######## design 1 ########
### src/rtl/matrix_scan_reader.sv
// Walks a ROWS x COLS matrix memory with one-cycle read latency and streams the elements out,
// tagged with their coordinates, through a 3-entry credit-managed buffer. MATRIX_SCAN_TRANSPOSE_EN adds column-major order.
module matrix_scan_reader #(
    parameter  int DATA_W = 8,
    parameter  int ROWS   = 4,
    parameter  int COLS   = 4,
    localparam int ROW_W  = (ROWS > 1) ? $clog2(ROWS) : 1,
    localparam int COL_W  = (COLS > 1) ? $clog2(COLS) : 1
) (
    input  logic              clk,
    input  logic              rst_n,
    input  logic              start,
`ifdef MATRIX_SCAN_TRANSPOSE_EN
    input  logic              col_major,
`endif
    output logic              busy,
    output logic              done,
    output logic              mem_rd_en,
    output logic [ROW_W-1:0]  mem_row,
    output logic [COL_W-1:0]  mem_col,
    input  logic [DATA_W-1:0] mem_rd_data,
    output logic              out_valid,
    input  logic              out_ready,
    output logic [DATA_W-1:0] out_data,
    output logic [ROW_W-1:0]  out_row,
    output logic [COL_W-1:0]  out_col,
    output logic              out_last
);

    localparam int ENTRY_W = DATA_W + ROW_W + COL_W + 1;
    localparam logic [ROW_W-1:0] ROW_MAX = ROW_W'(ROWS - 1);
    localparam logic [COL_W-1:0] COL_MAX = COL_W'(COLS - 1);

    typedef enum logic [1:0] {
        S_IDLE  = 2'd0,
        S_SCAN  = 2'd1,
        S_DRAIN = 2'd2
    } state_t;

    state_t              r_state;
    logic [ROW_W-1:0]    r_row;
    logic [COL_W-1:0]    r_col;
    logic                r_col_major;
    logic                r_done;

    logic                r_inflight;
    logic [ROW_W-1:0]    r_tag_row;
    logic [COL_W-1:0]    r_tag_col;
    logic                r_tag_last;

    logic [ENTRY_W-1:0]  r_fifo_mem [0:2];
    logic [1:0]          r_wr_ptr;
    logic [1:0]          r_rd_ptr;
    logic [1:0]          r_count;

    logic                w_start_accept;
    logic                w_start_col_major;
    logic                w_last_issue;
    logic                w_rd_en;
    logic                w_push;
    logic                w_pop;
    logic                w_fifo_nonempty;
    logic [ENTRY_W-1:0]  w_head;
    logic [DATA_W-1:0]   w_head_data;
    logic [ROW_W-1:0]    w_head_row;
    logic [COL_W-1:0]    w_head_col;
    logic                w_head_last;
    logic [1:0]          w_wr_ptr_inc;
    logic [1:0]          w_rd_ptr_inc;

`ifdef MATRIX_SCAN_TRANSPOSE_EN
    assign w_start_col_major = col_major;
`else
    assign w_start_col_major = 1'b0;
`endif

    assign w_start_accept  = (r_state == S_IDLE) && start;
    assign w_last_issue    = (r_row == ROW_MAX) && (r_col == COL_MAX);
    assign w_fifo_nonempty = (r_count != 2'd0);

    // Credit counts only registered occupancy; a pop in the same cycle does not free a slot yet.
    assign w_rd_en = (r_state == S_SCAN) &&
                     (({1'b0, r_count} + {2'b00, r_inflight}) < 3'd3);

    assign w_push = r_inflight;
    assign w_pop  = w_fifo_nonempty && out_ready;

    assign w_head = r_fifo_mem[r_rd_ptr];
    assign {w_head_data, w_head_row, w_head_col, w_head_last} = w_head;

    assign w_wr_ptr_inc = (r_wr_ptr == 2'd2) ? 2'd0 : r_wr_ptr + 2'd1;
    assign w_rd_ptr_inc = (r_rd_ptr == 2'd2) ? 2'd0 : r_rd_ptr + 2'd1;

    always_ff @(posedge clk) begin
        if (!rst_n) begin
            r_state     <= S_IDLE;
            r_row       <= '0;
            r_col       <= '0;
            r_col_major <= 1'b0;
            r_done      <= 1'b0;
        end else begin
            r_done <= 1'b0;
            case (r_state)
                S_IDLE: begin
                    if (start) begin
                        r_state     <= S_SCAN;
                        r_row       <= '0;
                        r_col       <= '0;
                        r_col_major <= w_start_col_major;
                    end
                end
                S_SCAN: begin
                    if (w_rd_en) begin
                        if (w_last_issue) begin
                            r_state <= S_DRAIN;
                            r_row   <= '0;
                            r_col   <= '0;
                        end else if (r_col_major) begin
                            if (r_row == ROW_MAX) begin
                                r_row <= '0;
                                r_col <= r_col + COL_W'(1);
                            end else begin
                                r_row <= r_row + ROW_W'(1);
                            end
                        end else begin
                            if (r_col == COL_MAX) begin
                                r_col <= '0;
                                r_row <= r_row + ROW_W'(1);
                            end else begin
                                r_col <= r_col + COL_W'(1);
                            end
                        end
                    end
                end
                S_DRAIN: begin
                    if (w_pop && w_head_last) begin
                        r_state <= S_IDLE;
                        r_done  <= 1'b1;
                    end
                end
                default: r_state <= S_IDLE;
            endcase
        end
    end

    // Tag travels alongside the read so the returning data knows where it came from.
    always_ff @(posedge clk) begin
        if (!rst_n) begin
            r_inflight <= 1'b0;
            r_tag_row  <= '0;
            r_tag_col  <= '0;
            r_tag_last <= 1'b0;
        end else begin
            r_inflight <= w_rd_en;
            if (w_rd_en) begin
                r_tag_row  <= r_row;
                r_tag_col  <= r_col;
                r_tag_last <= w_last_issue;
            end
        end
    end

    always_ff @(posedge clk) begin
        if (!rst_n) begin
            r_wr_ptr <= 2'd0;
            r_rd_ptr <= 2'd0;
            r_count  <= 2'd0;
        end else if (w_start_accept) begin
            r_wr_ptr <= 2'd0;
            r_rd_ptr <= 2'd0;
            r_count  <= 2'd0;
        end else begin
            if (w_push) begin
                r_wr_ptr <= w_wr_ptr_inc;
            end
            if (w_pop) begin
                r_rd_ptr <= w_rd_ptr_inc;
            end
            case ({w_push, w_pop})
                2'b10:   r_count <= r_count + 2'd1;
                2'b01:   r_count <= r_count - 2'd1;
                default: r_count <= r_count;
            endcase
        end
    end

    always_ff @(posedge clk) begin
        if (w_push) begin
            r_fifo_mem[r_wr_ptr] <= {mem_rd_data, r_tag_row, r_tag_col, r_tag_last};
        end
    end

    assign busy      = (r_state != S_IDLE) || r_done;
    assign done      = r_done;
    assign mem_rd_en = w_rd_en;
    assign mem_row   = r_row;
    assign mem_col   = r_col;

    assign out_valid = w_fifo_nonempty;
    assign out_data  = w_fifo_nonempty ? w_head_data : '0;
    assign out_row   = w_fifo_nonempty ? w_head_row  : '0;
    assign out_col   = w_fifo_nonempty ? w_head_col  : '0;
    assign out_last  = w_fifo_nonempty && w_head_last;

endmodule

### config.mk
export PLATFORM = sky130hd
export DESIGN_NAME = matrix_scan_reader
export DESIGN_NICKNAME = d
export VERILOG_FILES = /design/src/rtl/matrix_scan_reader.sv
export SDC_FILE = /design/constraint.sdc
export NUM_CORES = 1
export LEC_CHECK = 0
export CORE_MARGIN = 2
export CORE_UTILIZATION = 58
export CTS_CLUSTER_DIAMETER = 120
export DETAILED_ROUTE_END_ITERATION = 16
export GPL_TIMING_DRIVEN = 0
export PLACE_DENSITY = 0.93
export REMOVE_ABC_BUFFERS = 1
export SETUP_SLACK_MARGIN = 0.3
export SYNTH_ARGS = -nofsm -noshare
export SYNTH_HDL_FRONTEND = slang
export SYNTH_SLANG_ARGS = --single-unit
### constraint.sdc
create_clock -name clk -period 5.3 [get_ports clk]
set_clock_uncertainty 0.1 [all_clocks]
set_input_delay 1.59 -clock clk [delete_from_list [all_inputs] [get_ports clk]]
set_output_delay 1.59 -clock clk [all_outputs]
set_load 0.02 [all_outputs]
######## design 2 ########
[src/rtl/register_adder_multiply_pkg.sv]
// rtl/register_adder_multiply_pkg.sv - shared widths and word types for the MAC datapath
//
// Package mac_pkg
//   MAC_IN_W  : default signed operand width
//   MAC_OUT_W : default accumulator width (>= 2*MAC_IN_W)
//   prod_t    : full-precision product word
//   acc_t     : accumulator word
package mac_pkg;

  localparam int MAC_IN_W  = 16;
  localparam int MAC_OUT_W = 38;

  typedef logic signed [2*MAC_IN_W-1:0] prod_t;
  typedef logic signed [MAC_OUT_W-1:0]  acc_t;

endpackage

[src/rtl/register_adder_multiply_pipe_reg.sv]
// rtl/register_adder_multiply_pipe_reg.sv - pipeline register with async reset and sync clear
//
// Module pipe_reg
//   clk : rising-edge clock
//   rst : asynchronous active-low reset, clears q
//   clr : synchronous clear, takes priority over d
//   d   : next-state data
//   q   : registered data
module pipe_reg #(
  parameter int Width = 8
) (
  input  logic             clk,
  input  logic             rst,
  input  logic             clr,
  input  logic [Width-1:0] d,
  output logic [Width-1:0] q
);

  always_ff @(posedge clk or negedge rst) begin
    if (!rst) begin
      q <= '0;
    end else if (clr) begin
      q <= '0;
    end else begin
      q <= d;
    end
  end

endmodule

[src/rtl/register_adder_multiply.sv]
// rtl/register_adder_multiply.sv - signed multiply-accumulate core of the FIR datapath
//
// Module register_adder_multiply
//   clk    : rising-edge clock
//   rst    : asynchronous active-low reset of both registers
//   a      : signed sample operand
//   b      : signed coefficient operand
//   flush  : synchronous clear of product register and accumulator
//   freeze : synchronous clear of product register only (accumulator holds a cycle later)
//   dout   : signed accumulator value, straight from the accumulator register
//
// Build option: define MAC_SAT_EN to saturate the accumulator add to the
// signed OutputWidth range; otherwise the add wraps.
module register_adder_multiply
  import mac_pkg::*;
#(
  parameter int InputWidth  = MAC_IN_W,
  parameter int OutputWidth = MAC_OUT_W
) (
  input  logic                          clk,
  input  logic                          rst,
  input  logic signed [InputWidth-1:0]  a,
  input  logic signed [InputWidth-1:0]  b,
  input  logic                          flush,
  input  logic                          freeze,
  output logic signed [OutputWidth-1:0] dout
);

  localparam int ProdWidth = 2 * InputWidth;

  logic signed [ProdWidth-1:0]   prod;
  logic signed [ProdWidth-1:0]   prod_q;
  logic signed [OutputWidth-1:0] prod_ext;
  logic signed [OutputWidth-1:0] acc_q;
  logic signed [OutputWidth-1:0] sum;
  logic signed [OutputWidth-1:0] acc_d;

  // Widen both operands first so the full-precision product is kept.
  assign prod = ProdWidth'(a) * ProdWidth'(b);

  pipe_reg #(.Width(ProdWidth)) u_prod_reg (
    .clk (clk),
    .rst (rst),
    .clr (flush | freeze),
    .d   (prod),
    .q   (prod_q)
  );

  // Size cast of a signed value replicates its MSB.
  assign prod_ext = OutputWidth'(prod_q);
  assign sum      = acc_q + prod_ext;

`ifdef MAC_SAT_EN
  localparam logic [OutputWidth-1:0] AccMax = {1'b0, {(OutputWidth-1){1'b1}}};
  localparam logic [OutputWidth-1:0] AccMin = {1'b1, {(OutputWidth-1){1'b0}}};

  logic ovf;

  // Overflow only when both addends share a sign and the sum's sign differs.
  assign ovf = (acc_q[OutputWidth-1] == prod_ext[OutputWidth-1]) &&
               (sum[OutputWidth-1] != acc_q[OutputWidth-1]);

  always_comb begin
    acc_d = sum;
    if (ovf) begin
      acc_d = acc_q[OutputWidth-1] ? AccMin : AccMax;
    end
  end
`else
  assign acc_d = sum;
`endif

  pipe_reg #(.Width(OutputWidth)) u_acc_reg (
    .clk (clk),
    .rst (rst),
    .clr (flush),
    .d   (acc_d),
    .q   (acc_q)
  );

  assign dout = acc_q;

endmodule

[config.mk]
export PLATFORM = sky130hd
export DESIGN_NAME = register_adder_multiply
export DESIGN_NICKNAME = d
export VERILOG_FILES = /design/src/rtl/register_adder_multiply_pkg.sv /design/src/rtl/register_adder_multiply_pipe_reg.sv /design/src/rtl/register_adder_multiply.sv
export SDC_FILE = /design/constraint.sdc
export NUM_CORES = 1
export LEC_CHECK = 0
export CAP_MARGIN = 15
export CELL_PAD_IN_SITES_DETAIL_PLACEMENT = 1
export CELL_PAD_IN_SITES_GLOBAL_PLACEMENT = 1
export CORE_MARGIN = 2
export CORE_UTILIZATION = 45
export CTS_CLUSTER_DIAMETER = 60
export DETAILED_ROUTE_END_ITERATION = 10
export PLACE_DENSITY = 0.79
export RECOVER_POWER = 50
export SKIP_LAST_GASP = 1
export SLEW_MARGIN = 20
export SYNTH_ARGS = -nofsm -noshare
export SYNTH_HDL_FRONTEND = slang
export SYNTH_HIERARCHICAL = 1
export SYNTH_SLANG_ARGS = --single-unit
export TNS_END_PERCENT = 20
[constraint.sdc]
create_clock -name clk -period 9.6 [get_ports clk]
set_input_delay 0.96 -clock clk [delete_from_list [all_inputs] [get_ports clk]]
set_output_delay 0.96 -clock clk [all_outputs]
set_load 0.01 [all_outputs]
######## design 3 ########
**config.mk**
```make
export PLATFORM = sky130hd
export DESIGN_NAME = fifo_wr_arbiter
export DESIGN_NICKNAME = d
export VERILOG_FILES = /design/src/rtl/fifo_arb_pkg.sv /design/src/rtl/rr_pick.sv /design/src/rtl/fifo_wr_arbiter.sv
export SDC_FILE = /design/constraint.sdc
export NUM_CORES = 1
export LEC_CHECK = 0
export CAP_MARGIN = 5
export CELL_PAD_IN_SITES_DETAIL_PLACEMENT = 1
export CELL_PAD_IN_SITES_GLOBAL_PLACEMENT = 2
export CORE_MARGIN = 8
export CORE_UTILIZATION = 21
export CTS_CLUSTER_DIAMETER = 80
export DETAILED_ROUTE_END_ITERATION = 8
export PLACE_DENSITY_LB_ADDON = 0.15
export SETUP_SLACK_MARGIN = 0.02
export SLEW_MARGIN = 30
export SYNTH_ARGS = -nofsm -noshare
export SYNTH_HDL_FRONTEND = slang
export SYNTH_SLANG_ARGS = --single-unit
export TNS_END_PERCENT = 20
```
**constraint.sdc**
```tcl
create_clock -name clk -period 2.59 [get_ports clk]
set_clock_uncertainty 0.2 [all_clocks]
set_input_delay 0.259 -clock clk [delete_from_list [all_inputs] [get_ports clk]]
set_output_delay 0.259 -clock clk [all_outputs]
set_load 0.1 [all_outputs]
```
**src/rtl/fifo_arb_pkg.sv**
```systemverilog
`default_nettype none
// ============================================================================
//  Module      : fifo_arb_pkg
//  Description : Shared types and width helpers for the FIFO write arbiter.
//                - arb_state_t : arbiter FSM states (IDLE, BURST)
//                - owner_w()   : width of a requester index
//                - cnt_w()     : width of the per-grant word counter
//  Revision    : 1.0 - initial release
// ============================================================================
package fifo_arb_pkg;

    typedef enum logic [0:0] {
        IDLE  = 1'b0,
        BURST = 1'b1
    } arb_state_t;

    // Index width for NUM_REQ requesters (never zero).
    function automatic int owner_w(input int num_req);
        return (num_req > 1) ? $clog2(num_req) : 1;
    endfunction

    // Counter must be able to hold MAX_BURST-1; one spare code keeps the
    // MAX_BURST = 1 case at a legal 1-bit width.
    function automatic int cnt_w(input int max_burst);
        return (max_burst > 1) ? $clog2(max_burst + 1) : 1;
    endfunction

endpackage : fifo_arb_pkg
`default_nettype wire

```
**src/rtl/rr_pick.sv**
```systemverilog
`default_nettype none
// ============================================================================
//  Module      : rr_pick
//  Description : Combinational round-robin search. Returns the first set bit
//                of i_req looking at i_ptr, i_ptr+1, ... modulo NUM_REQ.
//  Ports       : i_req   [NUM_REQ-1:0] request vector
//                i_ptr   [IDX_W-1:0]   search start position (< NUM_REQ)
//                o_valid               at least one request is set
//                o_idx   [IDX_W-1:0]   index of the selected request
//  Revision    : 1.0 - initial release
// ============================================================================
module rr_pick #(
    parameter int NUM_REQ = 4,
    parameter int IDX_W   = 2
) (
    input  logic [NUM_REQ-1:0] i_req,
    input  logic [IDX_W-1:0]   i_ptr,
    output logic               o_valid,
    output logic [IDX_W-1:0]   o_idx
);

    logic [IDX_W:0]   w_pos;
    logic [IDX_W-1:0] w_cand;

    always_comb begin
        o_valid = 1'b0;
        o_idx   = '0;
        w_pos   = '0;
        w_cand  = '0;
        for (int i = 0; i < NUM_REQ; i++) begin
            // One extra bit so ptr + i never overflows before the modulo.
            w_pos = {1'b0, i_ptr} + (IDX_W+1)'(i);
            if (w_pos >= (IDX_W+1)'(NUM_REQ)) begin
                w_pos = w_pos - (IDX_W+1)'(NUM_REQ);
            end
            w_cand = w_pos[IDX_W-1:0];
            if (!o_valid && i_req[w_cand]) begin
                o_valid = 1'b1;
                o_idx   = w_cand;
            end
        end
    end

endmodule : rr_pick
`default_nettype wire

```
**src/rtl/fifo_wr_arbiter.sv**
```systemverilog
`default_nettype none
// ============================================================================
//  Module      : fifo_wr_arbiter
//  Description : Round-robin, burst-granting write arbiter in front of a
//                sync_fifo write port. Never writes into a full FIFO.
//  Ports       : clk              clock
//                rst_n            asynchronous reset, asserted HIGH
//                req_i            per-producer word available
//                data_i           packed producer words, k at [k*DW +: DW]
//                last_i           current word ends the producer's packet
//                gnt_o            one-hot, word accepted this cycle (comb.)
//                fifo_wr_en_o     registered FIFO write strobe
//                fifo_wr_data_o   registered FIFO write data
//                fifo_elem_cnt_i  FIFO occupancy
//                owner_o          current burst owner
//                busy_o           arbiter is in a burst
//  Revision    : 1.0 - initial release
// ============================================================================
module fifo_wr_arbiter
    import fifo_arb_pkg::*;
#(
    parameter  int NUM_REQ    = 4,
    parameter  int DATA_WIDTH = 32,
    parameter  int DATA_DEPTH = 8,
    parameter  int MAX_BURST  = 4,
    localparam int OWNER_W    = owner_w(NUM_REQ),
    localparam int CNT_W      = cnt_w(MAX_BURST),
    localparam int ELEM_W     = $clog2(DATA_DEPTH) + 1
) (
    input  logic                          clk,
    input  logic                          rst_n,
    input  logic [NUM_REQ-1:0]            req_i,
    input  logic [NUM_REQ*DATA_WIDTH-1:0] data_i,
    input  logic [NUM_REQ-1:0]            last_i,
    output logic [NUM_REQ-1:0]            gnt_o,
    output logic                          fifo_wr_en_o,
    output logic [DATA_WIDTH-1:0]         fifo_wr_data_o,
    input  logic [ELEM_W-1:0]             fifo_elem_cnt_i,
    output logic [OWNER_W-1:0]            owner_o,
    output logic                          busy_o
);

    arb_state_t              r_state;
    arb_state_t              w_state_nxt;
    logic [OWNER_W-1:0]      r_rr_ptr;
    logic [OWNER_W-1:0]      w_rr_ptr_nxt;
    logic [OWNER_W-1:0]      r_owner;
    logic [OWNER_W-1:0]      w_owner_nxt;
    logic [CNT_W-1:0]        r_burst_cnt;
    logic [CNT_W-1:0]        w_burst_cnt_nxt;
    logic                    r_wr_en;
    logic [DATA_WIDTH-1:0]   r_wr_data;

    logic                    w_pick_valid;
    logic [OWNER_W-1:0]      w_pick_idx;
    logic [ELEM_W:0]         w_occupancy;
    logic                    w_space;
    logic                    w_owner_req;
    logic                    w_owner_last;
    logic [DATA_WIDTH-1:0]   w_owner_data;
    logic [OWNER_W-1:0]      w_owner_inc;
    logic                    w_accept;

    rr_pick #(
        .NUM_REQ (NUM_REQ),
        .IDX_W   (OWNER_W)
    ) u_rr_pick (
        .i_req   (req_i),
        .i_ptr   (r_rr_ptr),
        .o_valid (w_pick_valid),
        .o_idx   (w_pick_idx)
    );

    // The FIFO count lags the write strobe by one cycle, so the word already
    // in flight is added. Reads are ignored, which only ever under-fills.
    assign w_occupancy = {1'b0, fifo_elem_cnt_i} + {{ELEM_W{1'b0}}, r_wr_en};
    assign w_space     = (w_occupancy < (ELEM_W+1)'(DATA_DEPTH));

    assign w_owner_req  = req_i[r_owner];
    assign w_owner_last = last_i[r_owner];
    assign w_owner_data = data_i[r_owner*DATA_WIDTH +: DATA_WIDTH];
    assign w_owner_inc  = (r_owner == OWNER_W'(NUM_REQ-1)) ? '0 : r_owner + OWNER_W'(1);

    // Next-state and grant logic.
    always_comb begin
        w_state_nxt     = r_state;
        w_rr_ptr_nxt    = r_rr_ptr;
        w_owner_nxt     = r_owner;
        w_burst_cnt_nxt = r_burst_cnt;
        w_accept        = 1'b0;
        gnt_o           = '0;
        busy_o          = 1'b0;
        case (r_state)
            IDLE: begin
                // Arbitration takes a full cycle; nothing is accepted here.
                if (w_pick_valid) begin
                    w_owner_nxt     = w_pick_idx;
                    w_burst_cnt_nxt = '0;
                    w_state_nxt     = BURST;
                end
            end
            BURST: begin
                busy_o         = 1'b1;
                w_accept       = w_owner_req & w_space;
                gnt_o[r_owner] = w_accept;
                if (!w_owner_req) begin
                    // Producer walked away mid-packet: give up the grant.
                    w_state_nxt  = IDLE;
                    w_rr_ptr_nxt = w_owner_inc;
                end else if (w_accept) begin
                    if (w_owner_last || (r_burst_cnt == CNT_W'(MAX_BURST-1))) begin
                        w_state_nxt  = IDLE;
                        w_rr_ptr_nxt = w_owner_inc;
                    end else begin
                        w_burst_cnt_nxt = r_burst_cnt + CNT_W'(1);
                    end
                end
                // A stall (owner requesting, no space) holds everything.
            end
            default: begin
                w_state_nxt = IDLE;
            end
        endcase
    end

    always_ff @(posedge clk or posedge rst_n) begin
        if (rst_n) begin
            r_state <= IDLE;
        end else begin
            r_state <= w_state_nxt;
        end
    end

    always_ff @(posedge clk or posedge rst_n) begin
        if (rst_n) begin
            r_rr_ptr    <= '0;
            r_owner     <= '0;
            r_burst_cnt <= '0;
            r_wr_en     <= 1'b0;
            r_wr_data   <= '0;
        end else begin
            r_rr_ptr    <= w_rr_ptr_nxt;
            r_owner     <= w_owner_nxt;
            r_burst_cnt <= w_burst_cnt_nxt;
            r_wr_en     <= w_accept;
            if (w_accept) begin
                r_wr_data <= w_owner_data;
            end
        end
    end

    assign fifo_wr_en_o   = r_wr_en;
    assign fifo_wr_data_o = r_wr_data;
    assign owner_o        = r_owner;

endmodule : fifo_wr_arbiter
`default_nettype wire

```
######## design 4 ########
$ cat config.mk
export PLATFORM = sky130hd
export DESIGN_NAME = scan_shift_ctrl
export DESIGN_NICKNAME = d
export VERILOG_FILES = /design/src/rtl/scan_shift_ctrl.sv
export SDC_FILE = /design/constraint.sdc
export NUM_CORES = 1
export LEC_CHECK = 0
export ABC_CLOCK_PERIOD_IN_PS = 1180
export CAP_MARGIN = 20
export CORE_UTILIZATION = 43
export DETAILED_ROUTE_END_ITERATION = 8
export GPL_TIMING_DRIVEN = 1
export PLACE_DENSITY = 0.76
export SLEW_MARGIN = 20
export SYNTH_ARGS = -nofsm -noshare
export SYNTH_HDL_FRONTEND = slang
export SYNTH_SLANG_ARGS = --single-unit
export TNS_END_PERCENT = 10
$ cat constraint.sdc
create_clock -name CLK -period 1.18 [get_ports CLK]
set_input_delay 0.118 -clock CLK [delete_from_list [all_inputs] [get_ports CLK]]
set_output_delay 0.118 -clock CLK [all_outputs]
set_load 0.01 [all_outputs]
$ cat src/rtl/scan_shift_ctrl.sv
`default_nettype none
// +----------------------------------------------------------------------------+
// | Module      : scan_shift_ctrl                                              |
// | Description : Scan chain shift/capture controller. Serially loads a        |
// |               stimulus pattern (LSB first) while unloading the previous    |
// |               chain contents, optionally pulses a one-cycle functional     |
// |               capture, then signals completion with a one-cycle done.      |
// | Revision    : 1.0 - initial release                                        |
// +----------------------------------------------------------------------------+
module scan_shift_ctrl #(
    parameter int CHAIN_LEN = 8            // chain length in cells, 2..32
) (
    input  logic                 CLK,
    input  logic                 CoreIN_RESET,
    input  logic                 start,
    input  logic                 capture_en,
    input  logic [CHAIN_LEN-1:0] pattern_in,
    output logic                 scan_out,
    input  logic                 scan_in,
    output logic                 se,
    output logic                 busy,
    output logic                 done,
    output logic [CHAIN_LEN-1:0] response
);

    // Counter must hold CHAIN_LEN itself so it never wraps mid-operation.
    localparam int               CNT_W    = $clog2(CHAIN_LEN + 1);
    localparam logic [CNT_W-1:0] LAST_CNT = CNT_W'(CHAIN_LEN - 1);
    localparam logic [CNT_W-1:0] CNT_ONE  = CNT_W'(1);

    typedef enum logic [1:0] {
        IDLE    = 2'd0,
        SHIFT   = 2'd1,
        CAPTURE = 2'd2,
        DONE    = 2'd3
    } state_t;

    state_t               state_q, state_d;
    logic [CHAIN_LEN-1:0] shift_q, shift_d;
    logic [CHAIN_LEN-1:0] resp_q, resp_d;
    logic [CNT_W-1:0]     cnt_q, cnt_d;
    logic                 cap_q, cap_d;
    logic                 se_q, se_d;
    logic                 scan_out_q, scan_out_d;
    logic                 busy_q, busy_d;
    logic                 done_q, done_d;

    // Next-state, datapath and output decode. Outputs are decoded from the
    // next state so that the registered outputs line up with the state they
    // describe.
    always_comb begin
        state_d = state_q;
        shift_d = shift_q;
        resp_d  = resp_q;
        cnt_d   = cnt_q;
        cap_d   = cap_q;

        case (state_q)
            IDLE: begin
                if (start) begin
                    shift_d = pattern_in;
                    cap_d   = capture_en;
                    cnt_d   = '0;
                    state_d = SHIFT;
                end
            end
            SHIFT: begin
                // Pattern leaves from bit 0; response fills from the top so
                // the first bit received ends up in bit 0.
                shift_d = shift_q >> 1;
                resp_d  = {scan_in, resp_q[CHAIN_LEN-1:1]};
                cnt_d   = cnt_q + CNT_ONE;
                if (cnt_q == LAST_CNT) begin
                    state_d = cap_q ? CAPTURE : DONE;
                end
            end
            CAPTURE: begin
                state_d = DONE;
            end
            DONE: begin
                state_d = IDLE;
            end
            default: begin
                state_d = IDLE;
            end
        endcase

        se_d       = (state_d == SHIFT);
        scan_out_d = (state_d == SHIFT) ? shift_d[0] : 1'b0;
        busy_d     = (state_d != IDLE);
        done_d     = (state_d == DONE);
    end

    // State, datapath and output registers with synchronous reset.
    always_ff @(posedge CLK) begin
        if (CoreIN_RESET) begin
            state_q    <= IDLE;
            shift_q    <= '0;
            resp_q     <= '0;
            cnt_q      <= '0;
            cap_q      <= 1'b0;
            se_q       <= 1'b0;
            scan_out_q <= 1'b0;
            busy_q     <= 1'b0;
            done_q     <= 1'b0;
        end else begin
            state_q    <= state_d;
            shift_q    <= shift_d;
            resp_q     <= resp_d;
            cnt_q      <= cnt_d;
            cap_q      <= cap_d;
            se_q       <= se_d;
            scan_out_q <= scan_out_d;
            busy_q     <= busy_d;
            done_q     <= done_d;
        end
    end

    assign se       = se_q;
    assign scan_out = scan_out_q;
    assign busy     = busy_q;
    assign done     = done_q;
    assign response = resp_q;

endmodule
`default_nettype wire

design_2/met1.png
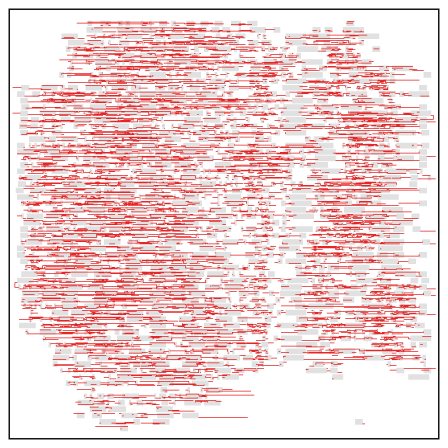
The layer carries 16,500 um of wire. The layer holds 47% of the routed length. 1,778 nets have wire on it. The wires run mostly horizontal. The longest straight run is 45.5 um.

design_2/final_congestion.png
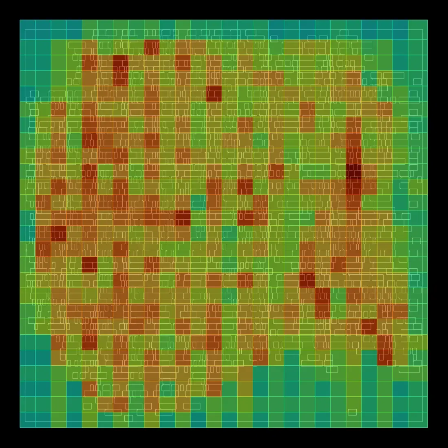
final routed wire length divided by cell count: 18.3 um
met2 capacity usage during global routing: 39.1%

==> out/writeup.txt, design 2 <==
The flow ran to the end, but the final reports show violations. The final reports fail on capacitance limit, slew limit. TritonCTS built the clock tree. The number of ordinary and repair buffers in the finished layout came out at 75. The tree is rooted in a sky130_fd_sc_hd__clkbuf_16. The boundary pin count came out at 74. The tools report the max-capacitance violation count as 2. For this run, the chip area from Yosys synthesis comes to 14,100 sq um. The tools report the worst setup slack before clock tree synthesis as 1550 ps.

Once detail routing completed, the nets flagged for antenna violations numbered 0. Counting pins that exceed their max-slew limit in the final report gives 111. The worst setup path is of the primary input to flip-flop kind. From left edge to right edge, the die measures 181 um.

The clock H-tree reported by CTS has 3 levels.
## design 2: final timing paths
check                                      from                to  slack, ps  cells past startpoint
min in group asynchronous                   rst   u_acc_reg/q[37]       1960                      2
worst min-delay path            u_prod_reg/q[0]    u_acc_reg/q[0]        580                      2
worst min register to register  u_prod_reg/q[0]    u_acc_reg/q[0]        580                      2
worst max-delay path                      b[10]  u_prod_reg/q[28]       1900                     23
worst max register to register   u_acc_reg/q[1]   u_acc_reg/q[35]       6020                     11
max in group asynchronous                   rst    u_acc_reg/q[5]       5570                      2
design_1/met1.png
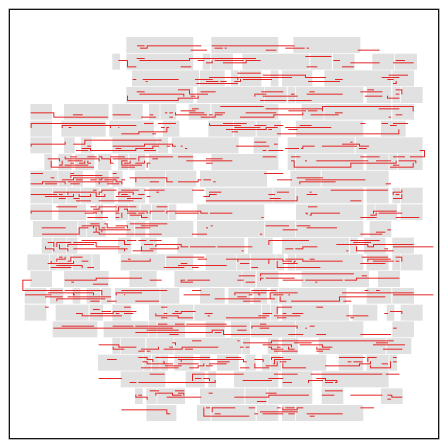
The layer holds 40% of the routed length. 218 nets have wire on it. The longest straight run is 19.8 um. The wires run mostly horizontal.

design_1/met3.png
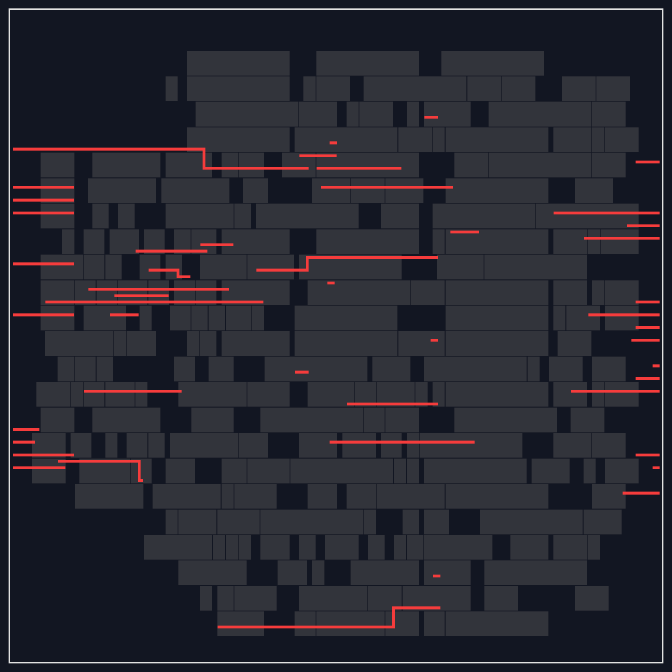
The longest straight run is 23.0 um. The layer carries 323 um of wire. 40 nets have wire on it.

==> out/writeup.txt, design 1 <==
The cell count after synthesis came out at 189. Summed over all routing layers, the global router reports a total usage of 20.6%. In the CTS report, the clock slew at the register clock pins of the worst setup and hold paths is listed as 60 ps. For reference, the top cells by count after synthesis are sky130_fd_sc_hd__edfxtp_1, sky130_fd_sc_hd__dfxtp_1, sky130_fd_sc_hd__nor2_1, sky130_fd_sc_hd__mux2i_1, sky130_fd_sc_hd__a21oi_1.

Per the OpenROAD floorplan log, the width of the die is 69.6 um. The post-synth register bit count is 60. The slew check shows that the tightest pin keeps a relative margin of 20.9%. Summing the areas of all and, or, nand and nor instances in the mapped netlist gives 11.0% of the synthesized area. The run gives 2.51% for the fraction of the mapped netlist area in adder cells. The run finished with clean final reports. The tools report the tally of nets with antenna violations remaining after routing as 0. In this run the worst hold path is classified as flip-flop to flip-flop. The number of buffers and inverters on the critical path was 1; the number of ordinary and repair buffers in the finished layout was 34.

The final report lists a non-filler cell total of 280. From the final report, the count of setup violators was given as 0.
==> design 1: worst paths after layout <==
path	startpoint	to	slack, ps	cells past startpoint
max	r_count[0]	mem_rd_en	1280	5
min	r_tag_col[0]	r_fifo_mem[0][1]	390	0
max reg2reg	r_count[0]	mem_row[1]	3430	5
min reg2reg	r_tag_col[0]	r_fifo_mem[0][1]	390	0
==> design 1: per-layer routing <==
layer | routed length (um) | share of wire [%]
met1 | 1890 | 40
met2 | 2400 | 51
met3 | 322 | 6.8
met4 | 85 | 1.8
met5 | 0 | 0
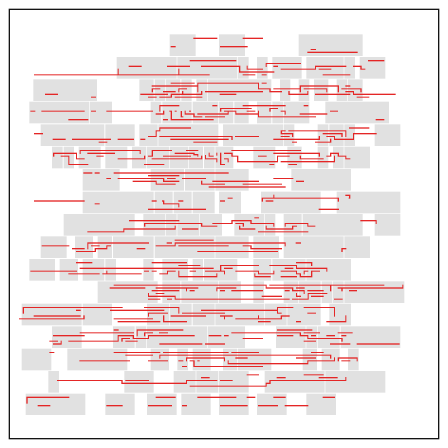
design_4/met1.png
155 nets have wire on it. The layer holds 47% of the routed length. The wires run mostly horizontal. The longest straight run is 21.2 um.

==> out/writeup.txt, design 4 <==
In the final routing, the length of wire on met1 measures 1140 um. For this run, global-route usage on met1 was measured as 26.0%.

Final count of pins violating max slew: 0. Global routing used 33.3% of the available met2 tracks.

Pin placement for this block handled 25 I/O pins. Per the TritonCTS log, the buffer count is 3. The worst setup path is captured at a flip-flop. The cell at the root of the clock tree is sky130_fd_sc_hd__clkbuf_4.

Arrival time at the worst endpoint: 1410 ps. Global routing finished with a remaining overflow of 0. Per the synthesis report, the AND-OR/OR-AND share of the synthesized area is 19.5%. The run finished with clean final reports. The run gives 2.16 ps as the setup skew after layout.

The clock network latency to the later pin of the worst-skew pair was 330 ps; the number of cells after detailed placement was 177.
==> design 4: critical path: cells and delay by family (launching register included) <==
kind / cells / cell delay, ps
compound gates: 2 / 620
flops: 1 / 400
simple gates: 1 / 60
==> design 4: cell usage in the layout (no fill, tap or decap), drive strengths merged, types with 3 or more instances in the layout <==
cell / n
a211oi: 7
nand2: 19
dlygate4sd2: 11
dfxtp: 27
a21oi: 9
o22ai: 4
buf: 12
o21ai: 3
clkdlybuf4s50: 12
nor2b: 6
or3b: 3
nor2: 11
clkbuf: 3
design_3/registers.png
Scale bar: 50 um. Other sequential cells in the stronger grey, the rest of the logic in the fainter grey.
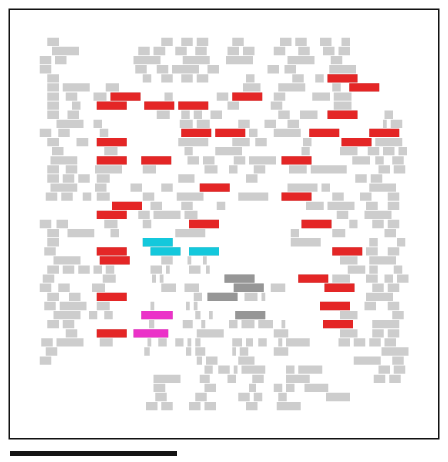
Cyan stands for r_burst_cnt, flops 3. Red stands for fifo_wr_data_o, flops 32. Magenta stands for owner_o, flops 2.

==> out/writeup.txt, design 3 <==
The most critical min-delay path falls under primary input to asynchronous set/reset pin. In this run the tightest slew margin relative to its limit is 64.0%. The first-pass detailed-route iteration total is 4. After detailed placement, the design holds a cell count of 518. The run gives 201 ps as the worst setup slack before clock tree synthesis. The number of antenna diodes in the final layout is 0.

The met3 demand-to-capacity share in global routing was 5.74%. The total setup violations reported at the end of the flow was 0; the synthesis-to-finish area growth was 83.0%. Setup slack on the worst reg-to-reg path comes out at 490 ps.

The run finished with clean final reports. Dominant kind of combinational cell: multiplexers. Start of the worst register-to-register path: owner_o[0]. Counting endpoints that fail hold in the final report gives 0. For this run, the slowest stage of the critical path takes 520 ps.

The cell sequence reported for the critical path is clkdlybuf4s50_1 -> mux4_2 -> and4b_4 -> and2_2 -> buf_12. Across all setup checks in the final design, the least slack found is 244 ps. The ratio of final minimum period to clock period is 90.6%. In the final routing, the length of wire on met1 measures 3580 um. The max-capacitance violation count came out at 0.
-- design 3: layout make-up --
class | count | area, sq um
Fill cell | 1335 | 7600
Timing Repair Buffer | 189 | 1860
Multi-Input combinational cell | 106 | 1490
Sequential cell | 41 | 1030
Tap cell | 172 | 215
Clock buffer | 6 | 139
Clock inverter | 2 | 37.5
Inverter | 10 | 37.5
-- design 3: registers in the layout, indices dropped and copies added (netlist names) --
register / count
r_rr_ptr: 2
fifo_wr_en_o: 1
r_state: 1
r_burst_cnt: 3
owner_o: 2
fifo_wr_data_o: 32

######## design 5 ########
--- config.mk ---
export PLATFORM = sky130hd
export DESIGN_NAME = mod13_up_counter
export DESIGN_NICKNAME = d
export VERILOG_FILES = /design/src/rtl/mod13_up_counter.sv
export SDC_FILE = /design/constraint.sdc
export NUM_CORES = 1
export LEC_CHECK = 0
export CORE_AREA = 5 5 42 44
export DETAILED_ROUTE_END_ITERATION = 10
export DIE_AREA = 0 0 47 49
export SLEW_MARGIN = 20
export SYNTH_ARGS = -nofsm -noshare
export SYNTH_HDL_FRONTEND = slang
export SYNTH_SLANG_ARGS = --single-unit
--- constraint.sdc ---
create_clock -name clk -period 1.1 [get_ports clk]
set_clock_uncertainty 0.05 [all_clocks]
set_input_delay 0.22 -clock clk [delete_from_list [all_inputs] [get_ports clk]]
set_output_delay 0.22 -clock clk [all_outputs]
set_load 0.01 [all_outputs]
--- src/rtl/mod13_up_counter.sv ---
// Modulo-MODULUS up-counter with synchronous parallel load and async active-low reset.
//   clk  : rising-edge clock
//   rst  : asynchronous active-low reset, clears cntr immediately
//   load : synchronous load enable (priority over counting)
//   din  : parallel load value; values >= MODULUS load 0 instead
//   cntr : current count, registered
module mod13_up_counter #(
  parameter int unsigned MODULUS = 13,
  parameter int unsigned WIDTH   = 4
) (
  input  logic             clk,
  input  logic             rst,
  input  logic             load,
  input  logic [WIDTH-1:0] din,
  output logic [WIDTH-1:0] cntr
);

  localparam logic [WIDTH-1:0] CNT_MAX = WIDTH'(MODULUS - 1);

  logic [WIDTH-1:0] cntr_q;
  logic [WIDTH-1:0] cntr_d;

  // Next count: load wins; out-of-range loads collapse to 0 so the count stays legal.
  always_comb begin
    cntr_d = cntr_q;
    if (load) begin
      if (din <= CNT_MAX) begin
        cntr_d = din;
      end else begin
        cntr_d = '0;
      end
    end else if (cntr_q == CNT_MAX) begin
      cntr_d = '0;
    end else begin
      cntr_d = cntr_q + WIDTH'(1);
    end
  end

  // Count register.
  always_ff @(posedge clk or negedge rst) begin
    if (!rst) begin
      cntr_q <= '0;
    end else begin
      cntr_q <= cntr_d;
    end
  end

  assign cntr = cntr_q;

endmodule

######## design 6 ########
`config.mk`:
```
export PLATFORM = sky130hd
export DESIGN_NAME = serial_adder
export DESIGN_NICKNAME = d
export VERILOG_FILES = /design/src/rtl/serial_adder.sv
export SDC_FILE = /design/constraint.sdc
export NUM_CORES = 1
export LEC_CHECK = 0
export CELL_PAD_IN_SITES_DETAIL_PLACEMENT = 1
export CELL_PAD_IN_SITES_GLOBAL_PLACEMENT = 1
export CORE_MARGIN = 5
export CORE_UTILIZATION = 25
export DETAILED_ROUTE_END_ITERATION = 7
export PLACE_DENSITY = 0.54
export SLEW_MARGIN = 25
export SYNTH_ARGS = -nofsm -noshare
export SYNTH_HDL_FRONTEND = slang
export SYNTH_SLANG_ARGS = --single-unit
```
`constraint.sdc`:
```
create_clock -name clk -period 2.6 [get_ports clk]
set_clock_uncertainty 0.15 [all_clocks]
set_input_delay 0.52 -clock clk [delete_from_list [all_inputs] [get_ports clk]]
set_output_delay 0.52 -clock clk [all_outputs]
set_load 0.02 [all_outputs]
```
`src/rtl/serial_adder.sv`:
```
// ----------------------------------------------------------------------------
// serial_adder
//   This is a multi-cycle unsigned adder that computes {cout,sum} = a + b + cin.
//   Each clock it adds BITS_PER_CYCLE bits, starting from the LSB, through a
//   single carry-chained slice. A full WIDTH-bit add takes
//   N = WIDTH/BITS_PER_CYCLE cycles. The result is bit-identical to a
//   WIDTH-bit ripple adder.
//
// Ports
//   clk    in   1      rising-edge clock
//   rst_n  in   1      asynchronous active-low reset
//   start  in   1      operation request; sampled only while busy==0
//   a, b   in   WIDTH  operands, captured on the accepting edge
//   cin    in   1      carry-in, captured on the accepting edge
//   busy   out  1      high while an operation is in progress
//   done   out  1      one-cycle pulse when sum/cout have just been updated
//   sum    out  WIDTH  registered result; held until the next completion
//   cout   out  1      registered carry-out; held like sum
// ----------------------------------------------------------------------------
module serial_adder #(
    parameter int WIDTH          = 8,
    parameter int BITS_PER_CYCLE = 1
) (
    input  logic             clk,
    input  logic             rst_n,
    input  logic             start,
    input  logic [WIDTH-1:0] a,
    input  logic [WIDTH-1:0] b,
    input  logic             cin,
    output logic             busy,
    output logic             done,
    output logic [WIDTH-1:0] sum,
    output logic             cout
);

    localparam int BPC = BITS_PER_CYCLE;
    localparam int N   = WIDTH / BPC;
    localparam int CW  = (N > 1) ? $clog2(N) : 1;
    localparam logic [CW-1:0] LAST = CW'(N - 1);

    generate
        if (WIDTH < 1 || BPC < 1 || (WIDTH % BPC) != 0) begin : g_param_err
            $error("serial_adder: WIDTH must be >= 1 and a multiple of BITS_PER_CYCLE");
        end
    endgenerate

    typedef enum logic {IDLE, RUN} state_t;

    state_t           state_q;
    logic [WIDTH-1:0] a_sh_q, b_sh_q, res_sh_q, sum_q;
    logic [CW-1:0]    cnt_q;
    logic             carry_q, cout_q, done_q, busy_q;

    // One slice of full adders: low BPC bits of each operand plus the running carry.
    logic [BPC:0]     slice_d;
    logic [WIDTH-1:0] part_d;
    logic [WIDTH-1:0] res_d;

    assign slice_d = {1'b0, a_sh_q[BPC-1:0]} + {1'b0, b_sh_q[BPC-1:0]}
                   + {{BPC{1'b0}}, carry_q};

    // The new partial sum enters at the MSB end. After N shifts, the first slice
    // produced has reached bit 0, so the register holds the result in order.
    // When N==1, the shift term is all zero and the partial sum is the full result.
    assign part_d = WIDTH'(slice_d[BPC-1:0]) << (WIDTH - BPC);
    assign res_d  = part_d | (res_sh_q >> BPC);

    always_ff @(posedge clk or negedge rst_n) begin
        if (!rst_n) begin
            state_q  <= IDLE;
            a_sh_q   <= '0;
            b_sh_q   <= '0;
            res_sh_q <= '0;
            sum_q    <= '0;
            cnt_q    <= '0;
            carry_q  <= 1'b0;
            cout_q   <= 1'b0;
            done_q   <= 1'b0;
            busy_q   <= 1'b0;
        end else begin
            done_q <= 1'b0;
            case (state_q)
                IDLE: begin
                    if (start) begin
                        a_sh_q  <= a;
                        b_sh_q  <= b;
                        carry_q <= cin;
                        cnt_q   <= '0;
                        busy_q  <= 1'b1;
                        state_q <= RUN;
                    end
                end
                RUN: begin
                    a_sh_q   <= a_sh_q >> BPC;
                    b_sh_q   <= b_sh_q >> BPC;
                    res_sh_q <= res_d;
                    carry_q  <= slice_d[BPC];
                    cnt_q    <= cnt_q + 1'b1;
                    // sum/cout change only here, so partial results are never visible.
                    if (cnt_q == LAST) begin
                        sum_q   <= res_d;
                        cout_q  <= slice_d[BPC];
                        done_q  <= 1'b1;
                        busy_q  <= 1'b0;
                        state_q <= IDLE;
                    end
                end
                default: state_q <= IDLE;
            endcase
        end
    end

    assign busy = busy_q;
    assign done = done_q;
    assign sum  = sum_q;
    assign cout = cout_q;

endmodule
```

==> gallery <==
Signal wires on met1.
picture 1
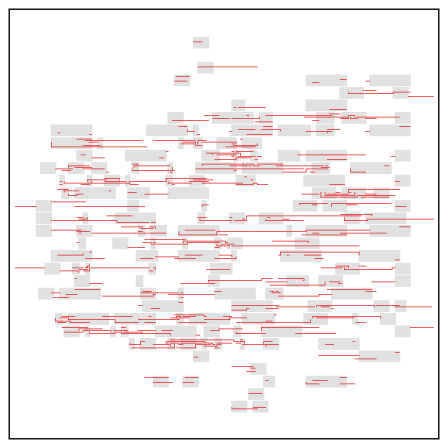
picture 2
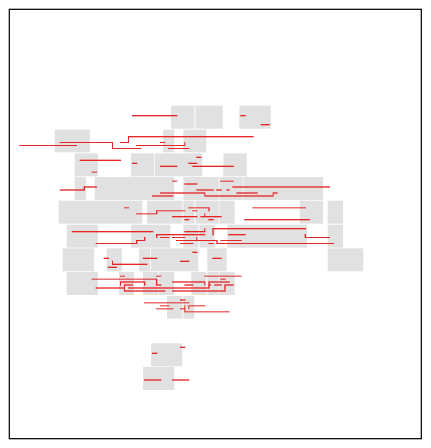
design 6 -> picture 1
design 5 -> picture 2

Key to picture 1:
156 nets have wire on it. The layer carries 1,600 um of wire. The layer holds 47% of the routed length. The longest straight run is 27.6 um. The wires run mostly horizontal.

design_6/met2.png
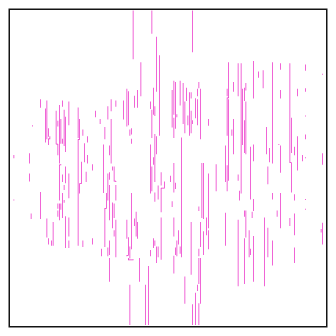
The longest straight run is 38.1 um. 162 nets have wire on it. The layer holds 46% of the routed length. The wires run mostly vertical.

design_6/met3.png
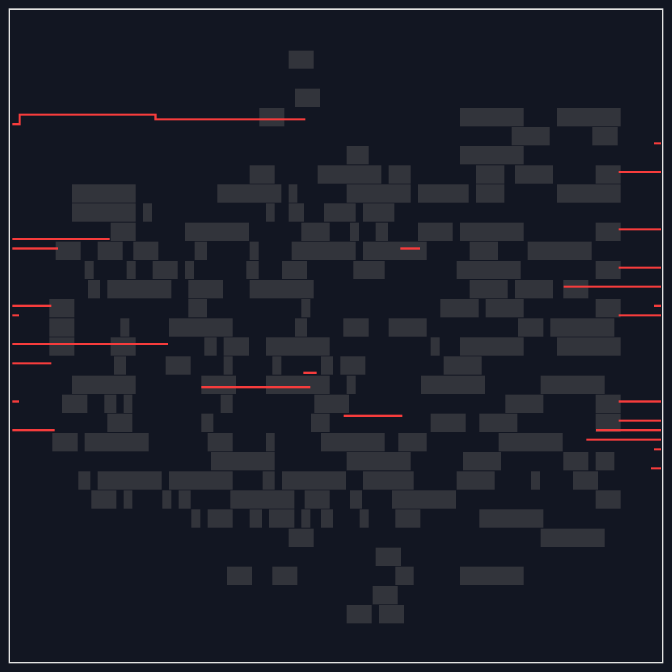
23 nets have wire on it. The wires run mostly horizontal. The layer holds 5.9% of the routed length. The layer carries 201 um of wire.

==> out/writeup.txt, design 6 <==
There are 39 flip-flops and latches. The run gives 0 for the count of library flops with an enable pin. The final net count is 181, and the total setup buffers inserted after CTS is 0. The run gives 1.05 mW as the sequential group power.

In this run the critical path is formed by clkdlybuf4s50_1. The flow ran to the end, and the final reports show no timing, DRC or antenna violations. The logs give 77 for the multi-input combinational cell count and 785 uW for the net switching power.

Among all cell classes, the greatest summed area belongs to flip-flops and latches. In the synthesized netlist the dominant register cell turns out to be sky130_fd_sc_hd__dfrtp_1. Yosys reports a chip area of 1710 sq um. The run gives 620 ps for the delay of the slowest critical-path stage. The overall global routing resource usage was 8.98%; the register fraction of the total cell area was 45.6%.

The run gives 3430 um as the detailed-route wire length. The most popular library cell in the synthesized design by count was sky130_fd_sc_hd__dfrtp_1. Entering global routing, the biggest net connects 40 pins. The first global-routing pass estimated 5860 um of wire.
-- design 6: routing by layer --
| metal | GRT usage, % | part of all wire (%) | vias to the layer above |
|---|---|---|---|
| met4 | 4.40 | 1.7 | 0 |
| met3 | 3.25 | 5.8 | 4 |
| met1 | 11.5 | 47 | 517 |
| met5 | 0 | 0 | - |
| li1 | - | - | 494 |
| met2 | 13.4 | 46 | 27 |
design_5/final_congestion.png
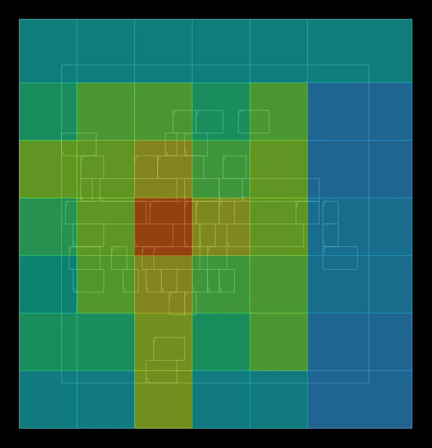
fraction of met1 tracks used by global routing: 8.24%
met2 capacity usage during global routing: 7.92%

==> out/writeup.txt, design 5 <==
The run finished, with violations left. The final reports fail on setup timing. Ratio of final minimum period to clock period: 110%. The tally of filler cells in the layout was 158. Ranked by total cell area, the synthesized netlist is headed by sky130_fd_sc_hd__dfrtp_1, sky130_fd_sc_hd__ha_1, sky130_fd_sc_hd__nand3_1. For this block, wires on met1 add up to 277 um.

The post-CTS hold buffer count recorded in the log is 0. With the number of global-route vias before repair at 256, the first-pass detailed-route iteration total is 4. The first global-routing pass estimated 1040 um of wire. The timing report gives the clock slew at the launch and capture registers of the worst setup and hold paths as 40 ps. The run gives -106 ps as the post-route worst setup slack. For this block, the routed nets add up to 605 um of wire. The number of warnings reported in the stage logs is 30. STA classifies the critical path endpoint as a flip-flop. For reference, the final report shows the max-slew violation count at 0.

For this run, the register share of the synthesized area comes to 42.3%. The met3 routed wirelength was 56 um. The run gives 0 as the antenna diode count.

The chip area line in the Yosys stat output reads 236 sq um. The dominant register cell in the synthesized netlist is sky130_fd_sc_hd__dfrtp_1. Looking at the setup timing report, the critical path kind is flip-flop to flip-flop. The total setup violations reported at the end of the flow is 4.

TritonCTS built the clock tree. The flow inserted 16 tap cells. The number of cells after detailed placement is 53. In this run the maximum-capacitance check reported violations numbering 0.
design 5: power breakdown:
part / total (mW) / internal, mW / switching [mW]
logic: 0.209 / 0.121 / 0.0875
registers: 0.197 / 0.172 / 0.0245
clock network: 0.202 / 0.136 / 0.0655
design 5: worst max-delay path, stage by stage (launching register included):
cell                      delay (ps)
sky130_fd_sc_hd__dfrtp_2         380
sky130_fd_sc_hd__inv_2            40
sky130_fd_sc_hd__or4_1           510
sky130_fd_sc_hd__a31oi_1         140

######## design 7 ########
design_7/met2.png
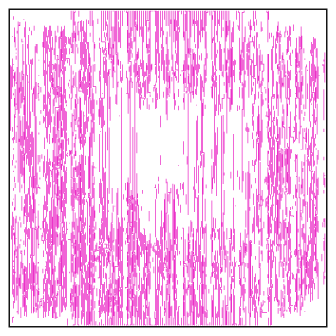

$ cat config.mk
export PLATFORM = sky130hd
export DESIGN_NAME = writeback_stage
export DESIGN_NICKNAME = d
export VERILOG_FILES = /design/src/rtl/writeback_stage_pkg.sv /design/src/rtl/wb_vector_serializer.sv /design/src/rtl/writeback_stage.sv
export SDC_FILE = /design/constraint.sdc
export NUM_CORES = 1
export LEC_CHECK = 0
export ABC_CLOCK_PERIOD_IN_PS = 1100
export CAP_MARGIN = 15
export CORE_UTILIZATION = 40
export DETAILED_ROUTE_END_ITERATION = 7
export GPL_TIMING_DRIVEN = 0
export HOLD_SLACK_MARGIN = 0.02
export PLACE_DENSITY = 0.78
export REMOVE_ABC_BUFFERS = 1
export SYNTH_ARGS = -nofsm -noshare
export SYNTH_HDL_FRONTEND = slang
export SYNTH_HIERARCHICAL = 1
export SYNTH_SLANG_ARGS = --single-unit
$ cat constraint.sdc
create_clock -name clk -period 1.1 [get_ports clk]
set_input_delay 0.11 -clock clk [delete_from_list [all_inputs] [get_ports clk]]
set_output_delay 0.11 -clock clk [all_outputs]
set_load 0.05 [all_outputs]
$ cat src/rtl/writeback_stage_pkg.sv
// Shared definitions for the writeback stage: MEM/WB bundle field layout, datapath widths
// and the vector burst FSM state type.
package writeback_stage_pkg;

    localparam int BUNDLE_W  = 302;
    localparam int VEC_W     = 144;
    localparam int BEAT_W    = 36;
    localparam int SCALAR_W  = 24;
    localparam int RC_W      = 4;

    // MEM/WB bundle field offsets
    localparam int REGWRITEV_BIT = 301;
    localparam int MODESEL_BIT   = 300;
    localparam int OPTYPE_LSB    = 298;
    localparam int OPTYPE_W      = 2;
    localparam int OPCODE_LSB    = 294;
    localparam int OPCODE_W      = 4;
    localparam int MEMTOREG_BIT  = 293;
    localparam int REGWRITE_BIT  = 292;
    localparam int RC_LSB        = 288;
    localparam int MEMDATA_LSB   = 144;
    localparam int ALURESULT_LSB = 0;

    typedef enum logic [0:0] {
        IDLE  = 1'b0,
        BURST = 1'b1
    } wb_state_t;

endpackage

$ cat src/rtl/wb_vector_serializer.sv
// Captures a vector result and streams it to the vector register file one beat per cycle,
// stalling upstream until the last beat. WB_FORWARD_EN exposes the held vector for forwarding.
module wb_vector_serializer #(
    parameter int VEC_W  = writeback_stage_pkg::VEC_W,
    parameter int BEAT_W = writeback_stage_pkg::BEAT_W
) (
    input  logic                                clk,
    input  logic                                rst,
    input  logic                                start,
    input  logic [writeback_stage_pkg::RC_W-1:0] rc_in,
    input  logic [VEC_W-1:0]                    vec_in,
    output logic                                busy,
    output logic                                stall,
    output logic                                we,
    output logic [writeback_stage_pkg::RC_W-1:0] waddr,
    output logic [1:0]                          lane,
    output logic [BEAT_W-1:0]                   wdata
`ifdef WB_FORWARD_EN
    ,
    output logic                                last_beat,
    output logic [writeback_stage_pkg::RC_W-1:0] hold_rc,
    output logic [VEC_W-1:0]                    hold_vec
`endif
);
    import writeback_stage_pkg::*;

    localparam logic [1:0] LAST_BEAT = 2'(VEC_W / BEAT_W - 1);

    wb_state_t        state_q, state_d;
    logic [1:0]       beat_q, beat_d;
    logic [RC_W-1:0]  rc_q, rc_d;
    logic [VEC_W-1:0] vec_q, vec_d;

    always_comb begin
        // NOTE: every _d takes its _q value first, so no branch below can leave one unassigned and infer a latch.
        state_d = state_q;
        beat_d  = beat_q;
        rc_d    = rc_q;
        vec_d   = vec_q;
        case (state_q)
            IDLE: begin
                if (start) begin
                    state_d = BURST;
                    beat_d  = '0;
                    rc_d    = rc_in;
                    vec_d   = vec_in;
                end
            end
            BURST: begin
                beat_d = beat_q + 2'd1;
                if (beat_q == LAST_BEAT) begin
                    state_d = IDLE;
                end
            end
            default: state_d = IDLE;
        endcase
    end

    // NOTE: state is updated with non-blocking assignments so every flop samples pre-edge values.
    always_ff @(posedge clk) begin
        if (rst) begin
            state_q <= IDLE;
            beat_q  <= '0;
            // NOTE: the holding registers are cleared too, so an aborted burst leaves no stale vector behind.
            rc_q    <= '0;
            vec_q   <= '0;
        end else begin
            state_q <= state_d;
            beat_q  <= beat_d;
            rc_q    <= rc_d;
            vec_q   <= vec_d;
        end
    end

    always_comb begin
        busy  = (state_q == BURST);
        stall = 1'b0;
        we    = 1'b0;
        waddr = '0;
        lane  = '0;
        wdata = '0;
        if (!rst) begin
            if (state_q == IDLE) begin
                stall = start;
            end else begin
                // Upstream is released during the final beat so the next bundle lands in IDLE.
                stall = (beat_q != LAST_BEAT);
                we    = 1'b1;
                waddr = rc_q;
                lane  = beat_q;
                wdata = vec_q[int'(beat_q) * BEAT_W +: BEAT_W];
            end
        end
    end

`ifdef WB_FORWARD_EN
    assign last_beat = !rst && (state_q == BURST) && (beat_q == LAST_BEAT);
    assign hold_rc   = rc_q;
    assign hold_vec  = vec_q;
`endif

endmodule

$ cat src/rtl/writeback_stage.sv
// Writeback stage: selects the result, performs scalar writes directly and serialises vector
// writes into four beats. Define WB_FORWARD_EN to add the result forwarding ports.
module writeback_stage #(
    parameter int BUNDLE_W = writeback_stage_pkg::BUNDLE_W,
    parameter int VEC_W    = writeback_stage_pkg::VEC_W,
    parameter int BEAT_W   = writeback_stage_pkg::BEAT_W
) (
    input  logic                                    clk,
    input  logic                                    rst,
    input  logic [BUNDLE_W-1:0]                     bufferIn,
    output logic                                    stall,
    output logic                                    weS,
    output logic [writeback_stage_pkg::RC_W-1:0]     waddrS,
    output logic [writeback_stage_pkg::SCALAR_W-1:0] wdataS,
    output logic                                    weV,
    output logic [writeback_stage_pkg::RC_W-1:0]     waddrV,
    output logic [1:0]                              laneV,
    output logic [BEAT_W-1:0]                       wdataV
`ifdef WB_FORWARD_EN
    ,
    output logic                                    fwdValid,
    output logic                                    fwdIsVec,
    output logic [writeback_stage_pkg::RC_W-1:0]     fwdRc,
    output logic [VEC_W-1:0]                        fwdData
`endif
);
    import writeback_stage_pkg::*;

    logic             reg_write_v;
    logic             reg_write;
    logic             mem_to_reg;
    logic [RC_W-1:0]  rc;
    logic [VEC_W-1:0] mem_data;
    logic [VEC_W-1:0] alu_result;
    logic [VEC_W-1:0] result;
    logic             vec_busy;

    assign reg_write_v = bufferIn[REGWRITEV_BIT];
    assign reg_write   = bufferIn[REGWRITE_BIT];
    assign mem_to_reg  = bufferIn[MEMTOREG_BIT];
    assign rc          = bufferIn[RC_LSB +: RC_W];
    assign mem_data    = bufferIn[MEMDATA_LSB +: VEC_W];
    assign alu_result  = bufferIn[ALURESULT_LSB +: VEC_W];
    assign result      = mem_to_reg ? mem_data : alu_result;

    // Mode and opcode fields travel with the bundle but do not steer writeback.
    logic unused_ctrl;
    assign unused_ctrl = ^{bufferIn[MODESEL_BIT], bufferIn[OPTYPE_LSB +: OPTYPE_W],
                           bufferIn[OPCODE_LSB +: OPCODE_W]};

`ifdef WB_FORWARD_EN
    logic             vec_last;
    logic [RC_W-1:0]  vec_hold_rc;
    logic [VEC_W-1:0] vec_hold;
`endif

    wb_vector_serializer #(
        .VEC_W  (VEC_W),
        .BEAT_W (BEAT_W)
    ) u_serializer (
        .clk      (clk),
        .rst      (rst),
        .start    (reg_write_v),
        .rc_in    (rc),
        .vec_in   (result),
        .busy     (vec_busy),
        .stall    (stall),
        .we       (weV),
        .waddr    (waddrV),
        .lane     (laneV),
        .wdata    (wdataV)
`ifdef WB_FORWARD_EN
        ,
        .last_beat(vec_last),
        .hold_rc  (vec_hold_rc),
        .hold_vec (vec_hold)
`endif
    );

    // The bundle is held upstream during a burst, so gating on vec_busy keeps the scalar write single.
    always_comb begin
        weS    = 1'b0;
        waddrS = '0;
        wdataS = '0;
        if (!rst && !vec_busy && reg_write) begin
            weS    = 1'b1;
            waddrS = rc;
            wdataS = result[SCALAR_W-1:0];
        end
    end

`ifdef WB_FORWARD_EN
    always_comb begin
        fwdValid = 1'b0;
        fwdIsVec = 1'b0;
        fwdRc    = '0;
        fwdData  = '0;
        if (vec_last) begin
            fwdValid = 1'b1;
            fwdIsVec = 1'b1;
            fwdRc    = vec_hold_rc;
            fwdData  = vec_hold;
        end else if (weS) begin
            fwdValid = 1'b1;
            fwdRc    = rc;
            fwdData  = result;
        end
    end
`endif

endmodule

######## design 8 ########
### config.mk
export PLATFORM = sky130hd
export DESIGN_NAME = sipo_framed_deserializer
export DESIGN_NICKNAME = d
export VERILOG_FILES = /design/src/rtl/serdes_pkg.sv /design/src/rtl/sipo_shift_core.sv /design/src/rtl/sipo_framed_deserializer.sv
export SDC_FILE = /design/constraint.sdc
export NUM_CORES = 1
export LEC_CHECK = 0
export ABC_CLOCK_PERIOD_IN_PS = 2130
export CAP_MARGIN = 10
export CELL_PAD_IN_SITES_DETAIL_PLACEMENT = 1
export CELL_PAD_IN_SITES_GLOBAL_PLACEMENT = 2
export CORE_MARGIN = 1.5
export CORE_UTILIZATION = 28
export DETAILED_ROUTE_END_ITERATION = 10
export PLACE_DENSITY_LB_ADDON = 0.1
export SLEW_MARGIN = 40
export SYNTH_ARGS = -nofsm -noshare
export SYNTH_HDL_FRONTEND = slang
export SYNTH_HIERARCHICAL = 1
export SYNTH_SLANG_ARGS = --single-unit
### constraint.sdc
create_clock -name clkIn -period 2.13 [get_ports clkIn]
set_clock_uncertainty 0.2 [all_clocks]
set_input_delay 0.639 -clock clkIn [delete_from_list [all_inputs] [get_ports clkIn]]
set_output_delay 0.639 -clock clkIn [all_outputs]
set_load 0.05 [all_outputs]
### src/rtl/serdes_pkg.sv
// Shared definitions for the serial/parallel converters.
// Bit-order modes and counter width helper.
package serdes_pkg;

  localparam int LSB_FIRST_MODE = 1;
  localparam int MSB_FIRST_MODE = 0;

  function automatic int cnt_width(input int w);
    int c;
    c = $clog2(w);
    return (c < 1) ? 1 : c;
  endfunction

endpackage

### src/rtl/sipo_shift_core.sv
// Shift register and bit counter for the SIPO deserializer.
// Offers the completed word combinationally on its last bit.
module sipo_shift_core
  import serdes_pkg::*;
#(
  parameter int WIDTH     = 4,
  parameter int LSB_FIRST = LSB_FIRST_MODE,
  parameter int CNT_W     = cnt_width(WIDTH)
) (
  input  logic             clkIn,
  input  logic             rst,
  input  logic             din,
  input  logic             dinValid,
  input  logic             frameStart,
  output logic [CNT_W-1:0] bitCount,
  output logic             wordDone,
  output logic [WIDTH-1:0] wordData
);

  localparam logic [CNT_W-1:0] LAST =
    CNT_W'(WIDTH - 1);

  logic [WIDTH-1:0] sr;
  logic [WIDTH-1:0] sr_next;

  always_comb begin
    if (LSB_FIRST == LSB_FIRST_MODE)
      sr_next = {din, sr[WIDTH-1:1]};
    else
      sr_next = {sr[WIDTH-2:0], din};
  end

  assign wordData = sr_next;
  assign wordDone = dinValid && !frameStart &&
                    (bitCount == LAST);

  always_ff @(posedge clkIn) begin
    if (rst) begin
      sr       <= '0;
      bitCount <= '0;
    end else if (dinValid) begin
      sr <= sr_next;
      // frameStart makes this bit the first of a word
      if (frameStart)
        bitCount <= CNT_W'(1);
      else if (bitCount == LAST)
        bitCount <= '0;
      else
        bitCount <= bitCount + 1'b1;
    end
  end

endmodule

### src/rtl/sipo_framed_deserializer.sv
// Framed serial-to-parallel converter with output holding
// register, valid/ready handshake and sticky overrun.
module sipo_framed_deserializer
  import serdes_pkg::*;
#(
  parameter int WIDTH     = 4,
  parameter int LSB_FIRST = LSB_FIRST_MODE,
  parameter int CNT_W     = cnt_width(WIDTH)
) (
  input  logic             clkIn,
  input  logic             rst,
  input  logic             din,
  input  logic             dinValid,
  input  logic             frameStart,
  output logic [WIDTH-1:0] dout,
  output logic             doutValid,
  input  logic             doutReady,
  output logic             overrun,
  input  logic             clrOverrun,
  output logic [CNT_W-1:0] bitCount
);

  logic             word_done;
  logic [WIDTH-1:0] word_data;
  logic             load;
  logic             drop;

  sipo_shift_core #(
    .WIDTH     (WIDTH),
    .LSB_FIRST (LSB_FIRST),
    .CNT_W     (CNT_W)
  ) u_core (
    .clkIn      (clkIn),
    .rst        (rst),
    .din        (din),
    .dinValid   (dinValid),
    .frameStart (frameStart),
    .bitCount   (bitCount),
    .wordDone   (word_done),
    .wordData   (word_data)
  );

  assign load = word_done && (!doutValid || doutReady);
  assign drop = word_done && doutValid && !doutReady;

  always_ff @(posedge clkIn) begin
    if (rst) begin
      dout      <= '0;
      doutValid <= 1'b0;
    end else if (load) begin
      dout      <= word_data;
      doutValid <= 1'b1;
    end else if (doutValid && doutReady) begin
      doutValid <= 1'b0;
    end
  end

  // a new overrun beats a simultaneous clear
  always_ff @(posedge clkIn) begin
    if (rst)
      overrun <= 1'b0;
    else if (drop)
      overrun <= 1'b1;
    else if (clrOverrun)
      overrun <= 1'b0;
  end

endmodule

######## design 9 ########
### src/rtl/aibcr3aux_red_pkg.sv
// Shared types for the aux active-redundancy shift controller: FSM states and
// the chain-select bit positions used to pick chain1/chain2 out of i_chain_sel.
package aibcr3aux_red_pkg;

    typedef enum logic [2:0] {
        IDLE,
        SETUP,
        SHIFT,
        HOLD,
        DONE
    } red_state_e;

    localparam int SEL_CH1 = 0;
    localparam int SEL_CH2 = 1;

endpackage

### src/rtl/aibcr3aux_red_shreg.sv
// Per-chain parallel-load shift register; presents the MSB it will hold after
// this cycle's load/shift so the caller can register it alongside its own state.
module aibcr3aux_red_shreg #(
    parameter int WIDTH = 48
) (
    input  logic             clk,
    input  logic             rst,
    input  logic             load,
    input  logic             shift,
    input  logic [WIDTH-1:0] load_data,
    output logic             next_msb
);

    logic [WIDTH-1:0] data_q;
    logic [WIDTH-1:0] data_d;

    always_comb begin
        data_d = data_q;
        if (load) begin
            data_d = load_data;
        end else if (shift) begin
            data_d = {data_q[WIDTH-2:0], 1'b0};
        end
    end

    assign next_msb = data_d[WIDTH-1];

    always_ff @(posedge clk) begin
        if (rst) begin
            data_q <= '0;
        end else begin
            data_q <= data_d;
        end
    end

endmodule

### src/rtl/aibcr3aux_red_shift_ctrl.sv
// Serially programs the two aux redundancy chains MSB first, generating its own
// divided shift strobe; every output is registered from the next-state decode.
module aibcr3aux_red_shift_ctrl
    import aibcr3aux_red_pkg::*;
#(
    parameter int CHAIN_LEN = 48,
    parameter int CLK_DIV   = 4
) (
    input  logic                 i_clk,
    input  logic                 i_rst,
    input  logic                 i_start,
    input  logic                 i_abort,
    input  logic [1:0]           i_chain_sel,
    input  logic [CHAIN_LEN-1:0] i_map1,
    input  logic [CHAIN_LEN-1:0] i_map2,
    output logic                 o_busy,
    output logic                 o_done,
    output logic                 o_red_clk,
    output logic                 o_actred1,
    output logic                 o_actred2,
    output logic                 o_shift_en_chain1,
    output logic                 o_shift_en_chain2,
    output logic                 o_idataselb_chain1,
    output logic                 o_idataselb_chain2,
    output logic                 o_txen1,
    output logic                 o_txen2
);

    localparam int DIV_W = (CLK_DIV > 1) ? $clog2(CLK_DIV) : 1;
    localparam int BIT_W = (CHAIN_LEN > 1) ? $clog2(CHAIN_LEN) : 1;
    localparam logic [DIV_W-1:0] DIV_LAST = DIV_W'(CLK_DIV - 1);
    localparam logic [DIV_W-1:0] DIV_HALF = DIV_W'(CLK_DIV / 2);
    localparam logic [BIT_W-1:0] BIT_LAST = BIT_W'(CHAIN_LEN - 1);

    red_state_e       state_q, state_d;
    logic [DIV_W-1:0] div_q, div_d;
    logic [BIT_W-1:0] bit_q, bit_d;
    logic [1:0]       sel_q, sel_d;
    logic             load, shift;
    logic             next_msb1, next_msb2;

    logic busy_d, done_d, red_clk_d, actred1_d, actred2_d;
    logic shift_en1_d, shift_en2_d, dataselb1_d, dataselb2_d, txen1_d, txen2_d;
    logic active, shifting;

    always_comb begin
        state_d = state_q;
        div_d   = div_q;
        bit_d   = bit_q;
        sel_d   = sel_q;
        load    = 1'b0;
        shift   = 1'b0;
        unique case (state_q)
            IDLE: begin
                if (i_start && !i_abort) begin
                    sel_d   = i_chain_sel;
                    load    = 1'b1;
                    div_d   = '0;
                    state_d = (i_chain_sel != 2'b00) ? SETUP : DONE;
                end
            end
            SETUP: begin
                if (div_q == DIV_LAST) begin
                    div_d   = '0;
                    bit_d   = BIT_LAST;
                    state_d = SHIFT;
                end else begin
                    div_d = div_q + 1'b1;
                end
            end
            SHIFT: begin
                if (div_q == DIV_LAST) begin
                    div_d = '0;
                    if (bit_q == '0) begin
                        state_d = HOLD;
                    end else begin
                        bit_d = bit_q - 1'b1;
                        shift = 1'b1;
                    end
                end else begin
                    div_d = div_q + 1'b1;
                end
            end
            HOLD: begin
                if (div_q == DIV_LAST) begin
                    div_d   = '0;
                    state_d = DONE;
                end else begin
                    div_d = div_q + 1'b1;
                end
            end
            DONE: begin
                state_d = IDLE;
            end
            default: begin
                state_d = IDLE;
            end
        endcase
        if (i_abort && state_q != IDLE) begin
            state_d = IDLE;
            div_d   = '0;
            bit_d   = '0;
            shift   = 1'b0;
        end
    end

    aibcr3aux_red_shreg #(.WIDTH(CHAIN_LEN)) u_shreg1 (
        .clk       (i_clk),
        .rst       (i_rst),
        .load      (load),
        .shift     (shift),
        .load_data (i_map1),
        .next_msb  (next_msb1)
    );

    aibcr3aux_red_shreg #(.WIDTH(CHAIN_LEN)) u_shreg2 (
        .clk       (i_clk),
        .rst       (i_rst),
        .load      (load),
        .shift     (shift),
        .load_data (i_map2),
        .next_msb  (next_msb2)
    );

    // Data holds the last bit through HOLD; unselected chains stay parked.
    always_comb begin
        active      = (state_d == SETUP) || (state_d == SHIFT) || (state_d == HOLD);
        shifting    = (state_d == SETUP) || (state_d == SHIFT);
        busy_d      = active;
        done_d      = (state_d == DONE);
        red_clk_d   = (state_d == SHIFT) && (div_d >= DIV_HALF);
        txen1_d     = active && sel_d[SEL_CH1];
        txen2_d     = active && sel_d[SEL_CH2];
        dataselb1_d = !txen1_d;
        dataselb2_d = !txen2_d;
        shift_en1_d = shifting && sel_d[SEL_CH1];
        shift_en2_d = shifting && sel_d[SEL_CH2];
        actred1_d   = 1'b0;
        actred2_d   = 1'b0;
        if (sel_d[SEL_CH1]) begin
            if (state_d == SHIFT)     actred1_d = next_msb1;
            else if (state_d == HOLD) actred1_d = o_actred1;
        end
        if (sel_d[SEL_CH2]) begin
            if (state_d == SHIFT)     actred2_d = next_msb2;
            else if (state_d == HOLD) actred2_d = o_actred2;
        end
    end

    always_ff @(posedge i_clk) begin
        if (i_rst) begin
            state_q            <= IDLE;
            div_q              <= '0;
            bit_q              <= '0;
            sel_q              <= '0;
            o_busy             <= 1'b0;
            o_done             <= 1'b0;
            o_red_clk          <= 1'b0;
            o_actred1          <= 1'b0;
            o_actred2          <= 1'b0;
            o_shift_en_chain1  <= 1'b0;
            o_shift_en_chain2  <= 1'b0;
            o_idataselb_chain1 <= 1'b1;
            o_idataselb_chain2 <= 1'b1;
            o_txen1            <= 1'b0;
            o_txen2            <= 1'b0;
        end else begin
            state_q            <= state_d;
            div_q              <= div_d;
            bit_q              <= bit_d;
            sel_q              <= sel_d;
            o_busy             <= busy_d;
            o_done             <= done_d;
            o_red_clk          <= red_clk_d;
            o_actred1          <= actred1_d;
            o_actred2          <= actred2_d;
            o_shift_en_chain1  <= shift_en1_d;
            o_shift_en_chain2  <= shift_en2_d;
            o_idataselb_chain1 <= dataselb1_d;
            o_idataselb_chain2 <= dataselb2_d;
            o_txen1            <= txen1_d;
            o_txen2            <= txen2_d;
        end
    end

endmodule
### config.mk
export PLATFORM = sky130hd
export DESIGN_NAME = aibcr3aux_red_shift_ctrl
export DESIGN_NICKNAME = d
export VERILOG_FILES = /design/src/rtl/aibcr3aux_red_pkg.sv /design/src/rtl/aibcr3aux_red_shreg.sv /design/src/rtl/aibcr3aux_red_shift_ctrl.sv
export SDC_FILE = /design/constraint.sdc
export NUM_CORES = 1
export LEC_CHECK = 0
export CORE_MARGIN = 2
export CORE_UTILIZATION = 51
export CTS_CLUSTER_DIAMETER = 200
export DETAILED_ROUTE_END_ITERATION = 8
export PLACE_DENSITY = 0.9
export SLEW_MARGIN = 20
export SYNTH_ARGS = -nofsm -noshare
export SYNTH_HDL_FRONTEND = slang
export SYNTH_SLANG_ARGS = --single-unit
### constraint.sdc
create_clock -name i_clk -period 1.95 [get_ports i_clk]
set_input_delay 0.585 -clock i_clk [delete_from_list [all_inputs] [get_ports i_clk]]
set_output_delay 0.585 -clock i_clk [all_outputs]
set_load 0.02 [all_outputs]
######## design 10 ########
`src/rtl/line_burst_master.sv`:
```
// Moves one cache line between a local line buffer and an Avalon-MM slave
// as a single fixed-length burst, as either a fill (read) or a write-back.
module line_burst_master #(
  parameter int unsigned LINE_WORDS = 8,
  parameter int unsigned ADDR_W     = 32
) (
  input  logic                          clk,
  input  logic                          rest,
  input  logic                          cmd_valid,
  output logic                          cmd_ready,
  input  logic                          cmd_write,
  input  logic [ADDR_W-1:0]             cmd_address,
  output logic [$clog2(LINE_WORDS)-1:0] wbuf_index,
  input  logic [31:0]                   wbuf_data,
  output logic                          fill_valid,
  output logic [$clog2(LINE_WORDS)-1:0] fill_index,
  output logic [31:0]                   fill_data,
  output logic                          done,
  output logic [ADDR_W-1:0]             m0_address,
  output logic [3:0]                    m0_byteEnable,
  output logic                          m0_read,
  output logic                          m0_write,
  output logic [31:0]                   m0_writeData,
  input  logic                          m0_waitRequest,
  input  logic [31:0]                   m0_readData,
  input  logic                          m0_readDataValid,
  output logic                          m0_beginBurstTransfer,
  output logic [7:0]                    m0_burstCount
);

  localparam int unsigned IW = $clog2(LINE_WORDS);
  localparam int unsigned CW = IW + 1;
  localparam logic [CW-1:0]     LastBeat  = CW'(LINE_WORDS - 1);
  localparam logic [ADDR_W-1:0] AlignMask = ~ADDR_W'(LINE_WORDS * 4 - 1);

  typedef enum logic [2:0] {StIdle, StRdCmd, StRdData, StWrData, StDone} state_e;

  state_e            r_state, w_state_next;
  logic [ADDR_W-1:0] r_addr;
  logic [CW-1:0]     r_count;
  logic              r_first;
  logic              r_live;
  logic              r_fill_valid;
  logic [IW-1:0]     r_fill_index;
  logic [31:0]       r_fill_data;

  logic w_accept;
  logic w_rd_beat;
  logic w_wr_beat;
  logic w_busy;

  // r_live keeps cmd_ready low until the first clock after reset release.
  assign w_accept  = cmd_valid && r_live && (r_state == StIdle);
  assign w_rd_beat = m0_readDataValid && ((r_state == StRdCmd) || (r_state == StRdData));
  assign w_wr_beat = (r_state == StWrData) && !m0_waitRequest;

  always_comb begin
    w_state_next = r_state;
    cmd_ready    = 1'b0;
    m0_read      = 1'b0;
    m0_write     = 1'b0;
    done         = 1'b0;
    unique case (r_state)
      StIdle: begin
        cmd_ready = r_live;
        if (w_accept) w_state_next = cmd_write ? StWrData : StRdCmd;
      end
      StRdCmd: begin
        m0_read = 1'b1;
        if (!m0_waitRequest) w_state_next = StRdData;
      end
      StRdData: begin
        if (w_rd_beat && (r_count == LastBeat)) w_state_next = StDone;
      end
      StWrData: begin
        m0_write = 1'b1;
        if (w_wr_beat && (r_count == LastBeat)) w_state_next = StDone;
      end
      StDone: begin
        done         = 1'b1;
        w_state_next = StIdle;
      end
      default: w_state_next = StIdle;
    endcase
  end

  assign w_busy                = m0_read || m0_write;
  assign m0_byteEnable         = w_busy ? 4'hF : 4'h0;
  assign m0_burstCount         = w_busy ? 8'(LINE_WORDS) : 8'd0;
  assign m0_beginBurstTransfer = r_first && w_busy;
  assign m0_writeData          = m0_write ? wbuf_data : 32'd0;
  assign wbuf_index            = (r_state == StWrData) ? r_count[IW-1:0] : '0;
  assign m0_address            = r_addr;
  assign fill_valid            = r_fill_valid;
  assign fill_index            = r_fill_index;
  assign fill_data             = r_fill_data;

  always_ff @(posedge clk or negedge rest) begin
    if (!rest) begin
      r_state <= StIdle;
    end else begin
      r_state <= w_state_next;
    end
  end

  always_ff @(posedge clk or negedge rest) begin
    if (!rest) begin
      r_addr       <= '0;
      r_count      <= '0;
      r_first      <= 1'b0;
      r_live       <= 1'b0;
      r_fill_valid <= 1'b0;
      r_fill_index <= '0;
      r_fill_data  <= '0;
    end else begin
      r_live       <= 1'b1;
      // Burst start flag lasts only the first cycle, so stalls never re-raise it.
      r_first      <= w_accept;
      r_fill_valid <= w_rd_beat;
      if (w_rd_beat) begin
        r_fill_data  <= m0_readData;
        r_fill_index <= r_count[IW-1:0];
      end
      if (w_accept) begin
        r_addr  <= cmd_address & AlignMask;
        r_count <= '0;
      end else if (w_rd_beat || w_wr_beat) begin
        r_count <= r_count + CW'(1);
      end
    end
  end

endmodule

```
`config.mk`:
```
export PLATFORM = sky130hd
export DESIGN_NAME = line_burst_master
export DESIGN_NICKNAME = d
export VERILOG_FILES = /design/src/rtl/line_burst_master.sv
export SDC_FILE = /design/constraint.sdc
export NUM_CORES = 1
export LEC_CHECK = 0
export CAP_MARGIN = 20
export CORE_MARGIN = 5
export CORE_UTILIZATION = 39
export DETAILED_ROUTE_END_ITERATION = 16
export PLACE_DENSITY = 0.87
export SLEW_MARGIN = 20
export SYNTH_ARGS = -nofsm -noshare
export SYNTH_HDL_FRONTEND = slang
export SYNTH_SLANG_ARGS = --single-unit
```
`constraint.sdc`:
```
create_clock -name clk -period 3.3 [get_ports clk]
set_input_delay 0.66 -clock clk [delete_from_list [all_inputs] [get_ports clk]]
set_output_delay 0.66 -clock clk [all_outputs]
set_load 0.005 [all_outputs]
```

==> layout pictures side by side <==
Signal wires on met1.
panel A
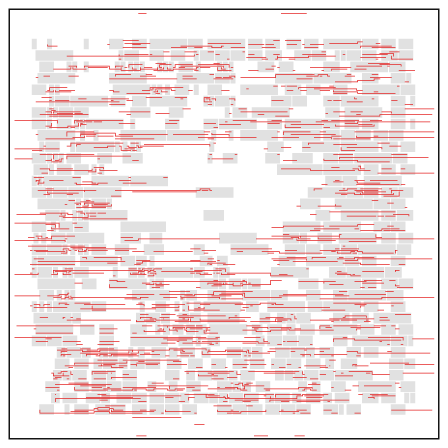
panel B
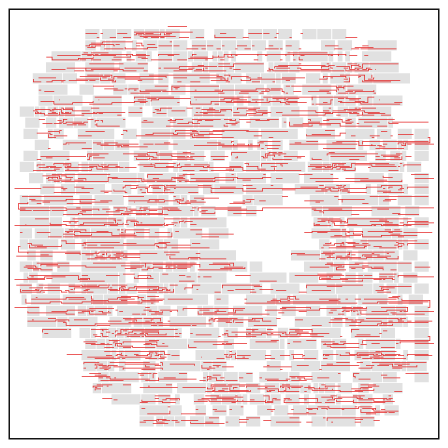
panel C
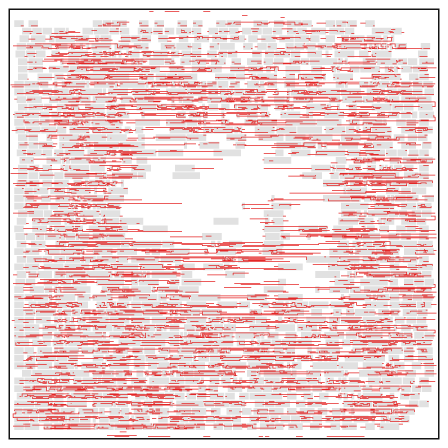
panel D
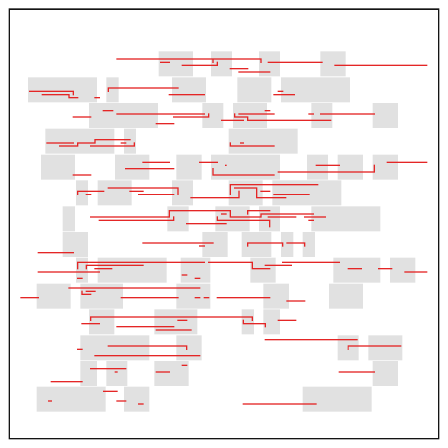
Design 8 is panel D.
Design 9 is panel B.
Design 10 is panel A.
Design 7 is panel C.

Key to panel B:
The layer holds 44% of the routed length. The wires run mostly horizontal. The layer carries 5,900 um of wire. The longest straight run is 42.1 um. 704 nets have wire on it.

design_10/final_congestion.png
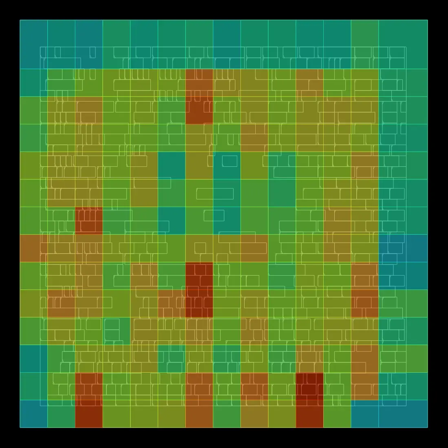
fraction of the core area covered by cells at the end of the flow: 67.4%
met2 capacity usage during global routing: 30.4%
fraction of met1 tracks used by global routing: 23.1%

==> out/writeup.txt, design 10 <==
The final timing report lists a max-slew violation count of 0. Hold is met by 457 ps. The clock network takes up 4.43% of total cell area after layout. Between clock sinks in the finished design, the worst skew comes to 8.17 ps.

For this run, the final setup violation count is recorded as 0. After clock tree synthesis, the clock-pin slew on the worst setup and hold paths is 80 ps. Leading area contributor after synthesis: sky130_fd_sc_hd__dfrtp_1. The tally of filler cells in the layout is 641, and the number of vias per cell is 4.62.

The maximum VDD drop came out at 0.432 mV. Summing internal, switching and leakage power gives 4.46 mW. The count of library flops with an enable pin came out at 0. By area the synthesized netlist is led by sky130_fd_sc_hd__dfrtp_1, sky130_fd_sc_hd__mux2_1, sky130_fd_sc_hd__nand2_1. The warning tally printed by Yosys for this design is 0. The flow ran to the end, and the final reports show no timing, DRC or antenna violations. Internal power comes to 3.11 mW.

The tap cell count was 105. The met3 routed wirelength came out at 932 um. According to the CTS report, the clock sink count is 72.

Per report_power, the Sequential row totals 1.53 mW. For the finished layout, the period the worst path requires is 3090 ps.
## design 10: worst max-delay path: cells and delay by family, from the launching register on
kind          cells  cell delay (ps)
simple gates      2              630
buf+inv           2              870
flops             1              590
## design 10: logic make-up (layout without fill, tap and decap cells)
family | after synthesis | count (layout) | share of synthesized area (%)
compound gates | 13 | 13 | 3.30
xor+xnor | 2 | 2 | 0.531
fa+ha+maj | 1 | 1 | 0.379
buf+inv | 40 | 226 | 7.78
flops | 72 | 72 | 54.6
mux | 36 | 36 | 12.3
other cells | 2 | 13 | 0.228
simple gates | 143 | 143 | 20.8
design_8/final_congestion.png
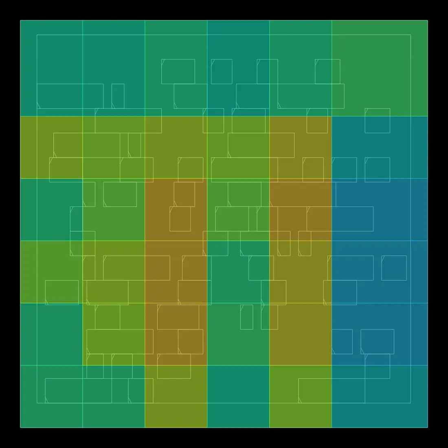
met2 capacity usage during global routing: 16.9%
fraction of the core area covered by cells at the end of the flow: 39.4%
overall track demand over capacity in global routing: 10.9%

==> out/writeup.txt, design 8 <==
End of the worst hold path: dout[3]. The flow ran to the end, and the final reports show no timing, DRC or antenna violations. The clock network latency to the later pin of the worst-skew pair was 270 ps.

The tools report the slack of the worst reg-to-reg path as 560 ps. The layout report lists the non-clock buffer share of cell area as 23.3%. In the post-synthesis netlist, the cell with the most instances is sky130_fd_sc_hd__dfxtp_1. After legalization and detailed placement, the total HPWL measured 690 um. The number of non-clock inverters was 0. For the sequential group, total power comes out at 215 uW. The sequential fraction of the synthesis area came out at 44.3%. Per the layout area report, the combinational gate area comes to 243 sq um. Total combinational power: 51.1 uW. The final layout report lists a filler cell count of 194. Ratio of cells with drive above 1 in the final layout: 26.2%. The most crowded layer after global routing was met2. Per STA, the worst path accumulates the most delay in the family buffers and inverters. Sequential cells account for 52.6% of the total power.

Sorting the synthesized cells by how often they occur yields sky130_fd_sc_hd__dfxtp_1, sky130_fd_sc_hd__nand2b_1, sky130_fd_sc_hd__mux2i_1, sky130_fd_sc_hd__nor2_1. The number of cells on the worst reg-to-reg path came out at 4. Per the final timing report, the hold violations number 0.

The dominant kind of cell by area is multi-input combinational cells. The depth of the CTS H-tree was 1; the first-pass detailed-route iteration total was 3. Measured against its own limit, the worst slew margin works out to 71.8%. For this design, Yosys synthesis ends with a cell count of 48. The run gives 45.1 um for the chip height.

By instance count after routing, the leading logic cell types are sky130_fd_sc_hd__dfxtp_1, sky130_fd_sc_hd__buf_4, sky130_fd_sc_hd__nand2b_1. Post-CTS repair changed the size of 0 cells. The worst setup path is launched from a primary input.
## design 8: cells by family after synthesis
family | share of synthesized area (%)
flip-flops | 44.3
buffers and inverters | 6.80
multiplexers | 14.1
AND/OR/NAND/NOR | 25.7
adder cells (fa/ha/maj) | 2.52
AND-OR/OR-AND | 6.55
## design 8: state kept, by name, summed over array words and instances, names as in the netlist
| signal | count |
|---|---|
| dout | 4 |
| u_core/sr | 3 |
| u_core/bitCount | 2 |
| doutValid | 1 |
| overrun | 1 |
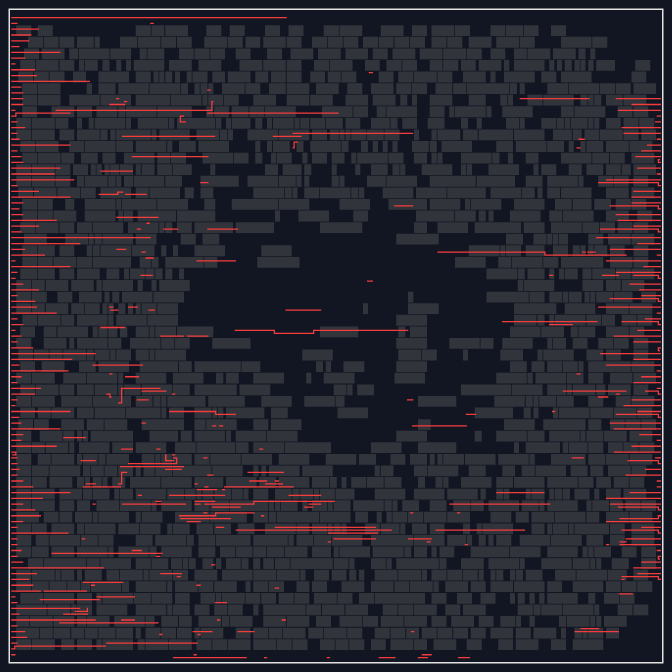
design_7/met3.png
The layer holds 6.1% of the routed length. The wires run mostly horizontal. The layer carries 2,290 um of wire. The longest straight run is 64.4 um. 280 nets have wire on it.

Notes on design_7/met2.png above:
The longest straight run is 77.9 um. The layer carries 19,400 um of wire. 1,510 nets have wire on it. The layer holds 52% of the routed length. The wires run mostly vertical.

==> out/writeup.txt, design 7 <==
The run finished, with violations left. The checks that failed: setup timing. The first-pass detailed-route iteration total was 5.

The areal power density over the cells was 1100 nW/um^2; the total setup violations reported at the end of the flow was 224. The root buffer cell chosen for the clock tree is sky130_fd_sc_hd__clkbuf_16. The leading cell type in the layout, fill and taps excluded is sky130_fd_sc_hd__clkdlybuf4s50_1. The number of non-clock inverters is 1, and the number of cells after detailed placement is 1,556. The count of port buffers added during placement is 369, and the post-route worst setup slack is -788 ps.

For the worst min-delay path, the startpoint reported by OpenROAD is rst. Yosys reported that registers with async set or reset make up 0%. The logs give 6.06 mW for the sequential group power and 420 ps for the clock network latency to the later pin of the worst-skew pair. In the placement report, post-DP HPWL is listed as 18,300 um.
==> design 7: stage by stage <==
stage | utilization, % | cell area, sq um | hold slack, ps | power [mW] | worst slack (ps)
floorplan | - | 8480 | 179 | 7.99 | -2700
global placement | 56.7 | 12500 | 438 | 10.1 | -8470
detailed placement | 57.9 | 12800 | 446 | 9.88 | -1730
CTS | 68.2 | 15100 | 78.1 | 17.2 | -785
global route | 73.9 | 16300 | 119 | 18.5 | -839
finish | 73.9 | 16300 | 118 | 18.0 | -788
design_9/final_congestion.png
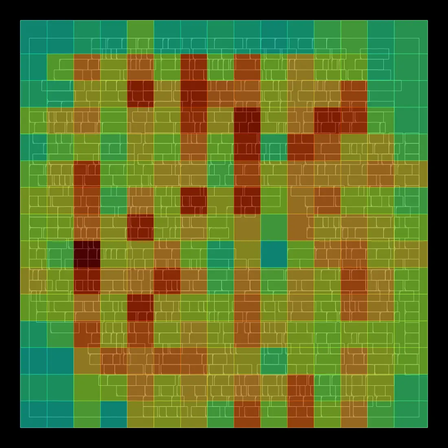
fraction of met1 tracks used by global routing: 27.9%
fraction of the core area covered by cells at the end of the flow: 74.2%
GRT met3 Usage: 4.51%
final routed wire length divided by cell count: 16.7 um
overall track demand over capacity in global routing: 23.5%

==> out/writeup.txt, design 9 <==
The run finished with clean final reports. After synthesis, the share of flip-flops with an asynchronous set or reset is 0%. The cell at the root of the clock tree was sky130_fd_sc_hd__clkbuf_8. Entering global routing, the biggest net connects 93 pins. The leading cell type in the layout, fill and taps excluded was sky130_fd_sc_hd__dfxtp_1. The number of nets in the synthesized netlist is 644. Number of global-route vias before repair: 4,530. For this run, the detailed router's first-pass iteration total came to 4. The worst-case max-slew headroom was logged as 61.8%.

The kind of start point of the critical path is a flip-flop. Source of the critical timing path: state_q[1]. Counting cells, the worst reg-to-reg path comes to 6.

The core region is 9860 sq um. The total met2 wirelength after detailed routing is 6710 um, and the total negative slack is 0 ps. For the clock group total power, the log shows 3.20 mW. With the standby leakage power at 2.53 nW, the count of port buffers added during placement is 112.

Once routing completed, OpenROAD measured the worst setup slack at 20.6 ps. Per the synthesis report, the number of distinct cell types is 37. The flow reports that combinational logic draws 10.5% of the design power.

The run gives 0 as the overall overflow remaining after global route. For the deepest clock path buffer count, the log shows 2. Total power: 6.60 mW. The tools report the critical path endpoint category as a flip-flop.

The flow inserted 133 tap cells. For this design the ratio of total power to cell area is 902 nW/um^2. The registers reported with the highest flop counts are u_shreg1.data_q: 48 flops, u_shreg2.data_q: 48 flops, bit_q: 6 flops. Dividing the detail-routed via count by the number of cells gives 5.55. The boundary pin count was 113.
-- design 9: logic make-up (layout without fill, tap and decap cells) --
| kind of cell | after synthesis | count (layout) | share of synthesized area, % |
|---|---|---|---|
| muxes | 94 | 94 | 18.0 |
| AOI/OAI and AO/OA | 122 | 122 | 17.2 |
| buffers and inverters | 48 | 174 | 4.93 |
| xor gates and xnor gates | 6 | 6 | 1.01 |
| DFF | 120 | 120 | 46.0 |
| and+or+nand+nor | 148 | 148 | 12.5 |
| adders and majority gates | 2 | 2 | 0.479 |


==> layout pictures side by side <==
Where the registers sit.
image #1
Scale bar: 10 um. Other sequential cells in the stronger grey, the rest of the logic in the fainter grey.
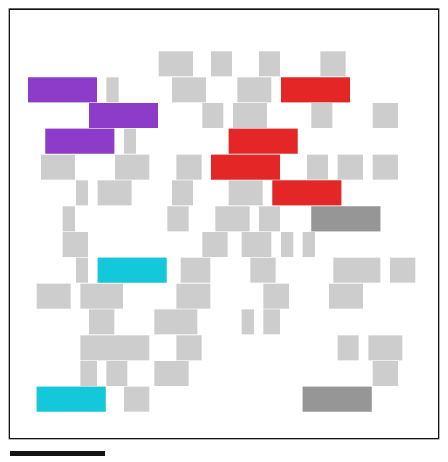
image #2
Scale bar: 20 um. Other sequential cells in the stronger grey, the rest of the logic in the fainter grey.
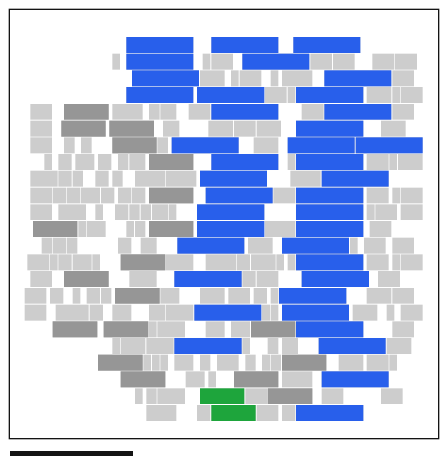
image #3
Scale bar: 20 um. Other sequential cells in the stronger grey, the rest of the logic in the fainter grey.
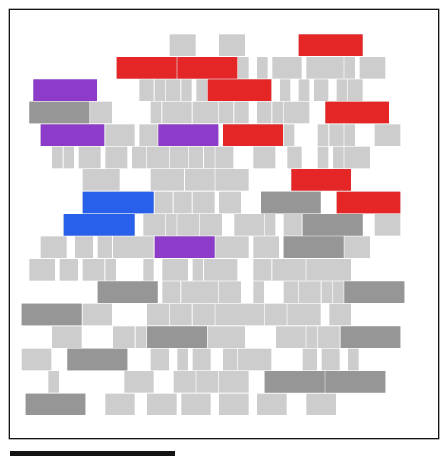
image #4
Scale bar: 20 um. Other sequential cells in the stronger grey, the rest of the logic in the fainter grey.
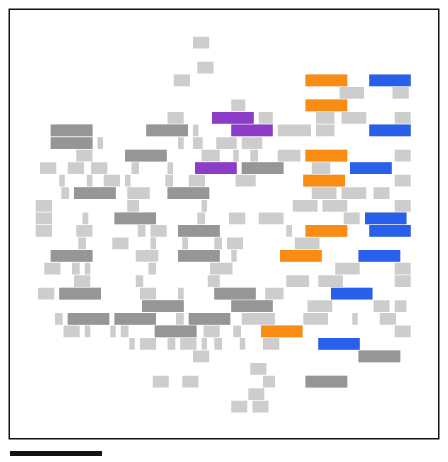
image #5
Scale bar: 20 um. Other sequential cells in the stronger grey, the rest of the logic in the fainter grey.
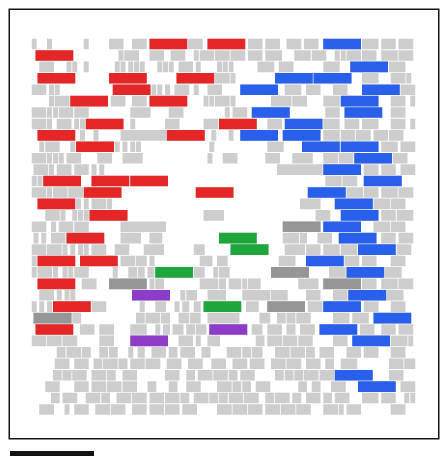
- largest die: image #5
- smallest die: image #1
For design 1, see image #2.
For design 8, see image #1.
For design 6, see image #4.
For design 4, see image #3.
For design 10, see image #5.

Key to image #3:
Blue stands for state_q, flops 2. Purple stands for cnt_q, flops 4. Red stands for response, flops 8.


==> layout pictures side by side <==
Metal 2.
Plate I
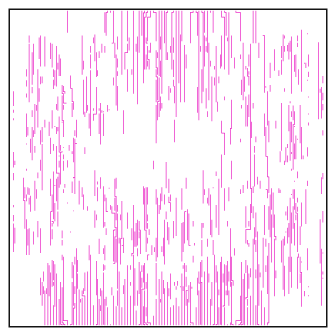
Plate II
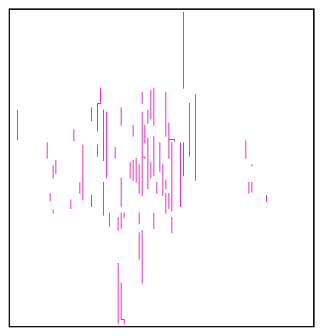
Plate III
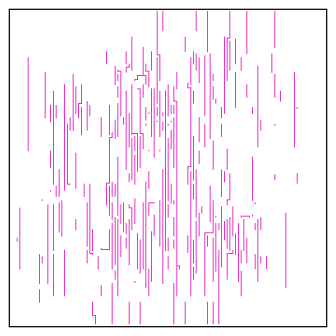
Plate IV
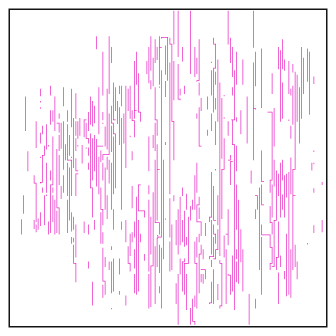
Plate V
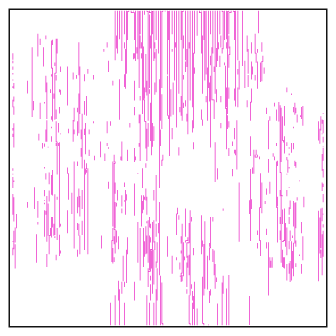
Plate VI
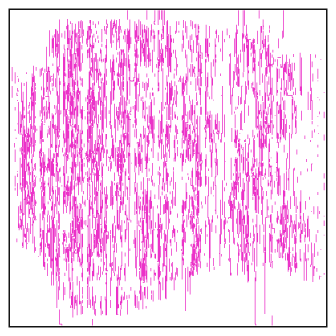
| picture | from |
|---|---|
| Plate VI | design 2 |
| Plate I | design 10 |
| Plate III | design 4 |
| Plate V | design 3 |
| Plate II | design 5 |
| Plate IV | design 1 |

Key to Plate III:
The longest straight run is 32.0 um. The wires run mostly vertical.

Power is estimated from default activity; no workload was simulated.
